# result_tx_sequencer

==> result_tx_sequencer/io_placement.png <==
Pins as bars across the die edge, other pins in grey.
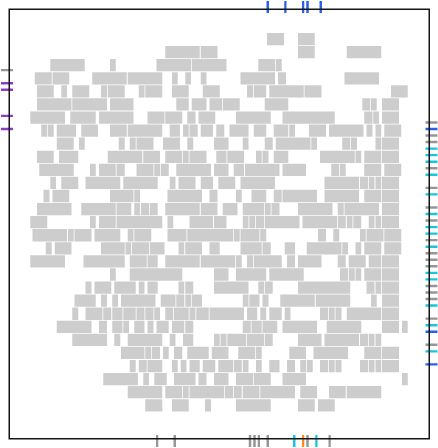
==> result_tx_sequencer/wires.png <==
Scale bar: 20 µm.
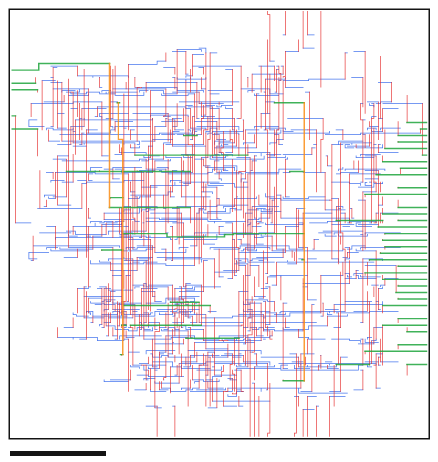
--- src/rtl/result_tx_sequencer.sv ---
// result_tx_sequencer: converts one result word through the external BCD
// converter, then streams the digits to the UART as ASCII.
// Leading zeros are suppressed and a terminator byte follows the last digit.
// Build option: define SIGNED_EN to treat res_data as two's complement (adds a '-' prefix).
module result_tx_sequencer #(
    parameter logic [7:0]  TERM_CHAR   = 8'h0A,
    parameter int unsigned TIMEOUT_CYC = 16
) (
    input  logic        clk,
    input  logic        rst,
    input  logic        res_valid,
    input  logic [15:0] res_data,
    output logic        res_ready,
    output logic        conv_wen,
    output logic [15:0] conv_din,
    input  logic [3:0]  conv_digit,
    input  logic        conv_sending,
    output logic [7:0]  tx_data,
    output logic        tx_valid,
    input  logic        tx_ready,
    output logic        busy,
    output logic        err
);
    localparam int unsigned NDIG = 6;
    localparam int unsigned IW   = 3;
    localparam int unsigned TW   = $clog2(TIMEOUT_CYC);
    localparam logic [IW-1:0] LAST_IDX = IW'(NDIG - 1);
    localparam logic [TW-1:0] TMO_LAST = TW'(TIMEOUT_CYC - 2);

    typedef enum logic [2:0] {
        S_IDLE,
        S_START,
        S_WAIT,
        S_CAPT,
`ifdef SIGNED_EN
        S_EMIT_SIGN,
`endif
        S_EMIT_DIG,
        S_EMIT_TERM
    } state_t;

    state_t                 state_q, state_d, first_emit;
    logic [15:0]            conv_din_q, conv_din_d;
    logic [NDIG-1:0][3:0]   dig_q, dig_d;
    logic [IW-1:0]          cap_q, cap_d;
    logic [IW-1:0]          idx_q, idx_d;
    logic [TW-1:0]          tmo_q, tmo_d;
    logic                   lead_q, lead_d;
    logic                   term_q, term_d;
    logic                   tx_valid_q, tx_valid_d;
    logic [7:0]             tx_data_q, tx_data_d;
    logic                   err_q, err_d;
    logic [15:0]            mag;
    logic                   tx_free;
    logic                   skip;
    logic [3:0]             cur_dig;
    logic [7:0]             cur_ascii;

    // Next byte may be loaded when the slot is empty or being accepted now
    assign tx_free   = !tx_valid_q || tx_ready;
    assign cur_dig   = dig_q[idx_q];
    assign skip      = lead_q && (cur_dig == 4'd0) && (idx_q != LAST_IDX);
    assign cur_ascii = (cur_dig > 4'd9) ? 8'h3F : 8'h30 + 8'(cur_dig);

`ifdef SIGNED_EN
    logic neg_q, neg_d;
    assign mag        = res_data[15] ? 16'(~res_data + 16'd1) : res_data;
    assign first_emit = neg_q ? S_EMIT_SIGN : S_EMIT_DIG;
`else
    assign mag        = res_data;
    assign first_emit = S_EMIT_DIG;
`endif

    assign conv_din = conv_din_q;
    assign tx_data  = tx_data_q;
    assign tx_valid = tx_valid_q;
    assign err      = err_q;

    // State register
    always_ff @(posedge clk) begin
        if (rst) state_q <= S_IDLE;
        else     state_q <= state_d;
    end

    // Next-state logic
    always_comb begin
        state_d = state_q;
        case (state_q)
            S_IDLE:      if (res_valid) state_d = S_START;
            S_START:     state_d = S_WAIT;
            S_WAIT: begin
                if (conv_sending)           state_d = S_CAPT;
                else if (tmo_q == TMO_LAST) state_d = S_IDLE;
            end
            S_CAPT: begin
                if (!conv_sending)          state_d = S_IDLE;
                else if (cap_q == LAST_IDX) state_d = first_emit;
            end
`ifdef SIGNED_EN
            S_EMIT_SIGN: state_d = S_EMIT_DIG;
`endif
            S_EMIT_DIG:  if (tx_free && !skip && idx_q == LAST_IDX) state_d = S_EMIT_TERM;
            S_EMIT_TERM: if (term_q && tx_ready) state_d = S_IDLE;
            default:     state_d = S_IDLE;
        endcase
    end

    // State-decoded outputs and next values of the datapath registers
    always_comb begin
        res_ready  = (state_q == S_IDLE);
        busy       = (state_q != S_IDLE);
        conv_wen   = (state_q == S_START);
        conv_din_d = conv_din_q;
        dig_d      = dig_q;
        cap_d      = cap_q;
        idx_d      = idx_q;
        tmo_d      = tmo_q;
        lead_d     = lead_q;
        term_d     = term_q;
        tx_valid_d = tx_valid_q;
        tx_data_d  = tx_data_q;
        err_d      = 1'b0;
`ifdef SIGNED_EN
        neg_d      = neg_q;
`endif
        case (state_q)
            S_IDLE: begin
                if (res_valid) begin
                    conv_din_d = mag;
                    cap_d      = '0;
                    idx_d      = '0;
                    lead_d     = 1'b1;
                    term_d     = 1'b0;
`ifdef SIGNED_EN
                    neg_d      = res_data[15];
`endif
                end
            end
            S_START: tmo_d = '0;
            S_WAIT: begin
                if (conv_sending) begin
                    dig_d[0] = conv_digit;
                    cap_d    = IW'(1);
                end else begin
                    tmo_d = tmo_q + TW'(1);
                    if (tmo_q == TMO_LAST) err_d = 1'b1;
                end
            end
            S_CAPT: begin
                if (conv_sending) begin
                    dig_d[cap_q] = conv_digit;
                    cap_d        = cap_q + IW'(1);
                end else begin
                    err_d = 1'b1;
                end
            end
`ifdef SIGNED_EN
            S_EMIT_SIGN: begin
                tx_valid_d = 1'b1;
                tx_data_d  = 8'h2D;
            end
`endif
            S_EMIT_DIG: begin
                if (tx_free) begin
                    if (skip) begin
                        tx_valid_d = 1'b0;
                        idx_d      = idx_q + IW'(1);
                    end else begin
                        tx_valid_d = 1'b1;
                        tx_data_d  = cur_ascii;
                        lead_d     = 1'b0;
                        if (idx_q != LAST_IDX) idx_d = idx_q + IW'(1);
                    end
                end
            end
            S_EMIT_TERM: begin
                if (!term_q) begin
                    if (tx_free) begin
                        tx_valid_d = 1'b1;
                        tx_data_d  = TERM_CHAR;
                        term_d     = 1'b1;
                    end
                end else if (tx_ready) begin
                    tx_valid_d = 1'b0;
                end
            end
            default: ;
        endcase
    end

    // Datapath and registered output flops
    always_ff @(posedge clk) begin
        if (rst) begin
            conv_din_q <= '0;
            dig_q      <= '0;
            cap_q      <= '0;
            idx_q      <= '0;
            tmo_q      <= '0;
            lead_q     <= 1'b0;
            term_q     <= 1'b0;
            tx_valid_q <= 1'b0;
            tx_data_q  <= '0;
            err_q      <= 1'b0;
`ifdef SIGNED_EN
            neg_q      <= 1'b0;
`endif
        end else begin
            conv_din_q <= conv_din_d;
            dig_q      <= dig_d;
            cap_q      <= cap_d;
            idx_q      <= idx_d;
            tmo_q      <= tmo_d;
            lead_q     <= lead_d;
            term_q     <= term_d;
            tx_valid_q <= tx_valid_d;
            tx_data_q  <= tx_data_d;
            err_q      <= err_d;
`ifdef SIGNED_EN
            neg_q      <= neg_d;
`endif
        end
    end

endmodule
--- config.mk ---
export PLATFORM = sky130hd
export DESIGN_NAME = result_tx_sequencer
export DESIGN_NICKNAME = d
export VERILOG_FILES = /design/src/rtl/result_tx_sequencer.sv
export SDC_FILE = /design/constraint.sdc
export NUM_CORES = 1
export LEC_CHECK = 0
export ABC_AREA = 0
export CAP_MARGIN = 20
export CORE_AREA = 4 4 83 85
export DETAILED_ROUTE_END_ITERATION = 10
export DIE_AREA = 0 0 87 89
export GPL_TIMING_DRIVEN = 1
export PLACE_DENSITY = 0.77
export SLEW_MARGIN = 20
export SYNTH_ARGS = -nofsm -noshare
export SYNTH_HDL_FRONTEND = slang
export SYNTH_SLANG_ARGS = --single-unit
--- constraint.sdc ---
create_clock -name clk -period 4 [get_ports clk]
set_clock_uncertainty 0.15 [all_clocks]
set_input_delay 0.8 -clock clk [delete_from_list [all_inputs] [get_ports clk]]
set_output_delay 0.8 -clock clk [all_outputs]
set_load 0.01 [all_outputs]
==> Slide: Implementation Results <==
Implementation Results

Clocking
  – CTS tree: done
  – Clock transition at path regs: 0.07 ns
  – CTS root buf: clkbuf_8
  – Clock buffer depth: 2
  – # resized after CTS: 0
  – Clock Sinks: 62
  – Hold-fix buffers at CTS: 0

Finish
  – Flop area: 1240 µm²
  – Max reg flops: 24
  – Non-filler instance count after layout: 467
  – Number of non-clock inverters: 13
  – Seq/total area: 33.0%
  – Design Area, Final: 3760 µm²
  – Layout cells sized above 1: 8.46%
  – Layout area overhead: 24.0%
  – Fill count: 558

Logic synthesis
  – Mapped Area: 3030 µm²
  – Max-area cell share: 41.0%
  – EDFF count, synth: 0
  – Post-Synth Simple-Gate Area: 21.9%
  – Post-Synth Adder-Cell Area: 2.48%
  – Yosys cell count: 346
  – Ys Warns: 0
  – Logic family by area: simple AND/OR/NAND/NOR gates
  – Top cells by area: dfxtp_1 (41%), mux2i_1 (11%), nand2_1 (6.0%)

Critical path
  – CP Cell Sequence: inv_1 > nor3_1 > clkdlybuf4s50_1
  – CP max stage cell: dfxtp_1
  – Worst R2R End: state_q[1]$_SDFFE_PP0P_
  – Reg2reg start: idx_q[0]$_SDFFE_PP0P_
  – Crit path launch: state_q[0]$_SDFFE_PP0P_
  – CP top delay family: buffers and inverters
  – Worst EP arrival: 2.10 ns
  – CP max FO: 14
  – Crit path DRT: 3.05 ns
  – Buf/Inv on CP: 2

Routing
  – Met1 WL: 2.93 mm
  – DR WL met3: 479 µm
  – Wire length on met2: 3.05 mm

Global routing
  – Met1 Use GR: 23.1%
  – Grt met3 use: 3.78%
  – Vias in the first global route: 2366

Floorplanning
  – Init Core Util: 48.8%
  – Row Count: 29
  – Core Area: 6200 µm²

Timing
  – Crit share post-route: 76.4%

Flow run
  – OpenROAD warning count: 29

Status
  – Status: finished clean
About result_tx_sequencer/io_placement.png:
Key: purple = `conv_digit` [pins 4, direction input, edge left]; cyan = `res_data` [pins 16, direction input, edge 14 right, 2 bottom]; blue = `tx_data` [pins 8, direction output, edge 5 top, 3 right]; orange = `err` [pins 1, direction output, edge bottom]
All pins by edge: 33 right, 11 bottom, 5 left, 5 top.
PortBufs: 51
vertical die size: 89 µm
horizontal die size: 87 µm

About result_tx_sequencer/wires.png:
Key: orange = metal 4 [wire length 141 µm]; red = metal 2 [wire length 3050 µm]; green = metal 3 [wire length 479 µm]; blue = metal 1 [wire length 2930 µm]
Wirelength per Cell: 14.1 µm
Vias: 2498
GRT Resource Usage Total: 18.3%

==> power by group <==
| part | internal [W] | switching [W] |
|---|---|---|
| logic | 0.000129 | 0.000141 |
| registers | 0.000647 | 0.0000334 |
| clock network | 0.000429 | 0.000242 |
| total | 0.00121 | 0.000416 |
==> stage by stage <==
step	power, W	setup slack (ns)
floorplan	0.000852	1.84
global placement	0.000960	1.18
detailed placement	0.000966	1.11
CTS	0.00164	0.928
global route	0.00171	0.766
finish	0.00162	0.945
==> how the worst min path moves through the flow <==
stage,to,cells after the start,from
floorplan,dig_q[8]$_SDFFE_PP0P_,2,dig_q[8]$_SDFFE_PP0P_
global placement,conv_din[8]$_SDFFE_PP0P_,2,conv_din[8]$_SDFFE_PP0P_
detailed placement,conv_din[15]$_SDFFE_PP0P_,2,conv_din[15]$_SDFFE_PP0P_
CTS,conv_din[15]$_SDFFE_PP0P_,2,conv_din[15]$_SDFFE_PP0P_
global route,conv_din[11]$_SDFFE_PP0P_,2,conv_din[11]$_SDFFE_PP0P_
finish,conv_din[12]$_SDFFE_PP0P_,2,conv_din[12]$_SDFFE_PP0P_

# demux_stream_1ton_flat

===== config.mk =====
export PLATFORM = sky130hd
export DESIGN_NAME = demux_stream_1ton_flat
export DESIGN_NICKNAME = d
export VERILOG_FILES = /design/src/rtl/demux_stream_1ton_if.sv /design/src/rtl/demux_stream_1ton.sv /design/src/flat_wrapper.sv
export SDC_FILE = /design/constraint.sdc
export NUM_CORES = 1
export LEC_CHECK = 0
export CAP_MARGIN = 30
export CORE_UTILIZATION = 40
export CTS_CLUSTER_DIAMETER = 60
export DETAILED_ROUTE_END_ITERATION = 16
export PLACE_DENSITY = 0.73
export SLEW_MARGIN = 10
export SYNTH_ARGS = -nofsm -noshare
export SYNTH_HDL_FRONTEND = slang
export SYNTH_SLANG_ARGS = --single-unit

===== constraint.sdc =====
create_clock -name clk -period 2.8 [get_ports clk]
set_input_delay 0.28 -clock clk [delete_from_list [all_inputs] [get_ports clk]]
set_output_delay 0.28 -clock clk [all_outputs]
set_load 0.05 [all_outputs]

===== src/rtl/demux_stream_1ton_if.sv =====
// Stream bundle for the 1-to-N demultiplexer:
// one valid/ready producer side, NCH registered consumer channels.
interface demux_stream_1ton_if #(
   parameter int WIDTH = 8,
   parameter int SEL_W = 2
);
   localparam int NCH = 1 << SEL_W;

   logic                 in_valid;
   logic                 in_ready;
   logic [WIDTH-1:0]     in_data;
   logic [SEL_W-1:0]     in_sel;
   logic                 in_bcast;
   logic                 in_inv;
   logic [NCH-1:0]       out_valid;
   logic [NCH-1:0]       out_ready;
   logic [NCH*WIDTH-1:0] out_data;

   modport master (
      output in_valid,
      output in_data,
      output in_sel,
      output in_bcast,
      output in_inv,
      output out_ready,
      input  in_ready,
      input  out_valid,
      input  out_data
   );

   modport slave (
      input  in_valid,
      input  in_data,
      input  in_sel,
      input  in_bcast,
      input  in_inv,
      input  out_ready,
      output in_ready,
      output out_valid,
      output out_data
   );
endinterface


===== src/rtl/demux_stream_1ton.sv =====
// 1-to-N stream demultiplexer with broadcast, optional invert,
// per-channel holding registers and a saturating accept counter.
module demux_stream_1ton #(
   parameter int WIDTH     = 8,
   parameter int SEL_W     = 2,
   parameter int INVERT_EN = 1,
   parameter int CNT_W     = 16
) (
   input  logic              clk,
   input  logic              rst_n,
   demux_stream_1ton_if.slave bus,
   output logic [CNT_W-1:0]  xfer_cnt
);
   localparam int NCH = 1 << SEL_W;

   logic [NCH-1:0]            full;
   logic [NCH-1:0][WIDTH-1:0] hold;
   logic [NCH-1:0]            free;
   logic [NCH-1:0]            tgt;
   logic [NCH-1:0]            load;
   logic                      acc;
   logic [WIDTH-1:0]          word;

   // Target set, readiness and the word to be stored.
   always_comb begin
      free = ~full | bus.out_ready;
      tgt  = '0;
      unique case (1'b1)
         bus.in_bcast: tgt = '1;
         default:      tgt[bus.in_sel] = 1'b1;
      endcase
      // Broadcast waits until every channel is free: all-or-nothing.
      bus.in_ready = rst_n & (&(free | ~tgt));
      acc  = bus.in_valid & bus.in_ready;
      load = acc ? tgt : '0;
      word = ((INVERT_EN != 0) && bus.in_inv) ? ~bus.in_data : bus.in_data;
   end

   assign bus.out_valid = full;
   assign bus.out_data  = hold;

   // Per-channel load / drain; a drained channel reads zero.
   always_ff @(posedge clk or negedge rst_n) begin
      if (!rst_n) begin
         full <= '0;
         hold <= '0;
      end else begin
         for (int k = 0; k < NCH; k++) begin
            if (load[k]) begin
               hold[k] <= word;
               full[k] <= 1'b1;
            end else if (full[k] && bus.out_ready[k]) begin
               hold[k] <= '0;
               full[k] <= 1'b0;
            end
         end
      end
   end

   // Saturating count of accepted input words.
   always_ff @(posedge clk or negedge rst_n) begin
      if (!rst_n) begin
         xfer_cnt <= '0;
      end else if (acc && (xfer_cnt != {CNT_W{1'b1}})) begin
         xfer_cnt <= xfer_cnt + 1'b1;
      end
   end
endmodule


===== src/flat_wrapper.sv =====
// flat-port wrapper written by rule: the top's interface ports become plain ports
module demux_stream_1ton_flat 
#(
   parameter int WIDTH     = 8,
   parameter int SEL_W     = 2,
   parameter int INVERT_EN = 1,
   parameter int CNT_W     = 16
)
  (clk, rst_n, xfer_cnt, bus_in_valid, bus_in_data, bus_in_sel, bus_in_bcast, bus_in_inv, bus_out_ready, bus_in_ready, bus_out_valid, bus_out_data);
  demux_stream_1ton_if #(.WIDTH(WIDTH), .SEL_W(SEL_W)) bus_i ();
  input  logic clk;
  input  logic rst_n;
  output logic [CNT_W-1:0] xfer_cnt;
  input wire logic [$bits(bus_i.in_valid)-1:0] bus_in_valid;
  input wire logic [$bits(bus_i.in_data)-1:0] bus_in_data;
  input wire logic [$bits(bus_i.in_sel)-1:0] bus_in_sel;
  input wire logic [$bits(bus_i.in_bcast)-1:0] bus_in_bcast;
  input wire logic [$bits(bus_i.in_inv)-1:0] bus_in_inv;
  input wire logic [$bits(bus_i.out_ready)-1:0] bus_out_ready;
  output wire logic [$bits(bus_i.in_ready)-1:0] bus_in_ready;
  output wire logic [$bits(bus_i.out_valid)-1:0] bus_out_valid;
  output wire logic [$bits(bus_i.out_data)-1:0] bus_out_data;
  assign bus_i.in_valid = bus_in_valid;
  assign bus_i.in_data = bus_in_data;
  assign bus_i.in_sel = bus_in_sel;
  assign bus_i.in_bcast = bus_in_bcast;
  assign bus_i.in_inv = bus_in_inv;
  assign bus_i.out_ready = bus_out_ready;
  assign bus_in_ready = bus_i.in_ready;
  assign bus_out_valid = bus_i.out_valid;
  assign bus_out_data = bus_i.out_data;
  demux_stream_1ton #(.WIDTH(WIDTH), .SEL_W(SEL_W), .INVERT_EN(INVERT_EN), .CNT_W(CNT_W)) u_core (.clk(clk), .rst_n(rst_n), .bus(bus_i), .xfer_cnt(xfer_cnt));
endmodule

==> demux_stream_1ton_flat/io_placement.png <==
Pins as bars across the die edge, other pins in grey.
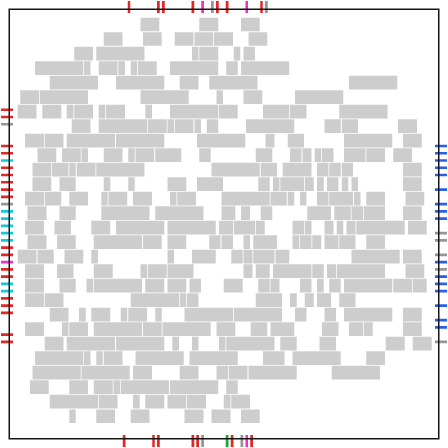
Key: green = `bus_in_bcast` [pins 1, direction input, edge bottom]; cyan = `bus_in_data` [pins 8, direction input, edge left]; red = `bus_out_data` [pins 32, direction output, edge 18 left, 7 top, 7 bottom]; blue = `xfer_cnt` [pins 16, direction output, edge right]; magenta = `bus_out_ready` [pins 4, direction input, edge 2 top, 1 bottom, 1 left]
All pins by edge: 29 left, 21 right, 11 bottom, 11 top.
PortBufs: 71
horizontal die size: 80.2 µm
vertical die size: 80.2 µm

==> Slide: Implementation Results <==
Implementation Results

Routing
  – Met1 WL: 2.61 mm
  – DR WL met3: 334 µm
  – Wirelength per Cell: 15.2 µm
  – 1st-pass router iterations: 5

Critical path
  – Worst EP arrival: 2.38 ns
  – Worst setup path end: u_core.xfer_cnt[12]$_DFFE_PN0P_
  – CP max stage cell: clkdlybuf4s50_1

Logic synthesis
  – Post-synth top flop: dfrtp_1
  – Mux share: 14.5%
  – Synthesized flop and latch total: 52
  – Ys Warns: 0
  – Yosys cell count: 218
  – Post-Synth Adder-Cell Area: 0.511%
  – EDFF count, synth: 0
  – Compound Share, Synth: 2.30%
  – Unique masters post-synth: 36
  – Top cells by area: dfrtp_1 (53%), mux2i_1 (13%), nand2_1 (6.9%)
  – Most frequent cells after synthesis: dfrtp_1 (52), nand2_1 (45), mux2i_1 (32), xnor2_1 (14)
  – Max-area cell share: 53.1%
  – Post-Synth Simple-Gate Area: 20.6%
  – Yosys xor share: 7.51%
  – Post-synth top area cell: dfrtp_1

Clocking
  – Clock buffer depth: 2
  – CTS Buf Count: 5
  – # resized after CTS: 0
  – Clock transition at path regs: 0.09 ns

Power and ir drop
  – Leak: 1.39 nW
  – VDD IR max: 0.586 mV

Status
  – Status: finished clean

Global routing
  – First-pass GRT wire length: 9.52 mm
  – Vias in the first global route: 1988
  – Met1 Use GR: 25.1%
  – GRT met2 Usage: 32.5%
  – Largest net degree at the start of global routing: 53

Finish
  – Ant diodes: 0
  – Top Layout Cells: clkdlybuf4s50_1 (69), dfrtp_1 (52), nand2_1 (45)

Placement
  – DP Worst Slack: 0.322 ns
  – Routability Congestion: 0.860

Timing
  – Crit share post-route: 78.2%
  – Relative slew slack: 57.4%
  – Setup repair after global routing missed its margin: false
  – Fin. max-slew vios: 0

Floorplanning
  – Core Area: 5920 µm²

Min path
  – Worst min path class: primary input to async pin
==> cell type report <==
| type | count | area (µm²) | area share, % |
|---|---|---|---|
| clock buffer | 5 | 68.8 | 2.06 |
| clock inverter | 2 | 12.5 | 0.375 |
| inverter | 2 | 7.51 | 0.225 |
| multi-input combinational | 159 | 1110 | 33.3 |
| sequential | 52 | 1300 | 39.0 |
| tap | 75 | 93.8 | 2.82 |
| timing repair buffer | 74 | 738 | 22.1 |
==> through the flow <==
stage,power (W),util [%]
4_1_cts,0.00275,56.3
2_1_floorplan,0.00187,-
6_report,0.00273,56.3
3_5_place_dp,0.00234,54.9
3_3_place_gp,0.00232,54.9
5_1_grt,0.00286,56.3
==> sequential cells by signal, summed over array words and instances, names as in the netlist <==
| signal | cells |
|---|---|
| u_core.bus.out_data | 32 |
| u_core.bus.out_valid | 4 |
| u_core.xfer_cnt | 16 |
==> report_power, final <==
group          total (W)  internal (W)  switching (W)  leakage [nW]
registers        0.00105      0.000916       0.000137         0.676
clock network   0.000409      0.000170       0.000240        0.0400
logic            0.00127      0.000426       0.000841         0.670
total            0.00273       0.00151        0.00122          1.39

# vga_vram_scheduler

==> vga_vram_scheduler/placement.png <==
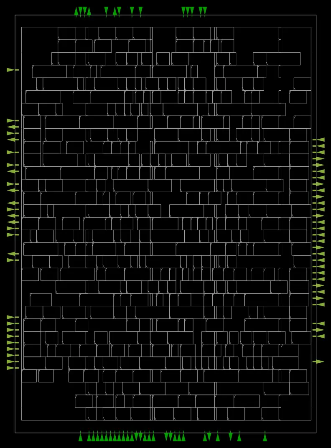
==> vga_vram_scheduler/io_placement.png <==
Pins as bars across the die edge, other pins in grey.
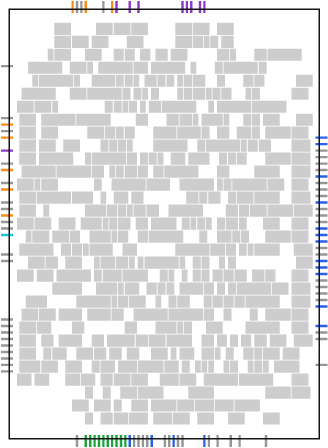
File: src/rtl/vga_vram_scheduler.sv
// Arbitrates the clk_vga-side VRAM read port between display scan-out and a
// burst capture reader. Display fetch owns the port inside its window; capture reads use the remaining slots.
module vga_vram_scheduler #(
  parameter int unsigned HF_START    = 285,
  parameter int unsigned HF_END      = 797,
  parameter int unsigned VF_START    = 45,
  parameter int unsigned VF_END      = 524,
  parameter bit          VBLANK_ONLY = 1'b0
) (
  input  logic        clk_vga,
  input  logic        reset,
  input  logic [9:0]  vga_hcnt,
  input  logic [9:0]  vga_vcnt,
  input  logic [15:0] disp_addr,
  output logic [15:0] vram_addr_b,
  input  logic [7:0]  vram_q_b,
  input  logic        cap_start,
  input  logic [15:0] cap_addr,
  input  logic [8:0]  cap_len,
  output logic        cap_busy,
  output logic        cap_rvalid,
  input  logic        cap_ready,
  output logic [7:0]  cap_rdata,
  output logic        cap_done
);

  typedef enum logic [1:0] {IDLE, ARB, LAT, HOLD} state_t;

  localparam logic [9:0] H_LO = 10'(HF_START);
  localparam logic [9:0] H_HI = 10'(HF_END);
  localparam logic [9:0] V_LO = 10'(VF_START);
  localparam logic [9:0] V_HI = 10'(VF_END);

  state_t      state, state_nxt;
  logic [15:0] cur_addr;
  logic [8:0]  remaining;
  logic        h_in, v_in, fetch_win, port_free;
  logic        start_ok, last_byte;

  assign h_in      = (vga_hcnt >= H_LO) && (vga_hcnt <= H_HI);
  assign v_in      = (vga_vcnt >= V_LO) && (vga_vcnt <= V_HI);
  assign fetch_win = h_in && v_in;
  assign port_free = VBLANK_ONLY ? !v_in : !fetch_win;

  // The cap_done cycle is already IDLE, but a start there still counts as "busy".
  assign start_ok  = cap_start && !cap_done;
  assign last_byte = (remaining == 9'd1);

  assign cap_busy    = (state != IDLE);
  assign vram_addr_b = ((state == ARB) && port_free) ? cur_addr : disp_addr;

  always_ff @(posedge clk_vga) begin
    if (reset) state <= IDLE;
    else       state <= state_nxt;
  end

  // NOTE: next state is defaulted to the current state before the case so no
  // path leaves it unassigned, which would otherwise infer a latch.
  always_comb begin
    state_nxt = state;
    case (state)
      IDLE:    if (start_ok) state_nxt = ARB;
      ARB:     if (port_free) state_nxt = LAT;
      LAT:     state_nxt = HOLD;
      HOLD:    if (cap_ready) state_nxt = last_byte ? IDLE : ARB;
      default: state_nxt = IDLE;
    endcase
  end

  // NOTE: registered state uses non-blocking assignments so every flop samples
  // pre-edge values regardless of statement order.
  always_ff @(posedge clk_vga) begin
    if (reset) begin
      cur_addr   <= 16'h0000;
      remaining  <= 9'd0;
      cap_rdata  <= 8'h00;
      cap_rvalid <= 1'b0;
      cap_done   <= 1'b0;
    end else begin
      cap_done <= 1'b0;
      case (state)
        IDLE: begin
          if (start_ok) begin
            cur_addr  <= cap_addr;
            remaining <= (cap_len == 9'd0) ? 9'd256 : cap_len;
          end
        end
        LAT: begin
          cap_rdata  <= vram_q_b;
          cap_rvalid <= 1'b1;
        end
        HOLD: begin
          if (cap_ready) begin
            cur_addr   <= cur_addr + 16'd1;
            remaining  <= remaining - 9'd1;
            cap_rvalid <= 1'b0;
            cap_done   <= last_byte;
          end
        end
        default: ;
      endcase
    end
  end

endmodule

File: config.mk
export PLATFORM = sky130hd
export DESIGN_NAME = vga_vram_scheduler
export DESIGN_NICKNAME = d
export VERILOG_FILES = /design/src/rtl/vga_vram_scheduler.sv
export SDC_FILE = /design/constraint.sdc
export NUM_CORES = 1
export LEC_CHECK = 0
export CAP_MARGIN = 30
export CORE_ASPECT_RATIO = 1.4
export CORE_UTILIZATION = 45
export CTS_BUF_LIST = sky130_fd_sc_hd__clkbuf_8
export CTS_CLUSTER_SIZE = 25
export DETAILED_ROUTE_END_ITERATION = 10
export PLACE_DENSITY = 0.83
export SLEW_MARGIN = 0
export SYNTH_ARGS = -nofsm -noshare
export SYNTH_HDL_FRONTEND = slang
export SYNTH_SLANG_ARGS = --single-unit
File: constraint.sdc
create_clock -name clk_vga -period 2.7 [get_ports clk_vga]
set_input_delay 0.405 -clock clk_vga [delete_from_list [all_inputs] [get_ports clk_vga]]
set_output_delay 0.405 -clock clk_vga [all_outputs]
set_load 0.01 [all_outputs]
==> Slide: Implementation Results <==
Implementation Results

Logic synthesis
  – Yosys cell count: 303
  – Max-area cell share: 30.0%
  – Synthesized flop and latch total: 37
  – Most frequent cells after synthesis: dfxtp_1 (37), o21ai_0 (26), nand2_1 (25), a21oi_1 (22), nor2_1 (22)
  – Syn_area_per_cell: 8.14 µm²

Clocking
  – Clock buffer depth: 2
  – CTS Buf Count: 5
  – Post-CTS Setup Bufs: 4
  – Clock Sinks: 37
  – CTS root buf: clkbuf_8

Timing
  – # setup viols final: 0
  – Layout Skew: 0.00836 ns
  – Fmax: 379 MHz
  – Actual slew at the worst max-slew pin: 0.693 ns
  – Crit share post-route: 97.6%

Critical path
  – Worst R2R End: cur_addr[2]$_SDFFE_PP0P_
  – Worst EP arrival: 2.23 ns
  – Crit path launch: vga_vcnt[3]
  – Startpoint Class: primary input

Finish
  – Design Area, Final: 3730 µm²
  – Logic area: 1660 µm²

Global routing
  – Vias in the first global route: 2407
  – Gr ovfl total: 0
  – First-pass GRT wire length: 11.1 mm

Status
  – Status: finished clean

Power and ir drop
  – PwrDens: 805 nW/µm²

Routing
  – 1st-pass router iterations: 4
  – DRC: 0

Placement
  – HPWL Detailed: 4.74 mm

Floorplanning
  – Init Core Util: 47.1%
  – IO Count: 100

Flow run
  – Total of max-cap violations: 0
## Picture notes: vga_vram_scheduler/placement.png
Core Util, Final: 71.3%
non-filler instance count after layout: 472
Seq/total area: 19.9%

## Picture notes: vga_vram_scheduler/io_placement.png
Key: blue = `cap_addr` [pins 16, direction input, edge 12 right, 4 bottom]; cyan = `cap_ready` [pins 1, direction input, edge left]; green = `vga_vcnt` [pins 10, direction input, edge bottom]; purple = `cap_len` [pins 9, direction input, edge 8 top, 1 left]; orange = `cap_rdata` [pins 8, direction output, edge 5 left, 3 top]
All pins by edge: 31 right, 28 bottom, 27 left, 14 top.
PortBufs: 99
vertical die size: 89.6 µm
horizontal die size: 64.6 µm

==> layout make-up <==
cell class / instances / share of cell area, %
Clock buffer: 6 / 2.21
Clock inverter: 2 / 0.369
Inverter: 8 / 0.805
Multi-Input combinational cell: 238 / 44.4
Sequential cell: 37 / 19.9
Tap cell: 66 / 2.21
Timing Repair Buffer: 115 / 30.1
==> cells by family after synthesis <==
kind of cell | synth area share (%)
mux | 13.4
simple gates | 23.0
fa+ha+maj | 4.06
flops | 30.0
compound gates | 24.3
buf+inv | 5.22
==> layer usage <==
layer	GRT usage, %	up-vias	share of wire (%)
met3	4.67	7	5.3
met1	27.1	1230	40
met4	7.88	0	1.0
li1	-	1328	-
met5	0	-	0
met2	46.0	95	53
==> power breakdown <==
group          internal (W)  total, W  switching [W]  leakage [nW]
Combinational      0.000836   0.00159       0.000757          1.11
Clock              0.000207  0.000411       0.000204        0.0512
Sequential         0.000756   0.00100       0.000246         0.304
Total               0.00180   0.00300        0.00121          1.47
==> critical path, stage by stage <==
cell and delay, ns:
dlygate4sd2_1 0.23, o211a_1 0.13, or4b_4 0.49, o211a_4 0.17, o21ai_4 0.18, buf_8 0.18, mux2_4 0.31, buf_6 0.12

# parity_window_counter

==> parity_window_counter/placement.png <==
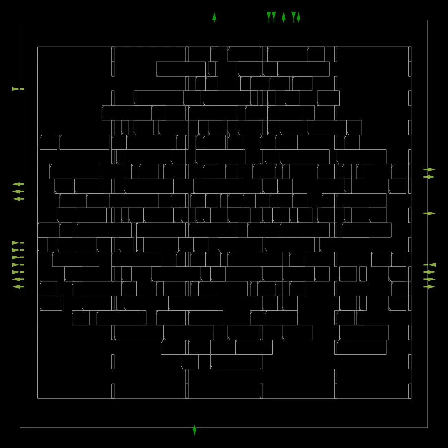
==> parity_window_counter/wires.png <==
Scale bar: 20 µm.
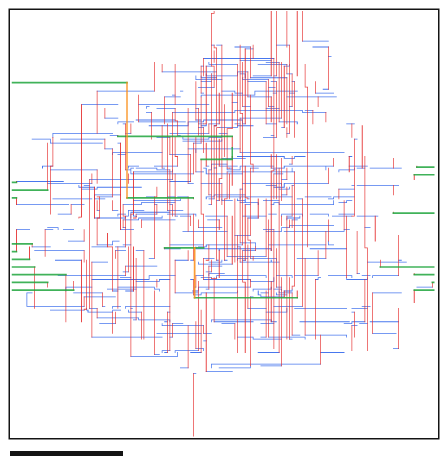
### config.mk
export PLATFORM = sky130hd
export DESIGN_NAME = parity_window_counter
export DESIGN_NICKNAME = d
export VERILOG_FILES = /design/src/rtl/parity_window_counter.sv
export SDC_FILE = /design/constraint.sdc
export NUM_CORES = 1
export LEC_CHECK = 0
export CORE_MARGIN = 3
export CORE_UTILIZATION = 30
export CTS_BUF_LIST = sky130_fd_sc_hd__clkbuf_4
export DETAILED_ROUTE_END_ITERATION = 10
export PLACE_DENSITY = 0.61
export SETUP_SLACK_MARGIN = 0.3
export SYNTH_ARGS = -nofsm -noshare
export SYNTH_HDL_FRONTEND = slang
export SYNTH_SLANG_ARGS = --single-unit
### constraint.sdc
create_clock -name clk -period 2 [get_ports clk]
set_input_delay 0.4 -clock clk [delete_from_list [all_inputs] [get_ports clk]]
set_output_delay 0.4 -clock clk [all_outputs]
set_load 0.05 [all_outputs]
### src/rtl/parity_window_counter.sv
// Streaming even/odd classifier: flags each accepted sample one cycle later and
// emits an even/odd count report on a second handshake after every WINDOW samples.
module parity_window_counter #(
  parameter int WIDTH  = 4,
  parameter int WINDOW = 16,
  localparam int CNT_W = $clog2(WINDOW + 1)
) (
  input  logic             clk,
  input  logic             rst_n,
  input  logic             clear,
  input  logic             mode,
  input  logic             in_valid,
  output logic             in_ready,
  input  logic [WIDTH-1:0] in_data,
  output logic             out_valid,
  output logic             even,
  output logic             odd,
  output logic             rpt_valid,
  input  logic             rpt_ready,
  output logic [CNT_W-1:0] rpt_even,
  output logic [CNT_W-1:0] rpt_odd
);

  logic [CNT_W-1:0] e_cnt;
  logic [CNT_W-1:0] o_cnt;
  logic [CNT_W-1:0] s_cnt;
  logic             is_even;
  logic             last;
  logic             accept;
  logic             rpt_take;

  assign is_even  = mode ? ~(^in_data) : ~in_data[0];
  assign last     = (s_cnt == CNT_W'(WINDOW - 1));
  // Stall only when this sample would complete a window whose report slot is still occupied.
  assign in_ready = ~clear & ~(rpt_valid & ~rpt_ready & last);
  assign accept   = in_valid & in_ready;
  assign rpt_take = rpt_valid & rpt_ready;

  always_ff @(posedge clk or negedge rst_n) begin
    if (!rst_n) begin
      out_valid <= 1'b0;
      even      <= 1'b0;
      odd       <= 1'b0;
      rpt_valid <= 1'b0;
      rpt_even  <= '0;
      rpt_odd   <= '0;
      e_cnt     <= '0;
      o_cnt     <= '0;
      s_cnt     <= '0;
    end else if (clear) begin
      out_valid <= 1'b0;
      rpt_valid <= 1'b0;
      e_cnt     <= '0;
      o_cnt     <= '0;
      s_cnt     <= '0;
    end else begin
      out_valid <= accept;
      if (accept) begin
        even <= is_even;
        odd  <= ~is_even;
      end
      // A completing accept reloads the report even when the old one is taken in the same cycle.
      if (accept && last) begin
        rpt_even  <= e_cnt + CNT_W'(is_even);
        rpt_odd   <= o_cnt + CNT_W'(~is_even);
        rpt_valid <= 1'b1;
        e_cnt     <= '0;
        o_cnt     <= '0;
        s_cnt     <= '0;
      end else begin
        if (rpt_take)
          rpt_valid <= 1'b0;
        if (accept) begin
          s_cnt <= s_cnt + 1'b1;
          e_cnt <= e_cnt + CNT_W'(is_even);
          o_cnt <= o_cnt + CNT_W'(~is_even);
        end
      end
    end
  end

endmodule
==> Slide: Implementation Results <==
Implementation Results

Finish
  – Logic area: 876 µm²
  – Non-filler instance count after layout: 250
  – Core Util, Final: 49.4%
  – Ant diodes: 0
  – Fin nets: 199

Critical path
  – CP max stage cell: xor3_1
  – CP max FO: 3
  – Buf/Inv on CP: 3
  – CP Cell Sequence: buf_6 > xor3_1 > nand2_2 > xnor2_4 > ha_2 > buf_4 > buf_6 > o31ai_4 > o41ai_4 > a22oi_1 > nor2_1
  – Most frequent cell on the critical path: buf_6
  – Crit path DRT: 2.22 ns
  – Reg2reg start: s_cnt[1]$_DFFE_PN0P_
  – Setup crit end kind: flip-flop
  – Crit path launch: in_data[2]

Logic synthesis
  – Top-count cell post-synth: dfrtp_1
  – EDFF count, synth: 0
  – Syn Nets: 147
  – Top cells by area: dfrtp_1 (50%), nor2_1 (5.9%), mux2_2 (4.6%)
  – Cells after synthesis: 132
  – Yosys synthesis chip area: 1460 µm²
  – Post-synth top flop: dfrtp_1
  – Unique masters post-synth: 38
  – Ys Warns: 0
  – Synthesized flop and latch total: 29

Timing
  – Setup TNS: 0 ns
  – Fin. max-slew vios: 0
  – Final worst slack: 0.110 ns
  – Layout Skew: 0.00860 ns
  – Hold Fails Final Rpt: 0
  – Actual slew at the worst max-slew pin: 0.499 ns
  – Fmax: 529 MHz
  – Relative slew slack: 66.9%

Routing
  – Wirelength per Cell: 13.7 µm
  – Routed WL: 3.42 mm

Placement
  – DP Worst Slack: -0.644 ns
  – HPWL Detailed: 2.11 mm
  – Routability Congestion: 0.716

Clocking
  – Clock transition at path regs: 0.10 ns
  – Clock buffer depth: 2
  – CTS tree: done
  – Clock Sinks: 29
  – CTS Buf Count: 5
  – Hold-fix buffers at CTS: 0
  – Htree depth: 2

Power and ir drop
  – Seq group: 0.000665 W
  – Clock power frac: 25.0%
  – Pwr top: registers
  – Logic pwr share: 28.5%

Flow run
  – OpenROAD warning count: 29

Global routing
  – Grt met3 use: 4.22%
  – GRT Max-Usage Layer: met2
  – GRT Resource Usage Total: 13.3%

Floorplanning
  – Init Core Util: 32.2%
  – Die area: 5740 µm²

Status
  – Status: finished clean
Notes on parity_window_counter/placement.png above:
fill count: 407
Well Taps: 65
registers: 29
Row Count: 24

Notes on parity_window_counter/wires.png above:
Key: green = metal 3 [wire length 160 µm]; blue = metal 1 [wire length 1450 µm]; red = metal 2 [wire length 1790 µm]; orange = metal 4 [wire length 29.2 µm]

area by class of cell:
cell class	instances	share of cell area, %
flip-flops and latches	29	32.5
inverters	8	1.34
repair buffers	51	21.0
well taps	65	3.63
clock buffers	6	2.01
clock inverters	2	0.447
multi-input cells	89	39.1
cell families (layout without fill, tap and decap cells):
family | after synthesis | count (layout) | share of synthesized area, %
adders and majority gates | 5 | 5 | 4.29
DFF | 29 | 29 | 49.7
xor gates and xnor gates | 7 | 7 | 5.23
buffers and inverters | 14 | 67 | 5.06
AOI/OAI and AO/OA | 26 | 26 | 13.0
muxes | 8 | 8 | 6.00
and+or+nand+nor | 43 | 43 | 16.6
timing repair:
action                                  4_1_cts  5_1_grt
resized                                      40       12
setup buffers                                 9        4
pin swaps                                    13        8
endpoints found under the setup margin       35       27
registers in the layout, summed over array words and instances (netlist names):
signal / cells
o_cnt: 5
rpt_even: 5
e_cnt: 5
rpt_odd: 5
rpt_valid: 1
even: 1
odd: 1
out_valid: 1
s_cnt: 5
metal layers:
layer  wire (µm)  vias up
met5           0        -
met4          29        0
met3         160        4
met2        1790       25
met1        1450      564
li1            -      563

# if_stage_flat

==> if_stage_flat/io_fan.png <==
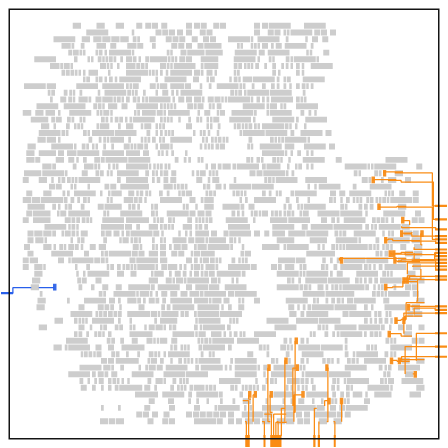
File: src/rtl/if_pkg.sv
// Shared types and constants for the MIPS instruction-fetch stage.
package if_pkg;

    typedef enum logic [1:0] {
        FETCH,
        HOLD,
        REDIRECT
    } state_t;

    localparam logic [31:0] NOP_INSTR        = 32'h0000_0000;
    localparam logic [31:0] DEFAULT_RESET_PC = 32'h0000_0000;

    typedef struct packed {
        logic [31:0] instruction;
        logic [31:0] pcplus4;
        logic        valid;
    } ifid_t;

    localparam ifid_t IFID_BUBBLE = {NOP_INSTR, 32'h0000_0000, 1'b0};

endpackage

File: src/rtl/if_stage_if.sv
// Instruction-memory request/response handshake between the fetch stage and memory.
interface if_stage_if;
    logic        IMemReq;
    logic [31:0] IMemAddr;
    logic        IMemValid;
    logic [31:0] IMemData;

    modport master (output IMemReq, output IMemAddr, input IMemValid, input IMemData);
    modport slave  (input IMemReq, input IMemAddr, output IMemValid, output IMemData);
endinterface

File: src/rtl/ifid_register.sv
// IF/ID pipeline register: loads a record or a bubble when enabled, bubble on reset.
module ifid_register
    import if_pkg::*;
(
    input  logic  clk,
    input  logic  rst_n,
    input  logic  load,
    input  logic  bubble,
    input  ifid_t d,
    output ifid_t q
);

    ifid_t q_reg;

    always_ff @(posedge clk or negedge rst_n) begin
        if (!rst_n) begin
            q_reg <= IFID_BUBBLE;
        end else if (load) begin
            q_reg <= bubble ? IFID_BUBBLE : d;
        end
    end

    assign q = q_reg;

endmodule

File: src/rtl/if_stage.sv
// Instruction-fetch stage: PC, imem handshake, IF/ID load, stall and redirect handling.
// Define IF_DELAY_SLOT_EN to keep the instruction fetched alongside a redirect (delay slot).
module if_stage
    import if_pkg::*;
#(
    parameter logic [31:0] RESET_PC = DEFAULT_RESET_PC
) (
    input  logic         Clock,
    input  logic         Reset,
    input  logic         PCWriteEnable,
    input  logic         IFIDWriteEnable,
    input  logic         Branch,
    input  logic [31:0]  BranchTarget,
    if_stage_if.master   imem,
    output logic [31:0]  IFIDInstruction,
    output logic [31:0]  IFIDPCPlus4,
    output logic         IFIDValid,
    output logic [31:0]  PC
);

    state_t      state_reg, state_next;
    logic [31:0] pc_reg, pc_next;
    logic [31:0] pending_reg, pending_next;
    ifid_t       buf_reg, buf_next;

    logic        redirect;
    logic [31:0] pc_plus4;
    logic [31:0] redirect_target;
    ifid_t       fetched;
    ifid_t       ifid_d;
    ifid_t       ifid_q;
    logic        ifid_load;
    logic        ifid_bubble;

    assign redirect        = Branch & PCWriteEnable;
    assign pc_plus4        = pc_reg + 32'd4;
    // A redirect arriving while one is already pending replaces it.
    assign redirect_target = redirect ? BranchTarget : pending_reg;
    assign fetched         = {imem.IMemData, pc_plus4, 1'b1};

    assign imem.IMemReq  = Reset & (state_reg != HOLD);
    assign imem.IMemAddr = pc_reg;

    always_ff @(posedge Clock or negedge Reset) begin
        if (!Reset) begin
            state_reg   <= FETCH;
            pc_reg      <= RESET_PC;
            pending_reg <= 32'h0000_0000;
            buf_reg     <= IFID_BUBBLE;
        end else begin
            state_reg   <= state_next;
            pc_reg      <= pc_next;
            pending_reg <= pending_next;
            buf_reg     <= buf_next;
        end
    end

    always_comb begin
        state_next   = state_reg;
        pc_next      = pc_reg;
        pending_next = pending_reg;
        buf_next     = buf_reg;
        ifid_load    = 1'b0;
        ifid_bubble  = 1'b0;
        ifid_d       = fetched;
        case (state_reg)
            FETCH: begin
                if (imem.IMemValid) begin
`ifdef IF_DELAY_SLOT_EN
                    pc_next = redirect ? BranchTarget : pc_plus4;
                    if (IFIDWriteEnable) begin
                        ifid_load = 1'b1;
                    end else begin
                        buf_next   = fetched;
                        state_next = HOLD;
                    end
`else
                    if (redirect) begin
                        pc_next     = BranchTarget;
                        ifid_load   = 1'b1;
                        ifid_bubble = 1'b1;
                    end else begin
                        pc_next = pc_plus4;
                        if (IFIDWriteEnable) begin
                            ifid_load = 1'b1;
                        end else begin
                            buf_next   = fetched;
                            state_next = HOLD;
                        end
                    end
`endif
                end else begin
                    // Address must stay stable until the response, so park the target.
                    ifid_load   = IFIDWriteEnable;
                    ifid_bubble = 1'b1;
                    if (redirect) begin
                        pending_next = BranchTarget;
                        state_next   = REDIRECT;
                    end
                end
            end
            HOLD: begin
                ifid_d = buf_reg;
`ifdef IF_DELAY_SLOT_EN
                if (redirect) begin
                    pc_next = BranchTarget;
                end
                if (IFIDWriteEnable) begin
                    ifid_load  = 1'b1;
                    state_next = FETCH;
                end
`else
                if (redirect) begin
                    pc_next     = BranchTarget;
                    buf_next    = IFID_BUBBLE;
                    ifid_load   = IFIDWriteEnable;
                    ifid_bubble = 1'b1;
                    state_next  = FETCH;
                end else if (IFIDWriteEnable) begin
                    ifid_load  = 1'b1;
                    state_next = FETCH;
                end
`endif
            end
            REDIRECT: begin
                pending_next = redirect_target;
                ifid_load    = IFIDWriteEnable;
                ifid_bubble  = 1'b1;
                if (imem.IMemValid) begin
                    pc_next    = redirect_target;
                    state_next = FETCH;
`ifdef IF_DELAY_SLOT_EN
                    ifid_bubble = 1'b0;
                    if (!IFIDWriteEnable) begin
                        buf_next   = fetched;
                        state_next = HOLD;
                    end
`endif
                end
            end
            default: begin
                state_next = FETCH;
            end
        endcase
    end

    ifid_register u_ifid (
        .clk    (Clock),
        .rst_n  (Reset),
        .load   (ifid_load),
        .bubble (ifid_bubble),
        .d      (ifid_d),
        .q      (ifid_q)
    );

    assign IFIDInstruction = ifid_q.instruction;
    assign IFIDPCPlus4     = ifid_q.pcplus4;
    assign IFIDValid       = ifid_q.valid;
    assign PC              = pc_reg;

endmodule

File: src/flat_wrapper.sv
// flat-port wrapper written by rule: the top's interface ports become plain ports
module if_stage_flat import if_pkg::*;
#(
    parameter logic [31:0] RESET_PC = DEFAULT_RESET_PC
)
  (Clock, Reset, PCWriteEnable, IFIDWriteEnable, Branch, BranchTarget, IFIDInstruction, IFIDPCPlus4, IFIDValid, PC, imem_IMemReq, imem_IMemAddr, imem_IMemValid, imem_IMemData);
  if_stage_if imem_i ();
  input  logic Clock;
  input  logic Reset;
  input  logic PCWriteEnable;
  input  logic IFIDWriteEnable;
  input  logic Branch;
  input  logic [31:0] BranchTarget;
  output logic [31:0] IFIDInstruction;
  output logic [31:0] IFIDPCPlus4;
  output logic IFIDValid;
  output logic [31:0] PC;
  output wire logic [$bits(imem_i.IMemReq)-1:0] imem_IMemReq;
  output wire logic [$bits(imem_i.IMemAddr)-1:0] imem_IMemAddr;
  input wire logic [$bits(imem_i.IMemValid)-1:0] imem_IMemValid;
  input wire logic [$bits(imem_i.IMemData)-1:0] imem_IMemData;
  assign imem_IMemReq = imem_i.IMemReq;
  assign imem_IMemAddr = imem_i.IMemAddr;
  assign imem_i.IMemValid = imem_IMemValid;
  assign imem_i.IMemData = imem_IMemData;
  if_stage #(.RESET_PC(RESET_PC)) u_core (.Clock(Clock), .Reset(Reset), .PCWriteEnable(PCWriteEnable), .IFIDWriteEnable(IFIDWriteEnable), .Branch(Branch), .BranchTarget(BranchTarget), .imem(imem_i), .IFIDInstruction(IFIDInstruction), .IFIDPCPlus4(IFIDPCPlus4), .IFIDValid(IFIDValid), .PC(PC));
endmodule
File: config.mk
export PLATFORM = sky130hd
export DESIGN_NAME = if_stage_flat
export DESIGN_NICKNAME = d
export VERILOG_FILES = /design/src/rtl/if_pkg.sv /design/src/rtl/if_stage_if.sv /design/src/rtl/ifid_register.sv /design/src/rtl/if_stage.sv /design/src/flat_wrapper.sv
export SDC_FILE = /design/constraint.sdc
export NUM_CORES = 1
export LEC_CHECK = 0
export ABC_AREA = 1
export CAP_MARGIN = 10
export CORE_MARGIN = 5
export CORE_UTILIZATION = 40
export CTS_CLUSTER_DIAMETER = 80
export DETAILED_ROUTE_END_ITERATION = 6
export PLACE_DENSITY_LB_ADDON = 0.3
export SYNTH_ARGS = -nofsm -noshare
export SYNTH_HDL_FRONTEND = slang
export SYNTH_HIERARCHICAL = 1
export SYNTH_SLANG_ARGS = --single-unit
File: constraint.sdc
create_clock -name Clock -period 2 [get_ports Clock]
set_clock_uncertainty 0.15 [all_clocks]
set_input_delay 0.4 -clock Clock [delete_from_list [all_inputs] [get_ports Clock]]
set_output_delay 0.4 -clock Clock [all_outputs]
set_load 0.05 [all_outputs]
==> Slide: Implementation Results <==
Implementation Results

Critical path
  – Crit path DRT: 1.45 ns
  – Startpoint Class: flip-flop
  – CP top delay family: buffers and inverters
  – CP max stage cell: dfrtp_1
  – Crit path launch: u_core/state_reg[0]$_DFFE_PN0P_

Timing
  – Crit share post-route: 104%
  – Fmax: 480 MHz
  – # setup viols final: 3
  – Final worst slack: -0.0849 ns

Finish
  – Clock buf count: 17
  – Largest cell class by area: flip-flops and latches
  – Fill count: 2520
  – Number of non-clock inverters: 103
  – Most frequent logic cell in the layout: nand2_1
  – Registers: 196

Status
  – Status: finished, violations left
  – Violated checks: negative setup slack

Floorplanning
  – Core Area: 26700 µm²

Global routing
  – GRT Max-Usage Layer: met2
  – First-pass GRT wire length: 53.0 mm
  – Vias in the first global route: 9788

Clocking
  – CTS tree: done
  – CTS Buf Count: 17

Min path
  – Worst min path class: flip-flop to flip-flop

Logic synthesis
  – Syn Nets: 1517
  – Synth async-reset ratio: 100%

Flow run
  – OpenROAD warning count: 34

Power and ir drop
  – Leak: 7.26 nW
Notes on if_stage_flat/io_fan.png above:
Key: orange = `imem_IMemData` [bits 32, direction input, edge 21 right, 11 bottom, end cells 32, buffers 32, wire 861 µm]; blue = `IFIDWriteEnable` [bits 1, direction input, edge left, end cells 1, buffers 1, wire 16.4 µm]
PortBufs: 199
IO Count: 200

==> through the flow <==
stage | setup TNS, ns | instances | setup slack, ns | hold slack (ns) | instance area (µm²)
floorplan | -0.933 | 1442 | -0.0186 | -0.0456 | 10800
detailed placement | -32.22 | 1974 | -0.327 | 0.318 | 13300
CTS | -0.0807 | 2015 | -0.0781 | 0.336 | 14100
finish | -0.0871 | 2017 | -0.0849 | 0.332 | 14300
global placement | -29.50 | 1974 | -0.276 | 0.313 | 13300
global route | -10.27 | 2017 | -0.123 | 0.356 | 14300
==> cells in the mapped netlist (all sizes together), types with 4 or more instances <==
master  count  area, µm²
nand3      99        495
inv       103        387
nor2       66        270
or2         4       25.0
buf        82        572
nand3b      8       60.1
and2        4       25.0
xor2       10       87.6
a21oi      51        259
clkbuf     34        130
nand2     567       2130
o21bai      4       30.0
a22oi      18        135
dfrtp     196       4900
o221ai      4       35.0
mux2       18        203
ha          5       62.6
o21ai     153        769
==> repair_timing <==
action                                  4_1_cts  5_1_grt
hold endpoints to repair                     92        0
cloned                                        4        1
pin swaps                                     2        2
setup buffers                                 4        1
endpoints found under the setup margin       36      182
hold buffers                                  1        0
gates resized                                16       50

# leaf_upstream_collector

$ cat config.mk
export PLATFORM = sky130hd
export DESIGN_NAME = leaf_upstream_collector
export DESIGN_NICKNAME = d
export VERILOG_FILES = /design/src/rtl/leaf_collect_pkg.sv /design/src/rtl/rr_arbiter5.sv /design/src/rtl/leaf_upstream_collector.sv
export SDC_FILE = /design/constraint.sdc
export NUM_CORES = 1
export LEC_CHECK = 0
export CORE_ASPECT_RATIO = 0.8
export CORE_MARGIN = 2
export CORE_UTILIZATION = 53
export CTS_CLUSTER_SIZE = 24
export DETAILED_ROUTE_END_ITERATION = 7
export GPL_TIMING_DRIVEN = 0
export PLACE_DENSITY_LB_ADDON = 0.2
export SLEW_MARGIN = 20
export SYNTH_ARGS = -nofsm -noshare
export SYNTH_HDL_FRONTEND = slang
export SYNTH_SLANG_ARGS = --single-unit
$ cat constraint.sdc
create_clock -name clk -period 13.6 [get_ports clk]
set_input_delay 2.72 -clock clk [delete_from_list [all_inputs] [get_ports clk]]
set_output_delay 2.72 -clock clk [all_outputs]
set_load 0.01 [all_outputs]
$ cat src/rtl/leaf_collect_pkg.sv
// leaf_collect_pkg: shared constants and types for the leaf upstream collector
package leaf_collect_pkg;
  localparam int NUM_CHILD = 5;
  localparam int IDX_W = 3;
  localparam int DATA_W = 16;
  typedef logic [IDX_W-1:0] child_idx_t;
  typedef struct packed {
    logic [DATA_W-1:0] data;
    child_idx_t idx;
  } up_word_t;
  function automatic child_idx_t next_ptr(input child_idx_t i);
    return (i == child_idx_t'(NUM_CHILD - 1)) ? child_idx_t'(0) : child_idx_t'(i + 1'b1);
  endfunction
endpackage

$ cat src/rtl/rr_arbiter5.sv
// rr_arbiter5: combinational round-robin pick of the first request at or above ptr, wrapping
module rr_arbiter5
  import leaf_collect_pkg::*;
(
  input  logic [NUM_CHILD-1:0] req,
  input  child_idx_t           ptr,
  input  logic                 en,
  output logic [NUM_CHILD-1:0] gnt,
  output child_idx_t           gnt_idx,
  output logic                 any
);
  child_idx_t c;
  // Scan farthest-first so the candidate nearest ptr overwrites the rest
  always_comb begin
    gnt = '0;
    gnt_idx = '0;
    any = 1'b0;
    c = '0;
    for (int k = NUM_CHILD - 1; k >= 0; k--) begin
      c = child_idx_t'((int'(ptr) + k) % NUM_CHILD);
      if (en && req[c]) begin
        gnt = '0;
        gnt[c] = 1'b1;
        gnt_idx = c;
        any = 1'b1;
      end
    end
  end
endmodule

$ cat src/rtl/leaf_upstream_collector.sv
// leaf_upstream_collector: round-robin merge of five child words into one registered upstream channel; LEAF_COLLECTOR_CNT_EN adds grant_cnt
module leaf_upstream_collector
  import leaf_collect_pkg::*;
(
  input  logic                               clk,
  input  logic                               rst,
  input  logic [NUM_CHILD-1:0]               child_valid,
  input  logic [NUM_CHILD-1:0][DATA_W-1:0]   child_data,
  output logic [NUM_CHILD-1:0]               child_ready,
  output logic                               up_valid,
  output logic [DATA_W-1:0]                  up_data,
  output logic [IDX_W-1:0]                   up_idx,
  input  logic                               up_ready,
  output logic                               busy
`ifdef LEAF_COLLECTOR_CNT_EN
  ,
  output logic [NUM_CHILD-1:0][15:0]         grant_cnt
`endif
);
  up_word_t word_q, word_d;
  logic valid_q, valid_d;
  child_idx_t ptr_q, ptr_d;
  logic load;
  logic [NUM_CHILD-1:0] gnt;
  child_idx_t gnt_idx;
  logic any;
  assign load = !valid_q || up_ready;
  // Reset gates the arbiter so no child word is taken during a reset cycle
  rr_arbiter5 u_arb (
    .req     (child_valid),
    .ptr     (ptr_q),
    .en      (load && !rst),
    .gnt     (gnt),
    .gnt_idx (gnt_idx),
    .any     (any)
  );
  assign child_ready = gnt;
  assign up_valid = valid_q;
  assign busy = valid_q;
  assign up_data = word_q.data;
  assign up_idx = word_q.idx;
  always_comb begin
    word_d = word_q;
    valid_d = load ? any : valid_q;
    ptr_d = ptr_q;
    if (any) begin
      word_d.data = child_data[gnt_idx];
      word_d.idx = gnt_idx;
      ptr_d = next_ptr(gnt_idx);
    end
  end
  always_ff @(posedge clk) begin
    if (rst) begin
      word_q <= '0;
      valid_q <= 1'b0;
      ptr_q <= '0;
    end else begin
      word_q <= word_d;
      valid_q <= valid_d;
      ptr_q <= ptr_d;
    end
  end
`ifdef LEAF_COLLECTOR_CNT_EN
  logic [NUM_CHILD-1:0][15:0] cnt_q, cnt_d;
  always_comb begin
    cnt_d = cnt_q;
    for (int i = 0; i < NUM_CHILD; i++)
      cnt_d[i] = cnt_q[i] + {15'd0, gnt[i] && cnt_q[i] != 16'hFFFF};
  end
  always_ff @(posedge clk) begin
    if (rst) cnt_q <= '0;
    else cnt_q <= cnt_d;
  end
  assign grant_cnt = cnt_q;
`endif
endmodule

==> leaf_upstream_collector/clk_routes.png <==
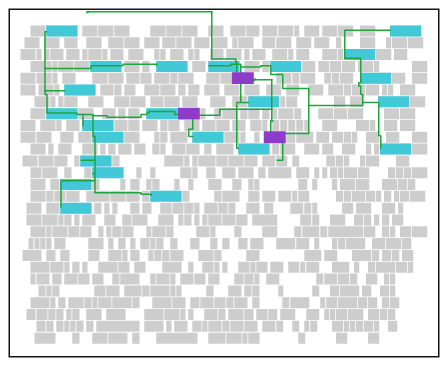
Key: cyan = flip-flops [count 23]; purple = clock drivers [count 3]; green = clock wires [length 378 µm]
There are 4 routed clock nets.

==> Slide: Implementation Results <==
Implementation Results

Status
  – Status: finished clean

Routing
  – 1st-pass router iterations: 7
  – DR WL met3: 1.69 mm
  – Initial DRC count: 487

Timing
  – Layout Skew: 0.00311 ns
  – Hold WS: 0.528 ns
  – Setup repair after global routing missed its margin: false
  – # setup viols final: 0
  – Actual slew at the worst max-slew pin: 0.789 ns
  – Min cycle time layout: 9.76 ns
  – Final worst slack: 3.84 ns
  – Setup TNS: 0 ns
  – Crit share post-route: 71.8%

Critical path
  – CP max FO: 13
  – Flop-to-flop setup slack: 6.49 ns
  – Startpoint Class: flip-flop
  – Crit path launch: ptr_q[0]$_SDFFE_PP0P_
  – Setup CP Type: flip-flop to output port
  – Crit path DRT: 10.88 ns

Floorplanning
  – Horizontal die size: 98.5 µm
  – Die area: 7840 µm²
  – Init Core Util: 55.0%
  – Row Count: 27

Global routing
  – First-pass GRT wire length: 22.7 mm
  – Gr ovfl total: 0
  – Largest net degree at the start of global routing: 15
  – Met1 Use GR: 47.0%
  – GRT Max-Usage Layer: met2
  – Grt met3 use: 9.11%

Logic synthesis
  – Max-area cell share: 12.2%
  – Logic family by area: AND-OR/OR-AND gates
  – Unique masters post-synth: 81
  – Register share after synthesis: 12.2%
  – Synthesized flop and latch total: 23
  – Synth async-reset ratio: 0%
  – Top cells by area: dfxtp_1 (12%), ha_1 (6.9%), nand2_1 (6.3%)
  – Yosys synthesis chip area: 3790 µm²
  – Mapped Area: 3790 µm²
  – Yosys xor share: 2.58%
  – Syn Nets: 628

Clocking
  – CTS Buf Count: 3
  – # resized after CTS: 0
  – CTS root buf: clkbuf_8
  – Hold-fix buffers at CTS: 0

Placement
  – HPWL Detailed: 11.2 mm
  – Routability Congestion: 1.02
  – DP Worst Slack: 4.42 ns
  – Dpl cell area: 5020 µm²
  – DP Cell Count: 718

Finish
  – Flop area: 460 µm²
  – Top Layout Cells: clkdlybuf4s50_1 (112), nand2_1 (64), o21ai_0 (38)
  – Ant diodes: 0
  – Fill count: 561
  – Non-filler instance count after layout: 722
  – Layout area overhead: 33.8%
  – Logic area: 2990 µm²
  – Design Area, Final: 5070 µm²
  – Fin nets: 745

Power and ir drop
  – Clock-net power: 0.0000483 W
  – Reg power frac: 8.1%
  – Pwr top: combinational logic
  – PwrDens: 296 nW/µm²
  – Switching Fraction: 57.3%
  – Logic pwr share: 88.7%
  – Combinational power: 0.00133 W

Min path
  – Hold Crit Depth: 2

Flow run
  – Total of max-cap violations: 0
[state kept, by name, summed over array words and instances, names as in the netlist]
signal   count
busy         1
ptr_q        3
up_data     16
up_idx       3
[layout make-up]
| class | instances | area share, % |
|---|---|---|
| repair buffers | 112 | 22.1 |
| inverters | 25 | 2.00 |
| clock inverters | 1 | 0.148 |
| flip-flops and latches | 23 | 9.09 |
| multi-input cells | 430 | 59.1 |
| well taps | 87 | 2.15 |
| clock buffers | 3 | 0.815 |
| plain buffers | 41 | 4.62 |
[worst max-delay path: stages (launching register included)]
cell	delay, ns
dfxtp_1	0.45
buf_2	0.26
inv_2	0.17
clkbuf_1	0.63
ha_1	0.26
clkbuf_1	0.42
inv_1	0.15
ha_1	0.30
buf_2	0.21
o21ai_0	0.14
mux2i_1	0.31
inv_1	0.13
ha_1	0.31
nand2b_1	0.19
a211oi_1	0.13
a211oi_1	0.31
a32oi_1	0.18
a311oi_2	0.55
nand2_1	0.18
a221oi_1	0.33
o41a_1	0.18
buf_4	0.19
inv_4	0.09
buf_4	0.18
clkdlybuf4s50_1	0.49

# ifetch_stage_flat

==> ifetch_stage_flat/clk_routes.png <==
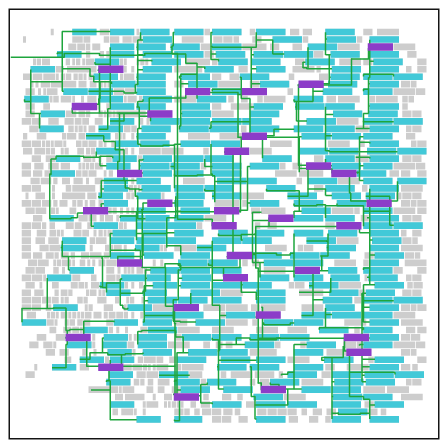
==> ifetch_stage_flat/io_fan.png <==
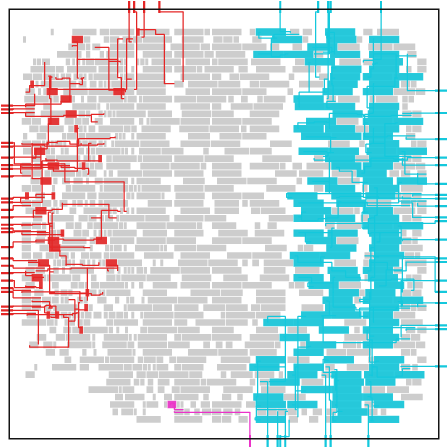
==> ifetch_stage_flat/wires.png <==
Scale bar: 50 µm.
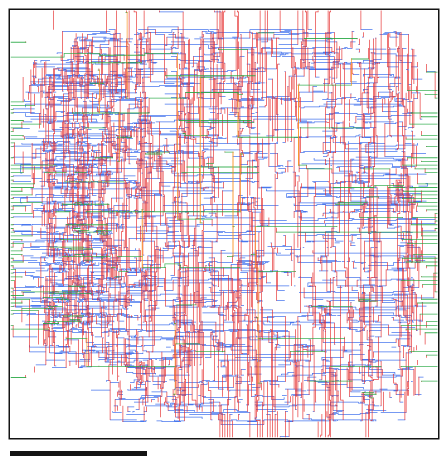
==> src/rtl/ifetch_if.sv <==
// ifetch_if: ROM address/data, redirect and decode valid/ready signals of the fetch stage.
interface ifetch_if;
  logic [29:0] imem_addr;
  logic [31:0] imem_inst;
  logic        redirect_valid;
  logic [31:0] redirect_pc;
  logic        out_valid;
  logic        out_ready;
  logic [31:0] out_pc;
  logic [31:0] out_inst;
  modport master (
    output imem_addr, out_valid, out_pc, out_inst,
    input  imem_inst, redirect_valid, redirect_pc, out_ready
  );
  modport slave (
    input  imem_addr, out_valid, out_pc, out_inst,
    output imem_inst, redirect_valid, redirect_pc, out_ready
  );
endinterface

==> src/rtl/ifetch_stage.sv <==
// ifetch_stage: PC and ROM fetch feeding a {pc, inst} FIFO with redirect flush.
// Define IFETCH_BYPASS_EN to let a response into an empty FIFO reach out_* in the same cycle.
module ifetch_stage #(
  parameter logic [31:0] RESET_PC   = 32'h0000_0000,
  parameter int          FIFO_DEPTH = 4
) (
  input logic      clk,
  input logic      rst,
  ifetch_if.master bus
);
  localparam int AW = $clog2(FIFO_DEPTH);
  logic [31:0] pc, inflight_pc, redirect_base;
  logic inflight, issue, resp, push, pop, has_data, byp;
  logic [AW:0] count;
  logic [AW-1:0] rd_ptr, wr_ptr;
  logic [31:0] mem_pc [FIFO_DEPTH];
  logic [31:0] mem_inst [FIFO_DEPTH];
  assign redirect_base = bus.redirect_pc & 32'hFFFF_FFFC;
  assign has_data = count != '0;
  // Slots already promised to an in-flight fetch count as occupied, so a push never overflows.
  assign issue = int'(count) + int'(inflight) < FIFO_DEPTH;
  assign resp = inflight & ~bus.redirect_valid;
`ifdef IFETCH_BYPASS_EN
  assign byp = resp & ~has_data;
`else
  assign byp = 1'b0;
`endif
  assign bus.out_valid = (has_data | byp) & ~bus.redirect_valid;
  assign bus.out_pc = has_data ? mem_pc[rd_ptr] : byp ? inflight_pc : '0;
  assign bus.out_inst = has_data ? mem_inst[rd_ptr] : byp ? bus.imem_inst : '0;
  assign pop = bus.out_valid & bus.out_ready & has_data;
  assign push = resp & ~(byp & bus.out_ready);
  assign bus.imem_addr = bus.redirect_valid ? redirect_base[31:2] : pc[31:2];
  always_ff @(posedge clk or posedge rst)
    if (rst) begin
      pc <= {RESET_PC[31:2], 2'b00};
      inflight <= 1'b0;
      inflight_pc <= '0;
      count <= '0;
      rd_ptr <= '0;
      wr_ptr <= '0;
    end else if (bus.redirect_valid) begin
      pc <= redirect_base + 32'd4;
      inflight <= 1'b1;
      inflight_pc <= redirect_base;
      count <= '0;
      rd_ptr <= '0;
      wr_ptr <= '0;
    end else begin
      inflight <= issue;
      if (issue) begin
        pc <= pc + 32'd4;
        inflight_pc <= pc;
      end
      if (push) wr_ptr <= wr_ptr + 1'b1;
      if (pop) rd_ptr <= rd_ptr + 1'b1;
      count <= count + (AW+1)'(push) - (AW+1)'(pop);
    end
  always_ff @(posedge clk)
    if (push) begin
      mem_pc[wr_ptr] <= inflight_pc;
      mem_inst[wr_ptr] <= bus.imem_inst;
    end
endmodule

==> src/flat_wrapper.sv <==
// flat-port wrapper written by rule: the top's interface ports become plain ports
module ifetch_stage_flat 
#(
  parameter logic [31:0] RESET_PC   = 32'h0000_0000,
  parameter int          FIFO_DEPTH = 4
)
  (clk, rst, bus_imem_addr, bus_out_valid, bus_out_pc, bus_out_inst, bus_imem_inst, bus_redirect_valid, bus_redirect_pc, bus_out_ready);
  ifetch_if bus_i ();
  input logic clk;
  input logic rst;
  output wire logic [$bits(bus_i.imem_addr)-1:0] bus_imem_addr;
  output wire logic [$bits(bus_i.out_valid)-1:0] bus_out_valid;
  output wire logic [$bits(bus_i.out_pc)-1:0] bus_out_pc;
  output wire logic [$bits(bus_i.out_inst)-1:0] bus_out_inst;
  input wire logic [$bits(bus_i.imem_inst)-1:0] bus_imem_inst;
  input wire logic [$bits(bus_i.redirect_valid)-1:0] bus_redirect_valid;
  input wire logic [$bits(bus_i.redirect_pc)-1:0] bus_redirect_pc;
  input wire logic [$bits(bus_i.out_ready)-1:0] bus_out_ready;
  assign bus_imem_addr = bus_i.imem_addr;
  assign bus_out_valid = bus_i.out_valid;
  assign bus_out_pc = bus_i.out_pc;
  assign bus_out_inst = bus_i.out_inst;
  assign bus_i.imem_inst = bus_imem_inst;
  assign bus_i.redirect_valid = bus_redirect_valid;
  assign bus_i.redirect_pc = bus_redirect_pc;
  assign bus_i.out_ready = bus_out_ready;
  ifetch_stage #(.RESET_PC(RESET_PC), .FIFO_DEPTH(FIFO_DEPTH)) u_core (.clk(clk), .rst(rst), .bus(bus_i));
endmodule
==> config.mk <==
export PLATFORM = sky130hd
export DESIGN_NAME = ifetch_stage_flat
export DESIGN_NICKNAME = d
export VERILOG_FILES = /design/src/rtl/ifetch_if.sv /design/src/rtl/ifetch_stage.sv /design/src/flat_wrapper.sv
export SDC_FILE = /design/constraint.sdc
export NUM_CORES = 1
export LEC_CHECK = 0
export CAP_MARGIN = 20
export CORE_MARGIN = 4
export CORE_UTILIZATION = 60
export DETAILED_ROUTE_END_ITERATION = 12
export PLACE_DENSITY = 0.85
export SLEW_MARGIN = 15
export SYNTH_ARGS = -nofsm -noshare
export SYNTH_HDL_FRONTEND = slang
export SYNTH_SLANG_ARGS = --single-unit
==> constraint.sdc <==
create_clock -name clk -period 4.68 [get_ports clk]
set_input_delay 0.936 -clock clk [delete_from_list [all_inputs] [get_ports clk]]
set_output_delay 0.936 -clock clk [all_outputs]
set_load 0.02 [all_outputs]
==> Slide: Implementation Results <==
Implementation Results

Floorplanning
  – Row Count: 53
  – Horizontal die size: 156 µm

Finish
  – Layout cells sized above 1: 16.8%
  – Non-Clock Buffer Count: 179
  – Top Layout Cells: edfxtp_1 (248), clkdlybuf4s50_1 (157), nor2_1 (84)
  – Number of non-clock inverters: 22
  – Flop area: 9150 µm²
  – Non-filler instance count after layout: 1288
  – Logic area: 3780 µm²
  – Core Util, Final: 76.5%
  – Layout area overhead: 23.9%
  – Most frequent logic cell in the layout: edfxtp_1
  – Clock network area share: 7.20%
  – Largest Register: u_core.mem_inst
  – Mi-comb count: 439
  – Clock buf count: 45
  – Largest registers: u_core.mem_inst (128), u_core.mem_pc (120)
  – Fill count: 1236

Routing
  – Top Metal Used: met4
  – Post-DR vias/cell: 5.88
  – DRC: 0
  – Vias: 7579
  – Initial DRC count: 533

Power and ir drop
  – Total power: 0.0102 W
  – Leak: 5.78 nW
  – Seq group: 0.00418 W
  – Switch Pwr: 0.00312 W
  – Reg power frac: 41.2%
  – Switching Fraction: 30.8%

Logic synthesis
  – Max-area cell share: 56.5%
  – Top cells by area: edfxtp_1 (56%), dfrtp_1 (13%), mux4_2 (11%)
  – Logic family by area: multiplexers
  – Yosys xor share: 1.39%
  – Most frequent cells after synthesis: edfxtp_1 (248), nor2_1 (84), and2_1 (68), dfrtp_1 (68), mux4_2 (62)
  – Ys Warns: 0
  – Register share after synthesis: 69.4%
  – Unique masters post-synth: 51
  – Mapped Area: 13200 µm²
  – Post-Synth Adder-Cell Area: 0.911%

Clocking
  – CTS Buf Count: 31
  – CTS root buf: clkbuf_16
  – Clock transition at path regs: 0.06 ns
  – CTS tree: done
  – Post-CTS Setup Bufs: 0
  – Hold-fix buffers at CTS: 0

Min path
  – Worst min path class: flip-flop to flip-flop

Timing
  – # setup viols final: 0
  – Setup repair after global routing missed its margin: false
  – Min cycle time layout: 3.94 ns
  – Actual slew at the worst max-slew pin: 0.958 ns
  – Fmax: 254 MHz

Critical path
  – CP max FO: 41
  – CP Depth: 5
  – Worst setup path end: bus_imem_addr[17]
  – Setup crit end kind: output port
  – Worst R2R Path Depth: 10
  – CP max stage delay: 0.64 ns
  – Startpoint Class: primary input

Placement
  – HPWL Detailed: 16.8 mm
  – DP Cell Count: 1230
  – DP Worst Slack: 0.761 ns
  – Routability Congestion: 0.863

Status
  – Status: finished clean

Flow run
  – Total of max-cap violations: 0

Global routing
  – Gr ovfl total: 0
Notes on ifetch_stage_flat/clk_routes.png above:
Key: green = clock wires [length 3220 µm]; cyan = flip-flops [count 316]; purple = clock drivers [count 31]
There are 32 routed clock nets. Position of the flops: widely spread.
clock latency (worst-skew pair): 0.54 ns
Clock power frac: 26.7%
Layout Skew: 0.0115 ns
clock-net power: 0.00271 W

Notes on ifetch_stage_flat/io_fan.png above:
Key: magenta = `bus_out_ready` [bits 1, direction input, edge bottom, end cells 2, buffers 1, wire 44.6 µm]; red = `bus_imem_addr` [bits 30, direction output, edge 26 left, 4 top, end cells 30, buffers 30, wire 1390 µm]; cyan = `bus_imem_inst` [bits 32, direction input, edge 20 right, 7 bottom, 5 top, end cells 128, buffers 32, wire 1950 µm]
IO Count: 163
PortBufs: 158

Notes on ifetch_stage_flat/wires.png above:
Key: green = metal 3 [wire length 1800 µm]; blue = metal 1 [wire length 11200 µm]; orange = metal 4 [wire length 407 µm]; red = metal 2 [wire length 13800 µm]
GRT Resource Usage Total: 22.7%
Wirelength per Cell: 21.1 µm

[worst min-delay path by stage]
stage               slack [ns]  depth (start not counted)                         to                 startpoint
floorplan                 0.44                          2  u_core.pc[31]$_DFFE_PP0P_  u_core.pc[31]$_DFFE_PP0P_
global placement          0.47                          2  u_core.pc[29]$_DFFE_PP0P_  u_core.pc[29]$_DFFE_PP0P_
detailed placement        0.47                          2  u_core.pc[30]$_DFFE_PP0P_  u_core.pc[30]$_DFFE_PP0P_
CTS                       0.49                          2  u_core.pc[30]$_DFFE_PP0P_  u_core.pc[30]$_DFFE_PP0P_
global route              0.53                          2  u_core.pc[26]$_DFFE_PP0P_  u_core.pc[26]$_DFFE_PP0P_
finish                    0.50                          2  u_core.pc[30]$_DFFE_PP0P_  u_core.pc[30]$_DFFE_PP0P_
[worst reg2reg max path, stage by stage (launching register included)]
cell	delay [ns]
dfrtp_1	0.44
or3_2	0.78
nand2_1	0.21
nor2_1	0.06
ha_1	0.28
inv_1	0.06
ha_1	0.13
inv_1	0.04
fa_1	0.37
xnor2_1	0.14
nor2_1	0.05

# mem_responder

==> mem_responder/io_placement.png <==
Pins as bars across the die edge, other pins in grey.
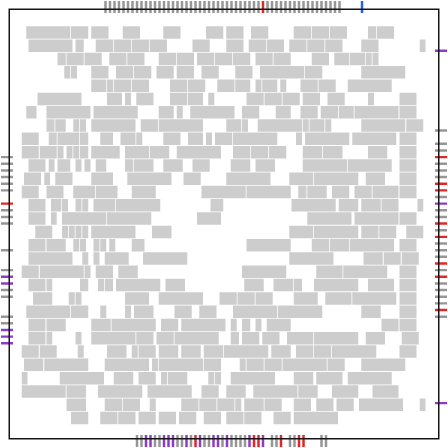
==> mem_responder/placement.png <==
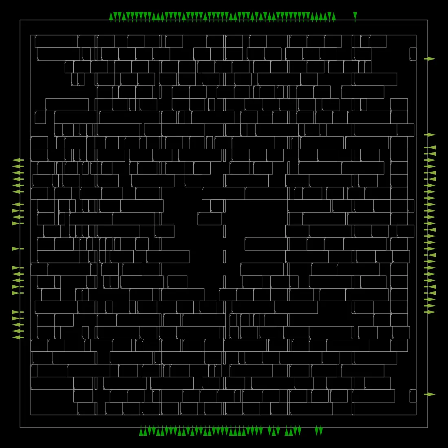
[src/rtl/elc3_mem_pkg.sv]
// elc3_mem_pkg: shared types and constants for the eLC-3 memory responder.
package elc3_mem_pkg;
    typedef enum logic [1:0] {IDLE, ACCESS, MMIO, DONE} mem_state_t;
    localparam logic [15:0] MMIO_ADDR_DEF = 16'hFFFF;
    localparam logic [4:0] STROBE_OFF = 5'b11111;
endpackage

[src/rtl/mem_responder.sv]
// mem_responder: services CPU memory requests against async SRAM (with wait states) or MMIO.
module mem_responder
    import elc3_mem_pkg::*;
#(
    parameter int WAIT_STATES = 2,
    parameter logic [15:0] MMIO_ADDR = MMIO_ADDR_DEF,
    parameter int SRAM_AW = 20
) (
    input  logic               Clk,
    input  logic               Reset,
    input  logic               Req,
    input  logic               WE,
    input  logic [15:0]        Address,
    input  logic [15:0]        Data_In,
    output logic [15:0]        Data_Out,
    output logic               Ready,
    output logic               Busy,
    input  logic [15:0]        Switches,
    output logic [15:0]        Hex_Out,
    output logic [SRAM_AW-1:0] SRAM_Addr,
    output logic [15:0]        SRAM_WData,
    input  logic [15:0]        SRAM_RData,
    output logic               SRAM_CE_N,
    output logic               SRAM_OE_N,
    output logic               SRAM_WE_N,
    output logic               SRAM_UB_N,
    output logic               SRAM_LB_N
);
    localparam int CW = $clog2(WAIT_STATES + 1);

    mem_state_t    state_q, state_d;
    logic [CW-1:0] cnt_q, cnt_d;
    logic [15:0]   addr_q, addr_d, wdata_q, wdata_d, dout_q, dout_d, hex_q, hex_d;
    logic          we_q, we_d;
    logic [4:0]    strobe;

    always_ff @(posedge Clk or negedge Reset) begin
        if (!Reset) begin
            state_q <= IDLE;
            cnt_q   <= '0;
            addr_q  <= '0;
            wdata_q <= '0;
            dout_q  <= '0;
            hex_q   <= '0;
            we_q    <= 1'b0;
        end else begin
            state_q <= state_d;
            cnt_q   <= cnt_d;
            addr_q  <= addr_d;
            wdata_q <= wdata_d;
            dout_q  <= dout_d;
            hex_q   <= hex_d;
            we_q    <= we_d;
        end
    end

    always_comb begin
        state_d = state_q;
        cnt_d   = cnt_q;
        addr_d  = addr_q;
        wdata_d = wdata_q;
        dout_d  = dout_q;
        hex_d   = hex_q;
        we_d    = we_q;
        case (state_q)
            IDLE: if (Req) begin
                addr_d  = Address;
                wdata_d = Data_In;
                we_d    = WE;
                cnt_d   = CW'(WAIT_STATES - 1);
                state_d = (Address == MMIO_ADDR) ? MMIO : ACCESS;
            end
            ACCESS: begin
                cnt_d   = (cnt_q == '0) ? cnt_q : cnt_q - CW'(1);
                dout_d  = (cnt_q == '0 && !we_q) ? SRAM_RData : dout_q;
                state_d = (cnt_q == '0) ? DONE : ACCESS;
            end
            MMIO: begin
                hex_d   = we_q ? wdata_q : hex_q;
                dout_d  = we_q ? dout_q : Switches;
                state_d = DONE;
            end
            default: state_d = Req ? DONE : IDLE;
        endcase
    end

    // Strobe order {CE, OE, WE, UB, LB}; only ACCESS drives the SRAM
    always_comb begin
        strobe = (state_q != ACCESS) ? STROBE_OFF : (we_q ? 5'b01000 : 5'b00100);
        {SRAM_CE_N, SRAM_OE_N, SRAM_WE_N, SRAM_UB_N, SRAM_LB_N} = strobe;
        Ready      = (state_q == DONE);
        Busy       = (state_q != IDLE);
        Data_Out   = dout_q;
        Hex_Out    = hex_q;
        SRAM_Addr  = SRAM_AW'(addr_q);
        SRAM_WData = wdata_q;
    end
endmodule

[config.mk]
export PLATFORM = sky130hd
export DESIGN_NAME = mem_responder
export DESIGN_NICKNAME = d
export VERILOG_FILES = /design/src/rtl/elc3_mem_pkg.sv /design/src/rtl/mem_responder.sv
export SDC_FILE = /design/constraint.sdc
export NUM_CORES = 1
export LEC_CHECK = 0
export ABC_AREA = 1
export CAP_MARGIN = 20
export CORE_MARGIN = 2
export CORE_UTILIZATION = 44
export DETAILED_ROUTE_END_ITERATION = 6
export PLACE_DENSITY = 0.84
export SKIP_LAST_GASP = 1
export SLEW_MARGIN = 20
export SYNTH_ARGS = -nofsm -noshare
export SYNTH_HDL_FRONTEND = slang
export SYNTH_SLANG_ARGS = --single-unit
export TNS_END_PERCENT = 5
[constraint.sdc]
create_clock -name Clk -period 4.35 [get_ports Clk]
set_input_delay 0.87 -clock Clk [delete_from_list [all_inputs] [get_ports Clk]]
set_output_delay 0.87 -clock Clk [all_outputs]
set_load 0.05 [all_outputs]
==> Slide: Implementation Results <==
Implementation Results

Status
  – Status: finished clean

Logic synthesis
  – Register share after synthesis: 56.2%
  – Synthesized flop and latch total: 69
  – Compound Share, Synth: 5.91%
  – Post-Synth Adder-Cell Area: 2.04%
  – Synth async-reset ratio: 100%
  – Post-Synth Simple-Gate Area: 7.25%

Timing
  – Min cycle time layout: 2.98 ns
  – Fin. max-slew vios: 0
  – Relative slew slack: 28.7%
  – Setup TNS: 0 ns

Clocking
  – Hold-fix buffers at CTS: 0
  – Clock latency (worst-skew pair): 0.32 ns
  – CTS Buf Count: 9
  – Post-CTS Setup Bufs: 0
  – Clock Sinks: 69

Global routing
  – First-pass GRT wire length: 10.6 mm
  – Grt met3 use: 3.86%
  – GRT met2 Usage: 31.3%

Floorplanning
  – Init Core Util: 45.5%

Critical path
  – Reg2reg start: state_q[0]$_DFFE_PN0P_
  – Setup CP Type: flip-flop to output port
  – Worst R2R Path Depth: 7

Routing
  – DR WL met3: 272 µm
  – Post-DR vias/cell: 4.78
  – DRC: 0
  – Antenna Nets Post-Route: 0

Flow run
  – Total of max-cap violations: 0

Power and ir drop
  – PwrDens: 921 nW/µm²
  – Reg power frac: 27.0%
  – Pwr top: combinational logic
  – Logic pwr share: 63.1%

Min path
  – Hold Crit Start: Hex_Out[15]$_DFFE_PN0P_

Placement
  – Routability Congestion: 0.866

Finish
  – Most frequent logic cell in the layout: clkdlybuf4s50_1
  – Layout area overhead: 50.5%
## Picture notes: mem_responder/io_placement.png
Key: purple = `SRAM_Addr` [pins 20, direction output, edge 12 bottom, 5 left, 3 right]; red = `SRAM_WData` [pins 16, direction output, edge 8 right, 6 bottom, 1 left, 1 top]; blue = `Reset` [pins 1, direction input, edge top]
All pins by edge: 54 top, 38 bottom, 30 right, 21 left.
horizontal die size: 87.6 µm
vertical die size: 87.6 µm

## Picture notes: mem_responder/placement.png
Core Util, Final: 68.4%
Seq/total area: 37.3%
Row Count: 30

==> registers in the layout (all words and copies together) (netlist names) <==
signal / count
SRAM_WData: 16
we_q: 1
Hex_Out: 16
state_q: 2
addr_q: 16
cnt_q: 2
Data_Out: 16
==> worst max-delay path: stages, from the launching register on <==
cell and delay (ns):
dfrtp_1 0.40, inv_1 0.12, ha_1 0.22, inv_2 0.08, or2_2 0.28, clkdlybuf4s50_1 0.70
==> area by class of cell <==
cell class                      count  area share, %
Sequential cell                    69           37.3
Timing Repair Buffer              140           30.1
Clock buffer                       11           2.84
Multi-Input combinational cell    149           26.0
Clock inverter                      5          0.595
Inverter                           12          0.974
Tap cell                           80           2.17
==> worst max path at each step <==
stage	to	cells after the start	startpoint	slack, ns
floorplan	SRAM_OE_N	4	state_q[1]$_DFFE_PN0P_	2.26
global placement	SRAM_OE_N	5	state_q[1]$_DFFE_PN0P_	1.78
detailed placement	SRAM_OE_N	5	state_q[1]$_DFFE_PN0P_	1.71
CTS	SRAM_OE_N	5	state_q[1]$_DFFE_PN0P_	1.35
global route	SRAM_OE_N	5	state_q[1]$_DFFE_PN0P_	1.26
finish	SRAM_OE_N	5	state_q[1]$_DFFE_PN0P_	1.37

# cam_capture_rgb565

==> cam_capture_rgb565/placement.png <==
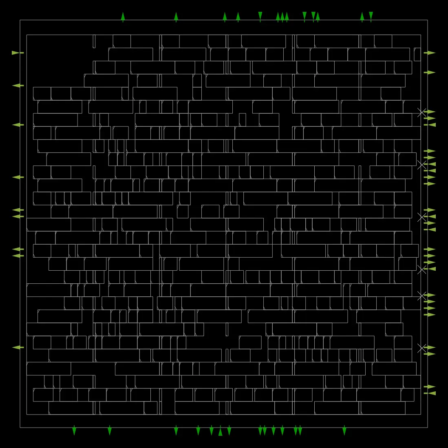
### src/rtl/cam_capture_rgb565.sv
// DVP camera capture: pairs bytes into RGB565, decimates, converts to RGB12 and issues draw-point writes.
// States: IDLE (settle-skip / wait for enabled frame), SYNC (wait VSync fall), ACTIVE (capturing lines).
module cam_capture_rgb565 #(
    parameter int HRES        = 640,
    parameter int VRES        = 480,
    parameter int DECIMATE    = 2,
    parameter int SKIP_FRAMES = 2
) (
    input  logic        piul1Clock,
    input  logic        piul1Reset_n,
    input  logic        piul1Enable,
    input  logic        piul1VSync,
    input  logic        piul1HRef,
    input  logic [7:0]  piul8Data,
    output logic [8:0]  poul9PosX,
    output logic [8:0]  poul9PosY,
    output logic [11:0] poul12Rgb12Data,
    output logic        poul1Update,
    output logic        poul1FrameDone,
    output logic        poul1Busy,
    output logic [15:0] poul16FrameCount,
    output logic        poul1LineError
);

    localparam int CW = $clog2(HRES + 1);
    localparam int RW = $clog2(VRES + 1);
    localparam int SW = (SKIP_FRAMES > 0) ? $clog2(SKIP_FRAMES + 1) : 1;

    typedef enum logic [1:0] {S_IDLE, S_SYNC, S_ACTIVE} state_t;

    state_t          r_state, w_state_nxt;
    logic [SW-1:0]   r_skip_cnt;
    logic            r_vsync_d, r_href_d;
    logic [CW-1:0]   r_col;
    logic [RW-1:0]   r_row;
    logic            r_phase;
    logic [6:0]      r_hi_bits;
    logic [8:0]      r_pos_x, r_pos_y;
    logic [11:0]     r_rgb12;
    logic            r_update, r_frame_done, r_line_error;
    logic [15:0]     r_frame_count;

    logic            w_vs_rise, w_vs_fall, w_hr_fall;
    logic            w_skip_inc, w_frame_start, w_line_end, w_frame_end, w_byte;
    logic [RW-1:0]   w_row_inc, w_row_after;
    logic            w_line_bad, w_frame_bad, w_in_win, w_keep, w_write;

    assign w_vs_rise = piul1VSync & ~r_vsync_d;
    assign w_vs_fall = ~piul1VSync & r_vsync_d;
    assign w_hr_fall = ~piul1HRef & r_href_d;

    always_ff @(posedge piul1Clock or negedge piul1Reset_n) begin
        if (!piul1Reset_n) r_state <= S_IDLE;
        else               r_state <= w_state_nxt;
    end

    always_comb begin
        w_state_nxt   = r_state;
        w_skip_inc    = 1'b0;
        w_frame_start = 1'b0;
        w_line_end    = 1'b0;
        w_frame_end   = 1'b0;
        w_byte        = 1'b0;
        case (r_state)
            S_IDLE: begin
                if (w_vs_rise) begin
                    if (r_skip_cnt < SW'(SKIP_FRAMES)) w_skip_inc  = 1'b1;
                    else if (piul1Enable)              w_state_nxt = S_SYNC;
                end
            end
            S_SYNC: begin
                if (w_vs_fall) begin
                    w_state_nxt   = S_ACTIVE;
                    w_frame_start = 1'b1;
                end
            end
            S_ACTIVE: begin
                w_byte     = piul1HRef;
                w_line_end = w_hr_fall;
                if (w_vs_rise) begin
                    w_frame_end = 1'b1;
                    w_state_nxt = piul1Enable ? S_SYNC : S_IDLE;
                end
            end
            default: w_state_nxt = S_IDLE;
        endcase
    end

    // Line end is folded in before the frame-end row check so a coincident HRef fall counts.
    assign w_row_inc   = (r_row < RW'(VRES)) ? r_row + RW'(1) : r_row;
    assign w_row_after = w_line_end ? w_row_inc : r_row;
    assign w_line_bad  = w_line_end && (r_row < RW'(VRES)) && ((r_col != CW'(HRES)) || r_phase);
    assign w_frame_bad = w_frame_end && (w_row_after != RW'(VRES));
    assign w_in_win    = (r_col < CW'(HRES)) && (r_row < RW'(VRES));
    assign w_keep      = (DECIMATE == 1) || (!r_col[0] && !r_row[0]);
    assign w_write     = w_byte && r_phase && w_in_win && w_keep;

    always_ff @(posedge piul1Clock or negedge piul1Reset_n) begin
        if (!piul1Reset_n) begin
            r_skip_cnt    <= '0;
            r_vsync_d     <= 1'b0;
            r_href_d      <= 1'b0;
            r_col         <= '0;
            r_row         <= '0;
            r_phase       <= 1'b0;
            r_hi_bits     <= '0;
            r_pos_x       <= '0;
            r_pos_y       <= '0;
            r_rgb12       <= '0;
            r_update      <= 1'b0;
            r_frame_done  <= 1'b0;
            r_frame_count <= '0;
            r_line_error  <= 1'b0;
        end else begin
            r_vsync_d    <= piul1VSync;
            r_href_d     <= piul1HRef;
            r_update     <= w_write;
            r_frame_done <= w_frame_end;
            if (w_skip_inc) r_skip_cnt <= r_skip_cnt + SW'(1);
            if (w_frame_start) begin
                r_col   <= '0;
                r_row   <= '0;
                r_phase <= 1'b0;
            end else if (w_line_end) begin
                r_col   <= '0;
                r_row   <= w_row_inc;
                r_phase <= 1'b0;
            end else if (w_byte) begin
                r_phase <= ~r_phase;
                if (!r_phase)                 r_hi_bits <= {piul8Data[7:4], piul8Data[2:0]};
                else if (r_col < CW'(HRES))   r_col     <= r_col + CW'(1);
            end
            if (w_write) begin
                r_pos_x <= 9'(r_col >> (DECIMATE - 1));
                r_pos_y <= 9'(r_row >> (DECIMATE - 1));
                r_rgb12 <= {r_hi_bits[6:3], r_hi_bits[2:0], piul8Data[7], piul8Data[4:1]};
            end
            if (w_frame_end)              r_frame_count <= r_frame_count + 16'd1;
            if (w_line_bad || w_frame_bad) r_line_error  <= 1'b1;
        end
    end

    assign poul9PosX        = r_pos_x;
    assign poul9PosY        = r_pos_y;
    assign poul12Rgb12Data  = r_rgb12;
    assign poul1Update      = r_update;
    assign poul1FrameDone   = r_frame_done;
    assign poul1Busy        = (r_state != S_IDLE);
    assign poul16FrameCount = r_frame_count;
    assign poul1LineError   = r_line_error;

endmodule
### config.mk
export PLATFORM = sky130hd
export DESIGN_NAME = cam_capture_rgb565
export DESIGN_NICKNAME = d
export VERILOG_FILES = /design/src/rtl/cam_capture_rgb565.sv
export SDC_FILE = /design/constraint.sdc
export NUM_CORES = 1
export LEC_CHECK = 0
export CORE_MARGIN = 1
export CORE_UTILIZATION = 52
export CTS_BUF_LIST = sky130_fd_sc_hd__clkbuf_16
export DETAILED_ROUTE_END_ITERATION = 7
export PLACE_DENSITY_LB_ADDON = 0.08
export SLEW_MARGIN = 20
export SYNTH_ARGS = -nofsm -noshare
export SYNTH_HDL_FRONTEND = slang
export SYNTH_SLANG_ARGS = --single-unit
### constraint.sdc
create_clock -name piul1Clock -period 2.24 [get_ports piul1Clock]
set_clock_uncertainty 0.2 [all_clocks]
set_input_delay 0.448 -clock piul1Clock [delete_from_list [all_inputs] [get_ports piul1Clock]]
set_output_delay 0.448 -clock piul1Clock [all_outputs]
set_load 0.03 [all_outputs]
==> Slide: Implementation Results <==
Implementation Results

Power and ir drop
  – Pwr top: registers
  – Clock power frac: 34.8%
  – VDD IR max: 0.588 mV
  – Clock-net power: 0.00157 W
  – PwrDens: 955 nW/µm²
  – Logic pwr share: 22.9%
  – Reg power frac: 42.3%

Logic synthesis
  – Unique masters post-synth: 49
  – Mapped Area: 3550 µm²
  – Synth async-reset ratio: 100%
  – Post-synth top flop: dfrtp_1
  – Most frequent cells after synthesis: dfrtp_1 (81), mux2_1 (25), nor2_1 (23)
  – Cells after synthesis: 294
  – Ys Warns: 0
  – Syn Nets: 311
  – Max-area cell share: 57.0%
  – Top-count cell post-synth: dfrtp_1
  – Syn_area_per_cell: 12.1 µm²
  – Yosys cell count: 294
  – Top cells by area: dfrtp_1 (57%), mux2_1 (7.9%), xnor2_1 (3.7%)

Clocking
  – Hold-fix buffers at CTS: 1
  – Clock transition at path regs: 0.06 ns
  – Clock Sinks: 81
  – Clock buffer depth: 2
  – CTS tree: done
  – Post-CTS Setup Bufs: 0
  – Htree depth: 3
  – Clock latency (worst-skew pair): 0.33 ns
  – CTS root buf: clkbuf_16

Critical path
  – Startpoint Class: flip-flop
  – CP max FO: 6
  – CP max stage cell: clkdlybuf4s50_1
  – CP max stage delay: 0.71 ns
  – CP Depth: 1
  – Setup CP Type: flip-flop to output port
  – Worst EP arrival: 1.47 ns
  – Worst R2R End: poul1LineError$_DFFE_PN0P_
  – Crit path launch: poul16FrameCount[2]$_DFFE_PN0P_
  – CP top delay family: buffers and inverters
  – Setup crit end kind: output port

Timing
  – Min cycle time layout: 2.12 ns
  – Final worst slack: 0.122 ns
  – Crit share post-route: 94.5%
  – # setup viols final: 0
  – Fmax: 472 MHz
  – Hold Fails Final Rpt: 0

Global routing
  – GRT Resource Usage Total: 21.4%
  – Gr ovfl total: 0

Routing
  – Antenna Nets Post-Route: 0
  – Initial DRC count: 115
  – DRC: 6

Finish
  – Layout area overhead: 33.3%
  – Design Area, Final: 4740 µm²
  – Max reg flops: 16

Status
  – Violated checks: design-rule violations
  – Status: finished, violations left

Floorplanning
  – Init Core Util: 55.0%
  – Die area: 7170 µm²
  – Core Area: 6460 µm²
  – IO Count: 63
  – Vertical die size: 84.7 µm
  – Horizontal die size: 84.7 µm
  – Row Count: 29

Placement
  – Routability Congestion: 0.819
  – HPWL Detailed: 4.65 mm
  – Dpl cell area: 4390 µm²

Min path
  – Hold Crit Start: poul16FrameCount[15]$_DFFE_PN0P_
  – WHS Endpoint: poul16FrameCount[15]$_DFFE_PN0P_

Flow run
  – Total of max-cap violations: 0
## Picture notes: cam_capture_rgb565/placement.png
Well Taps: 77
Core Util, Final: 73.4%
registers: 81

## logic make-up (layout without fill, tap and decap cells)
group           count (synthesis)  count (layout)  synth area share (%)
other cells                     1               1                 0.105
mux                            38              38                  11.9
simple gates                   99              99                  15.3
buf+inv                        18             106                  2.67
fa+ha+maj                       4               4                  1.41
flops                          81              81                  57.0
compound gates                 26              26                  4.89
xor+xnor                       27              27                  6.65
## cell type report
| class | count | area (µm²) |
|---|---|---|
| Sequential cell | 81 | 2030 |
| Fill cell | 449 | 1720 |
| Multi-Input combinational cell | 195 | 1450 |
| Timing Repair Buffer | 82 | 817 |
| Clock buffer | 9 | 225 |
| Tap cell | 77 | 96.3 |
| Clock inverter | 7 | 93.8 |
| Inverter | 8 | 30.0 |
## routing by layer
layer / up-vias / global-route usage, % / routed length (µm)
met5: - / 0 / 0
met4: 0 / 9.55 / 123
met3: 12 / 4.03 / 362
met2: 70 / 33.3 / 3240
met1: 1242 / 29.4 / 3250
li1: 1208 / - / -

# alu_dispatch_controller_flat

===== config.mk =====
export PLATFORM = sky130hd
export DESIGN_NAME = alu_dispatch_controller_flat
export DESIGN_NICKNAME = d
export VERILOG_FILES = /design/src/rtl/alu_dispatch_controller_if.sv /design/src/rtl/alu_dispatch_controller.sv /design/src/flat_wrapper.sv
export SDC_FILE = /design/constraint.sdc
export NUM_CORES = 1
export LEC_CHECK = 0
export CORE_UTILIZATION = 35
export CTS_BUF_LIST = sky130_fd_sc_hd__clkbuf_4 sky130_fd_sc_hd__clkbuf_8
export DETAILED_ROUTE_END_ITERATION = 7
export PLACE_DENSITY = 0.75
export SLEW_MARGIN = 10
export SYNTH_ARGS = -nofsm -noshare
export SYNTH_HDL_FRONTEND = slang
export SYNTH_SLANG_ARGS = --single-unit

===== constraint.sdc =====
create_clock -name clock -period 4.6 [get_ports clock]
set_input_delay 1.15 -clock clock [delete_from_list [all_inputs] [get_ports clock]]
set_output_delay 1.15 -clock clock [all_outputs]
set_load 0.005 [all_outputs]

===== src/rtl/alu_dispatch_controller_if.sv =====
// Signal bundle between the ALU dispatch controller, its four ALU units and the register file.
// The slave modport is the controller's side. The master modport is the surrounding pipeline.
interface alu_dispatch_controller_if;
  logic        issue_valid;
  logic        issue_ready;
  logic [6:0]  opcode;
  logic [4:0]  rd_index;

  logic        lui_enable;
  logic        auipc_enable;
  logic        op_imm_enable;
  logic        op_enable;

  logic [31:0] lui_rd_value;
  logic [31:0] auipc_rd_value;
  logic [31:0] op_imm_rd_value;
  logic [31:0] op_rd_value;

  logic        wb_valid;
  logic        wb_ready;
  logic [4:0]  wb_rd_index;
  logic [31:0] wb_rd_value;

  logic        illegal_opcode;
  logic        stall_flag;

  modport slave (
    input  issue_valid, opcode, rd_index,
    input  lui_rd_value, auipc_rd_value, op_imm_rd_value, op_rd_value,
    input  wb_ready,
    output issue_ready,
    output lui_enable, auipc_enable, op_imm_enable, op_enable,
    output wb_valid, wb_rd_index, wb_rd_value,
    output illegal_opcode, stall_flag
  );

  modport master (
    output issue_valid, opcode, rd_index,
    output lui_rd_value, auipc_rd_value, op_imm_rd_value, op_rd_value,
    output wb_ready,
    input  issue_ready,
    input  lui_enable, auipc_enable, op_imm_enable, op_enable,
    input  wb_valid, wb_rd_index, wb_rd_value,
    input  illegal_opcode, stall_flag
  );
endinterface


===== src/rtl/alu_dispatch_controller.sv =====
// Single-issue dispatcher that steps one instruction through the lui, auipc, op_imm or op unit.
// It then hands the unit's result to the register file through a valid/ready writeback.
module alu_dispatch_controller #(
  parameter int unsigned STALL_LIMIT = 15
) (
  input  logic                        clock,
  input  logic                        reset_n,
  alu_dispatch_controller_if.slave    bus
);

  typedef enum logic [1:0] {
    IDLE      = 2'd0,
    EXECUTE   = 2'd1,
    CAPTURE   = 2'd2,
    WRITEBACK = 2'd3
  } state_e;

  typedef enum logic [1:0] {
    UNIT_LUI    = 2'd0,
    UNIT_AUIPC  = 2'd1,
    UNIT_OP_IMM = 2'd2,
    UNIT_OP     = 2'd3
  } unit_e;

  localparam logic [7:0] STALL_LIMIT_C = 8'(STALL_LIMIT);

  // Returns {legal, unit}. An unsupported opcode yields legal = 0.
  function automatic logic [2:0] decode_opcode(input logic [6:0] op);
    logic [2:0] res;
    case (op)
      7'b0110111: res = {1'b1, UNIT_LUI};
      7'b0010111: res = {1'b1, UNIT_AUIPC};
      7'b0010011: res = {1'b1, UNIT_OP_IMM};
      7'b0110011: res = {1'b1, UNIT_OP};
      default:    res = 3'b000;
    endcase
    return res;
  endfunction

  state_e      state_q;
  unit_e       unit_q;
  logic [4:0]  rd_q;
  logic        issue_ready_q;
  logic        illegal_q;
  logic        lui_en_q;
  logic        auipc_en_q;
  logic        op_imm_en_q;
  logic        op_en_q;
  logic        wb_valid_q;
  logic [4:0]  wb_rd_index_q;
  logic [31:0] wb_rd_value_q;
  logic [7:0]  stall_cnt_q;
  logic        stall_flag_q;

  logic [2:0]  dec_s;
  logic        accept_s;
  logic [3:0]  en_oh_d;
  logic [31:0] sel_value_d;
  logic [7:0]  stall_cnt_d;

  assign dec_s    = decode_opcode(bus.opcode);
  assign accept_s = bus.issue_valid & issue_ready_q;

  // Select the one-hot enable pattern {lui, auipc, op_imm, op} for the incoming opcode.
  always_comb begin
    en_oh_d = 4'b0000;
    if (dec_s[2]) begin
      case (unit_e'(dec_s[1:0]))
        UNIT_LUI:    en_oh_d = 4'b1000;
        UNIT_AUIPC:  en_oh_d = 4'b0100;
        UNIT_OP_IMM: en_oh_d = 4'b0010;
        UNIT_OP:     en_oh_d = 4'b0001;
        default:     en_oh_d = 4'b0000;
      endcase
    end else begin
      en_oh_d = 4'b0000;
    end
  end

  // Pick the result bus of the unit that was enabled in the previous cycle.
  always_comb begin
    sel_value_d = 32'h0000_0000;
    case (unit_q)
      UNIT_LUI:    sel_value_d = bus.lui_rd_value;
      UNIT_AUIPC:  sel_value_d = bus.auipc_rd_value;
      UNIT_OP_IMM: sel_value_d = bus.op_imm_rd_value;
      UNIT_OP:     sel_value_d = bus.op_rd_value;
      default:     sel_value_d = 32'h0000_0000;
    endcase
  end

  // Saturating increment of the writeback stall counter.
  always_comb begin
    stall_cnt_d = stall_cnt_q;
    if (stall_cnt_q == 8'hFF) begin
      stall_cnt_d = stall_cnt_q;
    end else begin
      stall_cnt_d = stall_cnt_q + 8'd1;
    end
  end

  // Dispatch FSM. All outputs are registered here.
  always_ff @(posedge clock or negedge reset_n) begin
    if (!reset_n) begin
      state_q       <= IDLE;
      unit_q        <= UNIT_LUI;
      rd_q          <= 5'd0;
      issue_ready_q <= 1'b0;
      illegal_q     <= 1'b0;
      lui_en_q      <= 1'b0;
      auipc_en_q    <= 1'b0;
      op_imm_en_q   <= 1'b0;
      op_en_q       <= 1'b0;
      wb_valid_q    <= 1'b0;
      wb_rd_index_q <= 5'd0;
      wb_rd_value_q <= 32'h0000_0000;
      stall_cnt_q   <= 8'd0;
      stall_flag_q  <= 1'b0;
    end else begin
      illegal_q   <= 1'b0;
      lui_en_q    <= 1'b0;
      auipc_en_q  <= 1'b0;
      op_imm_en_q <= 1'b0;
      op_en_q     <= 1'b0;
      case (state_q)
        IDLE: begin
          if (accept_s && dec_s[2]) begin
            state_q       <= EXECUTE;
            unit_q        <= unit_e'(dec_s[1:0]);
            rd_q          <= bus.rd_index;
            issue_ready_q <= 1'b0;
            {lui_en_q, auipc_en_q, op_imm_en_q, op_en_q} <= en_oh_d;
          end else begin
            // Illegal opcodes are consumed in place and the controller stays ready.
            illegal_q     <= accept_s;
            issue_ready_q <= 1'b1;
          end
        end
        EXECUTE: begin
          state_q <= CAPTURE;
        end
        CAPTURE: begin
          wb_rd_value_q <= sel_value_d;
          wb_rd_index_q <= rd_q;
          if (rd_q == 5'd0) begin
            state_q       <= IDLE;
            issue_ready_q <= 1'b1;
          end else begin
            state_q    <= WRITEBACK;
            wb_valid_q <= 1'b1;
          end
        end
        WRITEBACK: begin
          if (bus.wb_ready) begin
            state_q       <= IDLE;
            wb_valid_q    <= 1'b0;
            issue_ready_q <= 1'b1;
            stall_cnt_q   <= 8'd0;
            stall_flag_q  <= 1'b0;
          end else begin
            stall_cnt_q  <= stall_cnt_d;
            stall_flag_q <= (stall_cnt_d >= STALL_LIMIT_C);
          end
        end
        default: begin
          state_q       <= IDLE;
          wb_valid_q    <= 1'b0;
          issue_ready_q <= 1'b1;
          stall_cnt_q   <= 8'd0;
          stall_flag_q  <= 1'b0;
        end
      endcase
    end
  end

  assign bus.issue_ready    = issue_ready_q;
  assign bus.illegal_opcode = illegal_q;
  assign bus.lui_enable     = lui_en_q;
  assign bus.auipc_enable   = auipc_en_q;
  assign bus.op_imm_enable  = op_imm_en_q;
  assign bus.op_enable      = op_en_q;
  assign bus.wb_valid       = wb_valid_q;
  assign bus.wb_rd_index    = wb_rd_index_q;
  assign bus.wb_rd_value    = wb_rd_value_q;
  assign bus.stall_flag     = stall_flag_q;

endmodule


===== src/flat_wrapper.sv =====
// flat-port wrapper written by rule: the top's interface ports become plain ports
module alu_dispatch_controller_flat 
#(
  parameter int unsigned STALL_LIMIT = 15
)
  (clock, reset_n, bus_issue_valid, bus_opcode, bus_rd_index, bus_lui_rd_value, bus_auipc_rd_value, bus_op_imm_rd_value, bus_op_rd_value, bus_wb_ready, bus_issue_ready, bus_lui_enable, bus_auipc_enable, bus_op_imm_enable, bus_op_enable, bus_wb_valid, bus_wb_rd_index, bus_wb_rd_value, bus_illegal_opcode, bus_stall_flag);
  alu_dispatch_controller_if bus_i ();
  input  logic clock;
  input  logic reset_n;
  input wire logic [$bits(bus_i.issue_valid)-1:0] bus_issue_valid;
  input wire logic [$bits(bus_i.opcode)-1:0] bus_opcode;
  input wire logic [$bits(bus_i.rd_index)-1:0] bus_rd_index;
  input wire logic [$bits(bus_i.lui_rd_value)-1:0] bus_lui_rd_value;
  input wire logic [$bits(bus_i.auipc_rd_value)-1:0] bus_auipc_rd_value;
  input wire logic [$bits(bus_i.op_imm_rd_value)-1:0] bus_op_imm_rd_value;
  input wire logic [$bits(bus_i.op_rd_value)-1:0] bus_op_rd_value;
  input wire logic [$bits(bus_i.wb_ready)-1:0] bus_wb_ready;
  output wire logic [$bits(bus_i.issue_ready)-1:0] bus_issue_ready;
  output wire logic [$bits(bus_i.lui_enable)-1:0] bus_lui_enable;
  output wire logic [$bits(bus_i.auipc_enable)-1:0] bus_auipc_enable;
  output wire logic [$bits(bus_i.op_imm_enable)-1:0] bus_op_imm_enable;
  output wire logic [$bits(bus_i.op_enable)-1:0] bus_op_enable;
  output wire logic [$bits(bus_i.wb_valid)-1:0] bus_wb_valid;
  output wire logic [$bits(bus_i.wb_rd_index)-1:0] bus_wb_rd_index;
  output wire logic [$bits(bus_i.wb_rd_value)-1:0] bus_wb_rd_value;
  output wire logic [$bits(bus_i.illegal_opcode)-1:0] bus_illegal_opcode;
  output wire logic [$bits(bus_i.stall_flag)-1:0] bus_stall_flag;
  assign bus_i.issue_valid = bus_issue_valid;
  assign bus_i.opcode = bus_opcode;
  assign bus_i.rd_index = bus_rd_index;
  assign bus_i.lui_rd_value = bus_lui_rd_value;
  assign bus_i.auipc_rd_value = bus_auipc_rd_value;
  assign bus_i.op_imm_rd_value = bus_op_imm_rd_value;
  assign bus_i.op_rd_value = bus_op_rd_value;
  assign bus_i.wb_ready = bus_wb_ready;
  assign bus_issue_ready = bus_i.issue_ready;
  assign bus_lui_enable = bus_i.lui_enable;
  assign bus_auipc_enable = bus_i.auipc_enable;
  assign bus_op_imm_enable = bus_i.op_imm_enable;
  assign bus_op_enable = bus_i.op_enable;
  assign bus_wb_valid = bus_i.wb_valid;
  assign bus_wb_rd_index = bus_i.wb_rd_index;
  assign bus_wb_rd_value = bus_i.wb_rd_value;
  assign bus_illegal_opcode = bus_i.illegal_opcode;
  assign bus_stall_flag = bus_i.stall_flag;
  alu_dispatch_controller #(.STALL_LIMIT(STALL_LIMIT)) u_core (.clock(clock), .reset_n(reset_n), .bus(bus_i));
endmodule

==> Slide: Implementation Results <==
Implementation Results

Logic synthesis
  – Ys Warns: 0
  – Syn_area_per_cell: 13.7 µm²
  – Syn Nets: 404
  – Synthesized flop and latch total: 62
  – Top-count cell post-synth: dfrtp_1
  – Cells after synthesis: 259
  – Register share after synthesis: 43.7%
  – Unique masters post-synth: 46

Min path
  – Hold Crit Depth: 1
  – Worst min path class: flip-flop to flip-flop

Power and ir drop
  – Leak: 2.27 nW
  – PwrDens: 521 nW/µm²
  – Switching Fraction: 31.4%
  – Logic pwr share: 49.5%
  – Reg power frac: 34.6%
  – VDD IR max: 0.247 mV
  – Switch Pwr: 0.000928 W
  – Seq group: 0.00102 W

Timing
  – Fmax: 420 MHz
  – # setup viols final: 0
  – Final worst slack: 2.22 ns
  – Min cycle time layout: 2.38 ns
  – Layout Skew: 0.00822 ns
  – Setup TNS: 0 ns
  – Fin. max-slew vios: 0
  – Actual slew at the worst max-slew pin: 1.06 ns

Routing
  – Met1 WL: 3.66 mm
  – Post-DR vias/cell: 4.96
  – Routed WL: 9.92 mm
  – Initial DRC count: 73
  – 1st-pass router iterations: 4

Critical path
  – Worst setup path end: bus_issue_ready
  – CP Depth: 1
  – Crit path DRT: 3.45 ns
  – Buf/Inv on CP: 1
  – CP Cell Sequence: clkdlybuf4s50_1
  – CP max FO: 3
  – Startpoint Class: flip-flop
  – Reg2reg start: u_core.unit_q[1]$_DFFE_PN0P_
  – Worst EP arrival: 1.23 ns
  – Flop-to-flop setup slack: 2.44 ns

Global routing
  – Largest net degree at the start of global routing: 41
  – GRT Resource Usage Total: 19.0%
  – Initial antenna violation count: 2
  – Met1 Use GR: 20.6%
  – GRT Max-Usage Layer: met2

Clocking
  – Clock Sinks: 62
  – Hold-fix buffers at CTS: 0
  – CTS tree: done
  – Clock transition at path regs: 0.07 ns
  – CTS root buf: clkbuf_8

Floorplanning
  – IO Count: 189
  – Row Count: 36

Finish
  – Top Layout Cells: clkdlybuf4s50_1 (187), dfrtp_1 (61), nand2_1 (36)
  – Non-filler instance count after layout: 579
  – Layout area overhead: 59.8%
  – Core Util, Final: 57.7%
  – Layout cells sized above 1: 20.6%

Status
  – Status: finished clean

Placement
  – Routability Congestion: 0.903
logic make-up after synthesis:
kind of cell,after synthesis,share of synthesized area (%)
AOI/OAI and AO/OA,27,4.90
xor gates and xnor gates,2,0.494
adders and majority gates,1,0.353
buffers and inverters,21,4.41
DFF,62,43.7
muxes,70,35.6
and+or+nand+nor,76,10.5
registers in the layout (all words and copies together) (netlist names), 2 cells and up:
| register | cells |
|---|---|
| u_core.bus.wb_rd_value | 32 |
| u_core.state_q | 2 |
| u_core.unit_q | 2 |
| u_core.bus.wb_rd_index | 5 |
| u_core.stall_cnt_q | 8 |
| u_core.rd_q | 5 |
metrics by stage:
stage | cell area [µm²] | hold WS, ns
floorplan | 3550 | 0.463
finish | 5670 | 0.506
CTS | 5670 | 0.512
detailed placement | 5470 | 0.491
global placement | 5470 | 0.489
global route | 5670 | 0.523
cell type report:
cell class / count / area (µm²)
fill: 852 / 4150
timing repair buffer: 191 / 1900
multi-input combinational: 176 / 1850
sequential: 62 / 1550
tap: 133 / 166
clock buffer: 9 / 124
clock inverter: 7 / 75.1
inverter: 1 / 3.75
==> alu_dispatch_controller_flat/io_fan.png <==
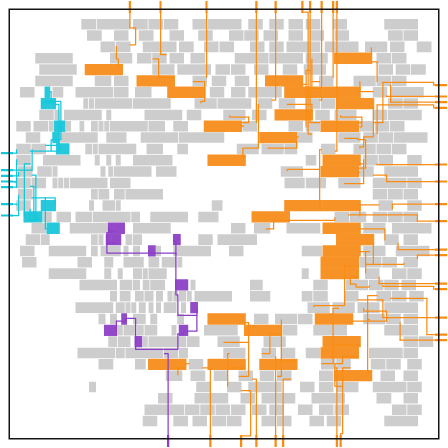
Key: cyan = `bus_opcode` [bits 7, direction input, edge left, end cells 10, buffers 7, wire 135 µm]; orange = `bus_wb_rd_value` [bits 32, direction output, edge 15 right, 10 top, 7 bottom, end cells 32, buffers 32, wire 990 µm]; purple = `bus_wb_ready` [bits 1, direction input, edge bottom, end cells 12, buffers 1, wire 112 µm]


# dmem_arbiter_flat

==> dmem_arbiter_flat/clk_routes.png <==
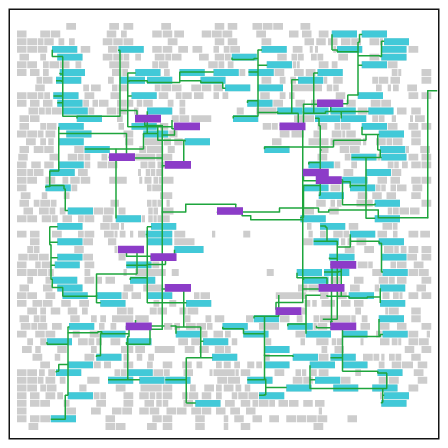
==> dmem_arbiter_flat/wires.png <==
Scale bar: 50 µm.
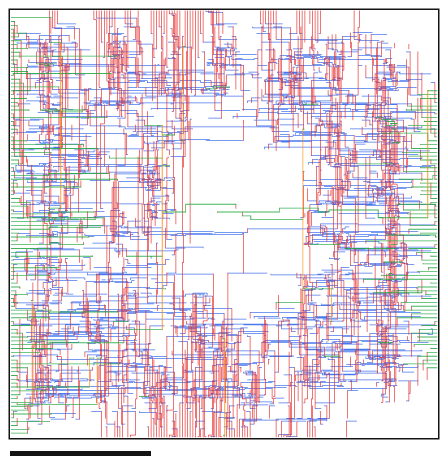
==> dmem_arbiter_flat/io_placement.png <==
Pins as bars across the die edge, other pins in grey.
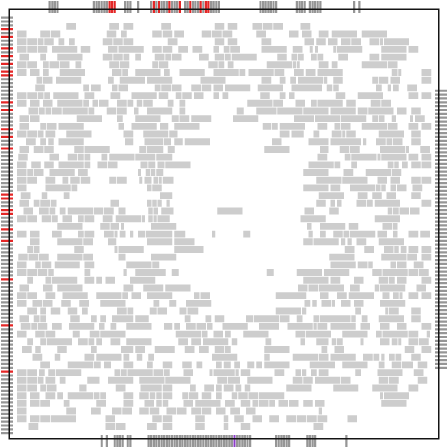
<file path="config.mk">
export PLATFORM = sky130hd
export DESIGN_NAME = dmem_arbiter_flat
export DESIGN_NICKNAME = d
export VERILOG_FILES = /design/src/rtl/dmem_arb_pkg.sv /design/src/rtl/dmem_arb_if.sv /design/src/rtl/dmem_arb_prio.sv /design/src/rtl/dmem_arbiter.sv /design/src/flat_wrapper.sv
export SDC_FILE = /design/constraint.sdc
export NUM_CORES = 1
export LEC_CHECK = 0
export CAP_MARGIN = 25
export CELL_PAD_IN_SITES_DETAIL_PLACEMENT = 0
export CELL_PAD_IN_SITES_GLOBAL_PLACEMENT = 1
export CORE_MARGIN = 2
export CORE_UTILIZATION = 31
export CTS_CLUSTER_DIAMETER = 40
export DETAILED_ROUTE_END_ITERATION = 8
export PLACE_DENSITY_LB_ADDON = 0.25
export SLEW_MARGIN = 15
export SYNTH_ARGS = -nofsm -noshare
export SYNTH_HDL_FRONTEND = slang
export SYNTH_SLANG_ARGS = --single-unit
</file>
<file path="constraint.sdc">
create_clock -name clk -period 2.4 [get_ports clk]
set_input_delay 0.48 -clock clk [delete_from_list [all_inputs] [get_ports clk]]
set_output_delay 0.48 -clock clk [all_outputs]
set_load 0.01 [all_outputs]
</file>
<file path="src/rtl/dmem_arb_pkg.sv">
// Shared types and constants for the two-master data-memory arbiter.
// Latency: n/a (declarations only).
// Backpressure: n/a.
package dmem_arb_pkg;

  typedef enum logic {
    IDLE   = 1'b0,
    ACCESS = 1'b1
  } state_e;

  localparam int DEPTH_DEF      = 16;
  localparam int ADDR_W_DEF     = 32;
  localparam int STARVE_MAX_DEF = 4;

  // Owner index encoding used for the latched owner and the arbiter winner.
  localparam logic M0 = 1'b0;
  localparam logic M1 = 1'b1;

endpackage

</file>
<file path="src/rtl/dmem_arb_if.sv">
// Bundle of both master request/response channels plus the memory port.
// Latency: n/a (wires only).
// Backpressure: masters hold req and fields stable until their gnt pulse.
interface dmem_arb_if
  import dmem_arb_pkg::*;
#(
  parameter int ADDR_W = ADDR_W_DEF
);

  // Master 0 (CPU load/store stage)
  logic              m0_req;
  logic              m0_we;
  logic [ADDR_W-1:0] m0_addr;
  logic [ADDR_W-1:0] m0_wdata;
  logic              m0_gnt;
  logic              m0_rvalid;
  logic [ADDR_W-1:0] m0_rdata;
  logic              m0_err;

  // Master 1 (debug/DMA loader)
  logic              m1_req;
  logic              m1_we;
  logic [ADDR_W-1:0] m1_addr;
  logic [ADDR_W-1:0] m1_wdata;
  logic              m1_gnt;
  logic              m1_rvalid;
  logic [ADDR_W-1:0] m1_rdata;
  logic              m1_err;

  // Single-port memory (writes on negedge, combinational read)
  logic [ADDR_W-1:0] mem_addr;
  logic [ADDR_W-1:0] mem_wdata;
  logic              mem_write;
  logic              mem_read;
  logic [ADDR_W-1:0] mem_rdata;

  // Arbiter side
  modport slave (
    input  m0_req, m0_we, m0_addr, m0_wdata,
    output m0_gnt, m0_rvalid, m0_rdata, m0_err,
    input  m1_req, m1_we, m1_addr, m1_wdata,
    output m1_gnt, m1_rvalid, m1_rdata, m1_err,
    output mem_addr, mem_wdata, mem_write, mem_read,
    input  mem_rdata
  );

  // Requester / memory-model side
  modport master (
    output m0_req, m0_we, m0_addr, m0_wdata,
    input  m0_gnt, m0_rvalid, m0_rdata, m0_err,
    output m1_req, m1_we, m1_addr, m1_wdata,
    input  m1_gnt, m1_rvalid, m1_rdata, m1_err,
    input  mem_addr, mem_wdata, mem_write, mem_read,
    output mem_rdata
  );

endinterface

</file>
<file path="src/rtl/dmem_arb_prio.sv">
// Picks the winner between m0 and m1 whenever the sequencer is IDLE.
// Latency: combinational winner; priority state updates at posedge.
// Backpressure: none; losing master simply keeps requesting. Macro DMEM_ARB_RR_EN selects round-robin.
module dmem_arb_prio
  import dmem_arb_pkg::*;
#(
  parameter int STARVE_MAX = STARVE_MAX_DEF
) (
  input  logic clk,
  input  logic rst_n,
  input  logic idle_i,
  input  logic m0_req_i,
  input  logic m1_req_i,
  output logic win_o,
  output logic gnt_vld_o
);

`ifdef DMEM_ARB_RR_EN

  // Owner of the most recent grant; starts at M1 so m0 wins the first tie.
  logic last_q, last_d;

  // Tie goes to whichever master was not granted last.
  always_comb begin
    gnt_vld_o = idle_i & (m0_req_i | m1_req_i);
    last_d    = last_q;
    if (m0_req_i && m1_req_i) begin
      win_o = (last_q == M1) ? M0 : M1;
    end else begin
      win_o = m1_req_i ? M1 : M0;
    end
    if (gnt_vld_o) begin
      last_d = win_o;
    end
  end

  // Last-owner pointer register.
  always_ff @(posedge clk or negedge rst_n) begin
    if (!rst_n) begin
      last_q <= M1;
    end else begin
      last_q <= last_d;
    end
  end

`else

  // Number of consecutive IDLE cycles m1 lost to m0; saturates at 7.
  logic [2:0] m1_wait_q, m1_wait_d;
  logic       starve;

  assign starve = (m1_wait_q == 3'(STARVE_MAX));

  // Fixed priority to m0 unless m1 has been starved long enough.
  always_comb begin
    gnt_vld_o = idle_i & (m0_req_i | m1_req_i);
    win_o     = M0;
    if (m1_req_i && (!m0_req_i || starve)) begin
      win_o = M1;
    end
    m1_wait_d = m1_wait_q;
    if (!m1_req_i) begin
      m1_wait_d = 3'd0;
    end else if (gnt_vld_o && (win_o == M1)) begin
      m1_wait_d = 3'd0;
    end else if (gnt_vld_o && (m1_wait_q != 3'd7)) begin
      m1_wait_d = m1_wait_q + 3'd1;
    end
  end

  // Starvation counter register.
  always_ff @(posedge clk or negedge rst_n) begin
    if (!rst_n) begin
      m1_wait_q <= 3'd0;
    end else begin
      m1_wait_q <= m1_wait_d;
    end
  end

`endif

endmodule

</file>
<file path="src/rtl/dmem_arbiter.sv">
// Two-master arbiter/sequencer in front of a 16-word single-port data memory.
// Latency: gnt in cycle N, memory strobe in N+1, registered rvalid/rdata/err in N+2.
// Backpressure: one access per 2 cycles; losers hold req until their gnt pulse.
module dmem_arbiter
  import dmem_arb_pkg::*;
#(
  parameter int ADDR_W     = ADDR_W_DEF,
  parameter int DEPTH      = DEPTH_DEF,
  parameter int STARVE_MAX = STARVE_MAX_DEF
) (
  input  logic       clk,
  input  logic       rst_n,
  dmem_arb_if.slave  bus
);

  state_e            state_q, state_d;
  logic              owner_q, owner_d;
  logic              we_q, we_d;
  logic [ADDR_W-1:0] addr_q, addr_d;
  logic [ADDR_W-1:0] wdata_q, wdata_d;

  logic              rvalid0_q, rvalid1_q;
  logic              err0_q, err1_q;
  logic [ADDR_W-1:0] rdata0_q, rdata1_q;

  logic              idle;
  logic              win;
  logic              gnt_vld;
  logic              in_range;
  logic              access;
  logic [ADDR_W-1:0] resp_data;

  logic              m0_gnt, m1_gnt;
  logic [ADDR_W-1:0] mem_addr, mem_wdata;
  logic              mem_write, mem_read;

  assign idle     = (state_q == IDLE);
  assign access   = (state_q == ACCESS);
  assign in_range = (addr_q < ADDR_W'(DEPTH));
  // Writes and out-of-range accesses return zero data.
  assign resp_data = (!we_q && in_range) ? bus.mem_rdata : '0;

  dmem_arb_prio #(
    .STARVE_MAX (STARVE_MAX)
  ) u_prio (
    .clk       (clk),
    .rst_n     (rst_n),
    .idle_i    (idle),
    .m0_req_i  (bus.m0_req),
    .m1_req_i  (bus.m1_req),
    .win_o     (win),
    .gnt_vld_o (gnt_vld)
  );

  // Next-state, request latch and memory strobes; strobes depend only on state_q so reset kills them at once.
  always_comb begin
    state_d   = state_q;
    owner_d   = owner_q;
    we_d      = we_q;
    addr_d    = addr_q;
    wdata_d   = wdata_q;
    m0_gnt    = 1'b0;
    m1_gnt    = 1'b0;
    mem_addr  = '0;
    mem_wdata = '0;
    mem_write = 1'b0;
    mem_read  = 1'b0;
    case (state_q)
      IDLE: begin
        if (gnt_vld) begin
          m0_gnt  = (win == M0);
          m1_gnt  = (win == M1);
          owner_d = win;
          we_d    = (win == M1) ? bus.m1_we    : bus.m0_we;
          addr_d  = (win == M1) ? bus.m1_addr  : bus.m0_addr;
          wdata_d = (win == M1) ? bus.m1_wdata : bus.m0_wdata;
          state_d = ACCESS;
        end
      end
      ACCESS: begin
        mem_addr  = addr_q;
        mem_wdata = wdata_q;
        mem_write = we_q & in_range;
        mem_read  = ~we_q & in_range;
        state_d   = IDLE;
      end
      default: state_d = IDLE;
    endcase
  end

  // FSM state and latched request fields.
  always_ff @(posedge clk or negedge rst_n) begin
    if (!rst_n) begin
      state_q <= IDLE;
      owner_q <= M0;
      we_q    <= 1'b0;
      addr_q  <= '0;
      wdata_q <= '0;
    end else begin
      state_q <= state_d;
      owner_q <= owner_d;
      we_q    <= we_d;
      addr_q  <= addr_d;
      wdata_q <= wdata_d;
    end
  end

  // Registered response to the owner; rdata holds between pulses.
  always_ff @(posedge clk or negedge rst_n) begin
    if (!rst_n) begin
      rvalid0_q <= 1'b0;
      rvalid1_q <= 1'b0;
      err0_q    <= 1'b0;
      err1_q    <= 1'b0;
      rdata0_q  <= '0;
      rdata1_q  <= '0;
    end else begin
      rvalid0_q <= access && (owner_q == M0);
      rvalid1_q <= access && (owner_q == M1);
      err0_q    <= access && (owner_q == M0) && !in_range;
      err1_q    <= access && (owner_q == M1) && !in_range;
      if (access && (owner_q == M0)) begin
        rdata0_q <= resp_data;
      end
      if (access && (owner_q == M1)) begin
        rdata1_q <= resp_data;
      end
    end
  end

  assign bus.m0_gnt    = m0_gnt;
  assign bus.m1_gnt    = m1_gnt;
  assign bus.m0_rvalid = rvalid0_q;
  assign bus.m1_rvalid = rvalid1_q;
  assign bus.m0_err    = err0_q;
  assign bus.m1_err    = err1_q;
  assign bus.m0_rdata  = rdata0_q;
  assign bus.m1_rdata  = rdata1_q;
  assign bus.mem_addr  = mem_addr;
  assign bus.mem_wdata = mem_wdata;
  assign bus.mem_write = mem_write;
  assign bus.mem_read  = mem_read;

endmodule

</file>
<file path="src/flat_wrapper.sv">
// flat-port wrapper written by rule: the top's interface ports become plain ports
module dmem_arbiter_flat import dmem_arb_pkg::*;
#(
  parameter int ADDR_W     = ADDR_W_DEF,
  parameter int DEPTH      = DEPTH_DEF,
  parameter int STARVE_MAX = STARVE_MAX_DEF
)
  (clk, rst_n, bus_m0_req, bus_m0_we, bus_m0_addr, bus_m0_wdata, bus_m0_gnt, bus_m0_rvalid, bus_m0_rdata, bus_m0_err, bus_m1_req, bus_m1_we, bus_m1_addr, bus_m1_wdata, bus_m1_gnt, bus_m1_rvalid, bus_m1_rdata, bus_m1_err, bus_mem_addr, bus_mem_wdata, bus_mem_write, bus_mem_read, bus_mem_rdata);
  dmem_arb_if #(.ADDR_W(ADDR_W)) bus_i ();
  input  logic clk;
  input  logic rst_n;
  input wire logic [$bits(bus_i.m0_req)-1:0] bus_m0_req;
  input wire logic [$bits(bus_i.m0_we)-1:0] bus_m0_we;
  input wire logic [$bits(bus_i.m0_addr)-1:0] bus_m0_addr;
  input wire logic [$bits(bus_i.m0_wdata)-1:0] bus_m0_wdata;
  output wire logic [$bits(bus_i.m0_gnt)-1:0] bus_m0_gnt;
  output wire logic [$bits(bus_i.m0_rvalid)-1:0] bus_m0_rvalid;
  output wire logic [$bits(bus_i.m0_rdata)-1:0] bus_m0_rdata;
  output wire logic [$bits(bus_i.m0_err)-1:0] bus_m0_err;
  input wire logic [$bits(bus_i.m1_req)-1:0] bus_m1_req;
  input wire logic [$bits(bus_i.m1_we)-1:0] bus_m1_we;
  input wire logic [$bits(bus_i.m1_addr)-1:0] bus_m1_addr;
  input wire logic [$bits(bus_i.m1_wdata)-1:0] bus_m1_wdata;
  output wire logic [$bits(bus_i.m1_gnt)-1:0] bus_m1_gnt;
  output wire logic [$bits(bus_i.m1_rvalid)-1:0] bus_m1_rvalid;
  output wire logic [$bits(bus_i.m1_rdata)-1:0] bus_m1_rdata;
  output wire logic [$bits(bus_i.m1_err)-1:0] bus_m1_err;
  output wire logic [$bits(bus_i.mem_addr)-1:0] bus_mem_addr;
  output wire logic [$bits(bus_i.mem_wdata)-1:0] bus_mem_wdata;
  output wire logic [$bits(bus_i.mem_write)-1:0] bus_mem_write;
  output wire logic [$bits(bus_i.mem_read)-1:0] bus_mem_read;
  input wire logic [$bits(bus_i.mem_rdata)-1:0] bus_mem_rdata;
  assign bus_i.m0_req = bus_m0_req;
  assign bus_i.m0_we = bus_m0_we;
  assign bus_i.m0_addr = bus_m0_addr;
  assign bus_i.m0_wdata = bus_m0_wdata;
  assign bus_m0_gnt = bus_i.m0_gnt;
  assign bus_m0_rvalid = bus_i.m0_rvalid;
  assign bus_m0_rdata = bus_i.m0_rdata;
  assign bus_m0_err = bus_i.m0_err;
  assign bus_i.m1_req = bus_m1_req;
  assign bus_i.m1_we = bus_m1_we;
  assign bus_i.m1_addr = bus_m1_addr;
  assign bus_i.m1_wdata = bus_m1_wdata;
  assign bus_m1_gnt = bus_i.m1_gnt;
  assign bus_m1_rvalid = bus_i.m1_rvalid;
  assign bus_m1_rdata = bus_i.m1_rdata;
  assign bus_m1_err = bus_i.m1_err;
  assign bus_mem_addr = bus_i.mem_addr;
  assign bus_mem_wdata = bus_i.mem_wdata;
  assign bus_mem_write = bus_i.mem_write;
  assign bus_mem_read = bus_i.mem_read;
  assign bus_i.mem_rdata = bus_mem_rdata;
  dmem_arbiter #(.ADDR_W(ADDR_W), .DEPTH(DEPTH), .STARVE_MAX(STARVE_MAX)) u_core (.clk(clk), .rst_n(rst_n), .bus(bus_i));
endmodule
</file>
==> Slide: Implementation Results <==
Implementation Results

Timing
  – Crit share post-route: 98.1%
  – Actual slew at the worst max-slew pin: 0.721 ns

Global routing
  – Vias in the first global route: 6574
  – Gr ovfl total: 0
  – First-pass GRT wire length: 35.1 mm
  – GRT met2 Usage: 32.0%

Critical path
  – CP max stage delay: 0.39 ns
  – Reg2reg start: u_core.u_prio.m1_wait_q[0]$_DFFE_PN0P_
  – Flop-to-flop setup slack: 0.37 ns
  – CP top delay family: simple AND/OR/NAND/NOR gates

Logic synthesis
  – Register share after synthesis: 51.3%
  – Most frequent cells after synthesis: dfrtp_1 (138), and2_1 (127), a32o_1 (64), a221o_1 (62), nor4_1 (49)
  – Synthesized flop and latch total: 138

Min path
  – Worst min path class: primary input to async pin

Routing
  – Top Metal Used: met4
  – 1st-pass router iterations: 4

Clocking
  – Clock buffer depth: 2
  – CTS tree: done

Finish
  – Non-filler instance count after layout: 1186

Floorplanning
  – Core Area: 21200 µm²

Status
  – Status: finished clean
About dmem_arbiter_flat/clk_routes.png:
Key: purple = clock drivers [count 17]; green = clock wires [length 1970 µm]; cyan = flip-flops [count 138]
There are 18 routed clock nets.

About dmem_arbiter_flat/wires.png:
Key: blue = metal 1 [wire length 9730 µm]; red = metal 2 [wire length 10800 µm]; orange = metal 4 [wire length 379 µm]; green = metal 3 [wire length 2040 µm]
Routed WL: 23.0 mm
Vias: 6301
GRT Resource Usage Total: 19.7%
Wirelength per Cell: 19.4 µm

About dmem_arbiter_flat/io_placement.png:
Key: purple = `bus_mem_read` [pins 1, direction output, edge bottom]; red = `bus_m1_wdata` [pins 32, direction input, edge 21 left, 11 top]
All pins by edge: 109 left, 73 right, 61 top, 59 bottom.
horizontal die size: 151 µm
vertical die size: 151 µm
PortBufs: 301

==> cells by family after synthesis <==
group	after synthesis	share of synthesized area (%)
AOI/OAI and AO/OA	143	20.4
adders and majority gates	3	0.558
buffers and inverters	97	6.27
DFF	138	51.3
and+or+nand+nor	234	21.4
==> area by class of cell <==
class / instances / area (µm²) / share of cell area, %
inverters: 28 / 105 / 0.967
well taps: 275 / 344 / 3.16
flip-flops and latches: 138 / 3460 / 31.8
repair buffers: 333 / 3360 / 30.9
multi-input cells: 380 / 2950 / 27.1
clock inverters: 13 / 214 / 1.97
clock buffers: 19 / 443 / 4.07
==> power breakdown <==
group          switching, W  leakage (nW)  internal, W  total [W]
Clock               0.00106         0.315      0.00188    0.00294
Combinational      0.000840          2.32     0.000967    0.00181
Sequential         0.000165          1.80      0.00256    0.00272
Total               0.00206          4.43      0.00541    0.00747
==> per-stage QoR <==
step / power (W) / hold WS [ns]
global route: 0.00783 / 0.0624
finish: 0.00747 / 0.0457
detailed placement: 0.00451 / 0.481
floorplan: 0.00357 / 0.184
global placement: 0.00449 / 0.473
CTS: 0.00754 / 0.0440


==> notes/layouts.md <==
Pictures saved along the way, in no particular order.

Cell placement.
(a)
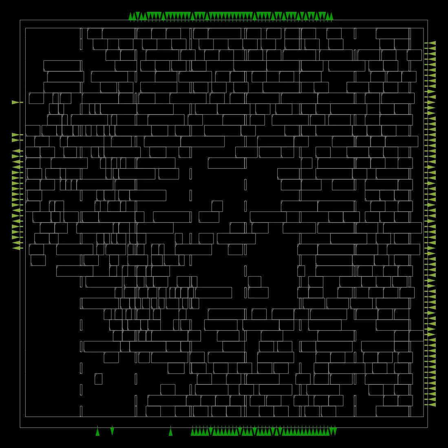
(b)
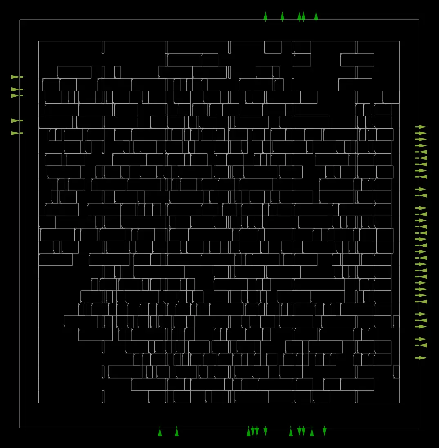
(c)
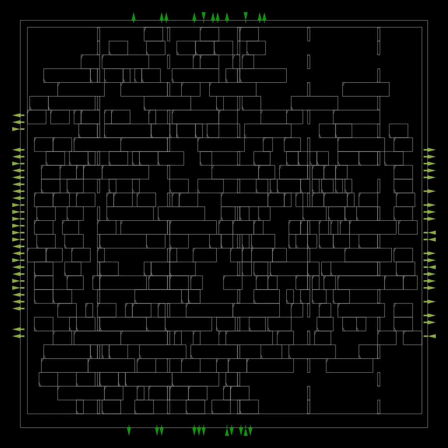
(d)
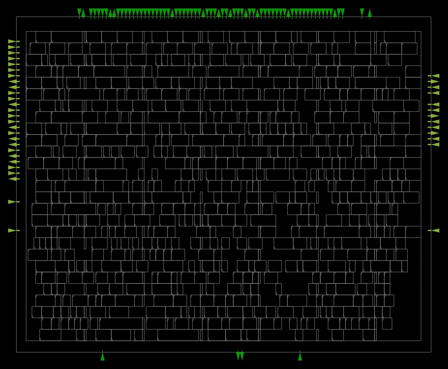
(e)
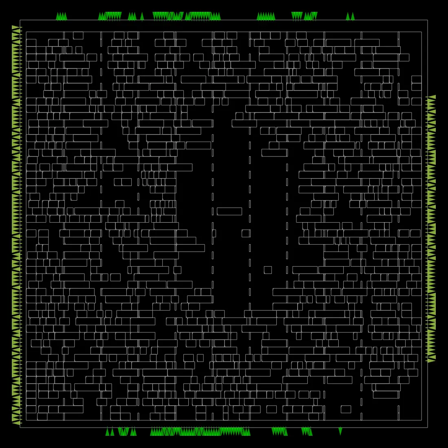
(f)
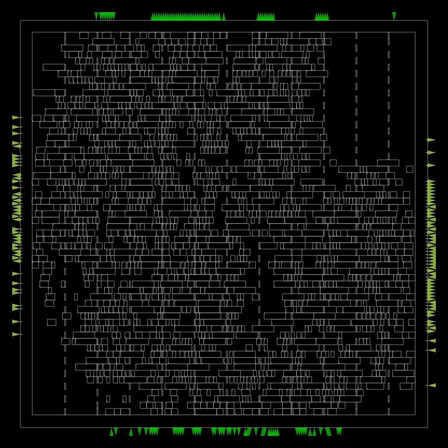
| from | picture |
|---|---|
| dmem_arbiter_flat | (e) |
| demux_stream_1ton_flat | (c) |
| leaf_upstream_collector | (d) |
| result_tx_sequencer | (b) |
| alu_dispatch_controller_flat | (a) |
| if_stage_flat | (f) |
The one with the fewest sequential cells is (d).


## Gallery

Nets reached from selected ports.
Plate I
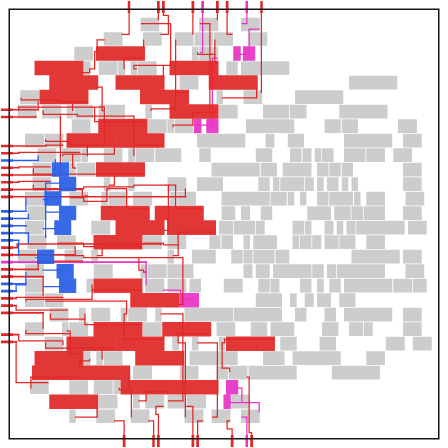
Plate II
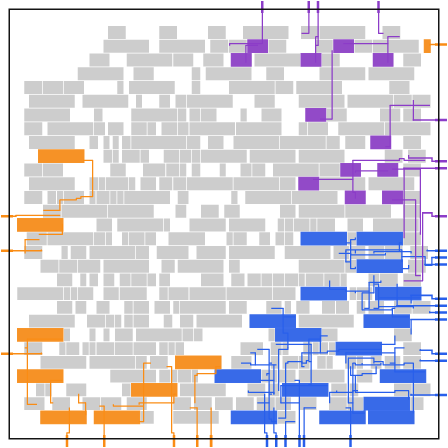
Plate III
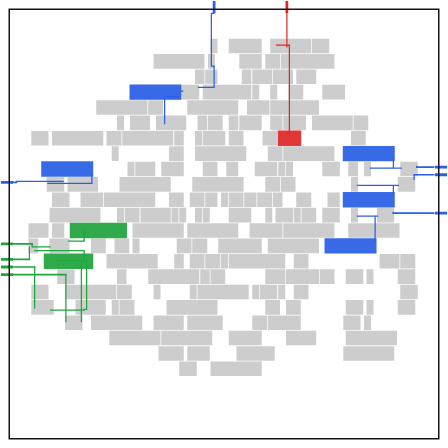
Plate IV
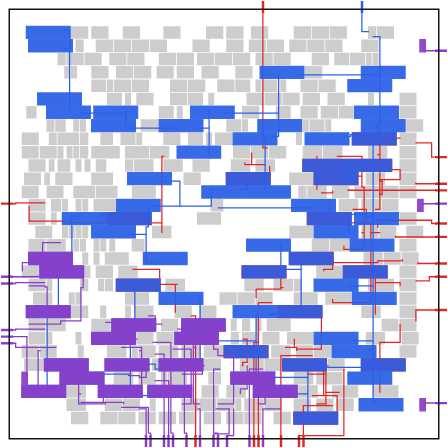
Plate V
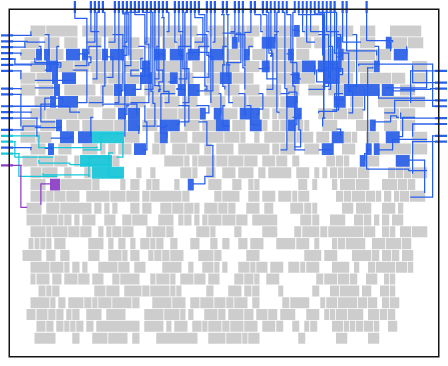
Plate VI
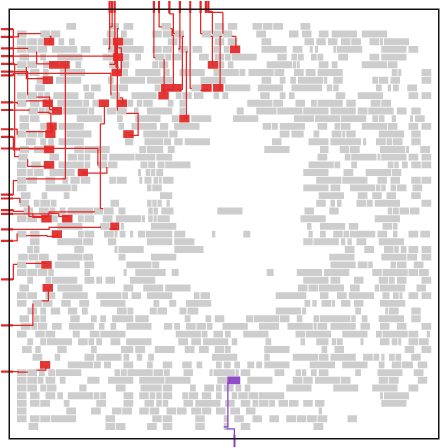
The one with the most cells is Plate VI.
The one with the fewest cells is Plate III.
Plate IV: mem_responder
Plate V: leaf_upstream_collector
Plate I: demux_stream_1ton_flat
Plate VI: dmem_arbiter_flat
Plate III: parity_window_counter
Plate II: cam_capture_rgb565

Key to Plate II:
Key: purple = `piul8Data` [bits 8, direction input, edge 4 top, 4 right, end cells 12, buffers 8, wire 223 µm]; orange = `poul9PosY` [bits 9, direction output, edge 5 bottom, 3 left, 1 right, end cells 9, buffers 8, wire 174 µm]; blue = `poul16FrameCount` [bits 16, direction output, edge 10 right, 6 bottom, end cells 16, buffers 16, wire 478 µm]

Power and IR drop assume default switching activity.
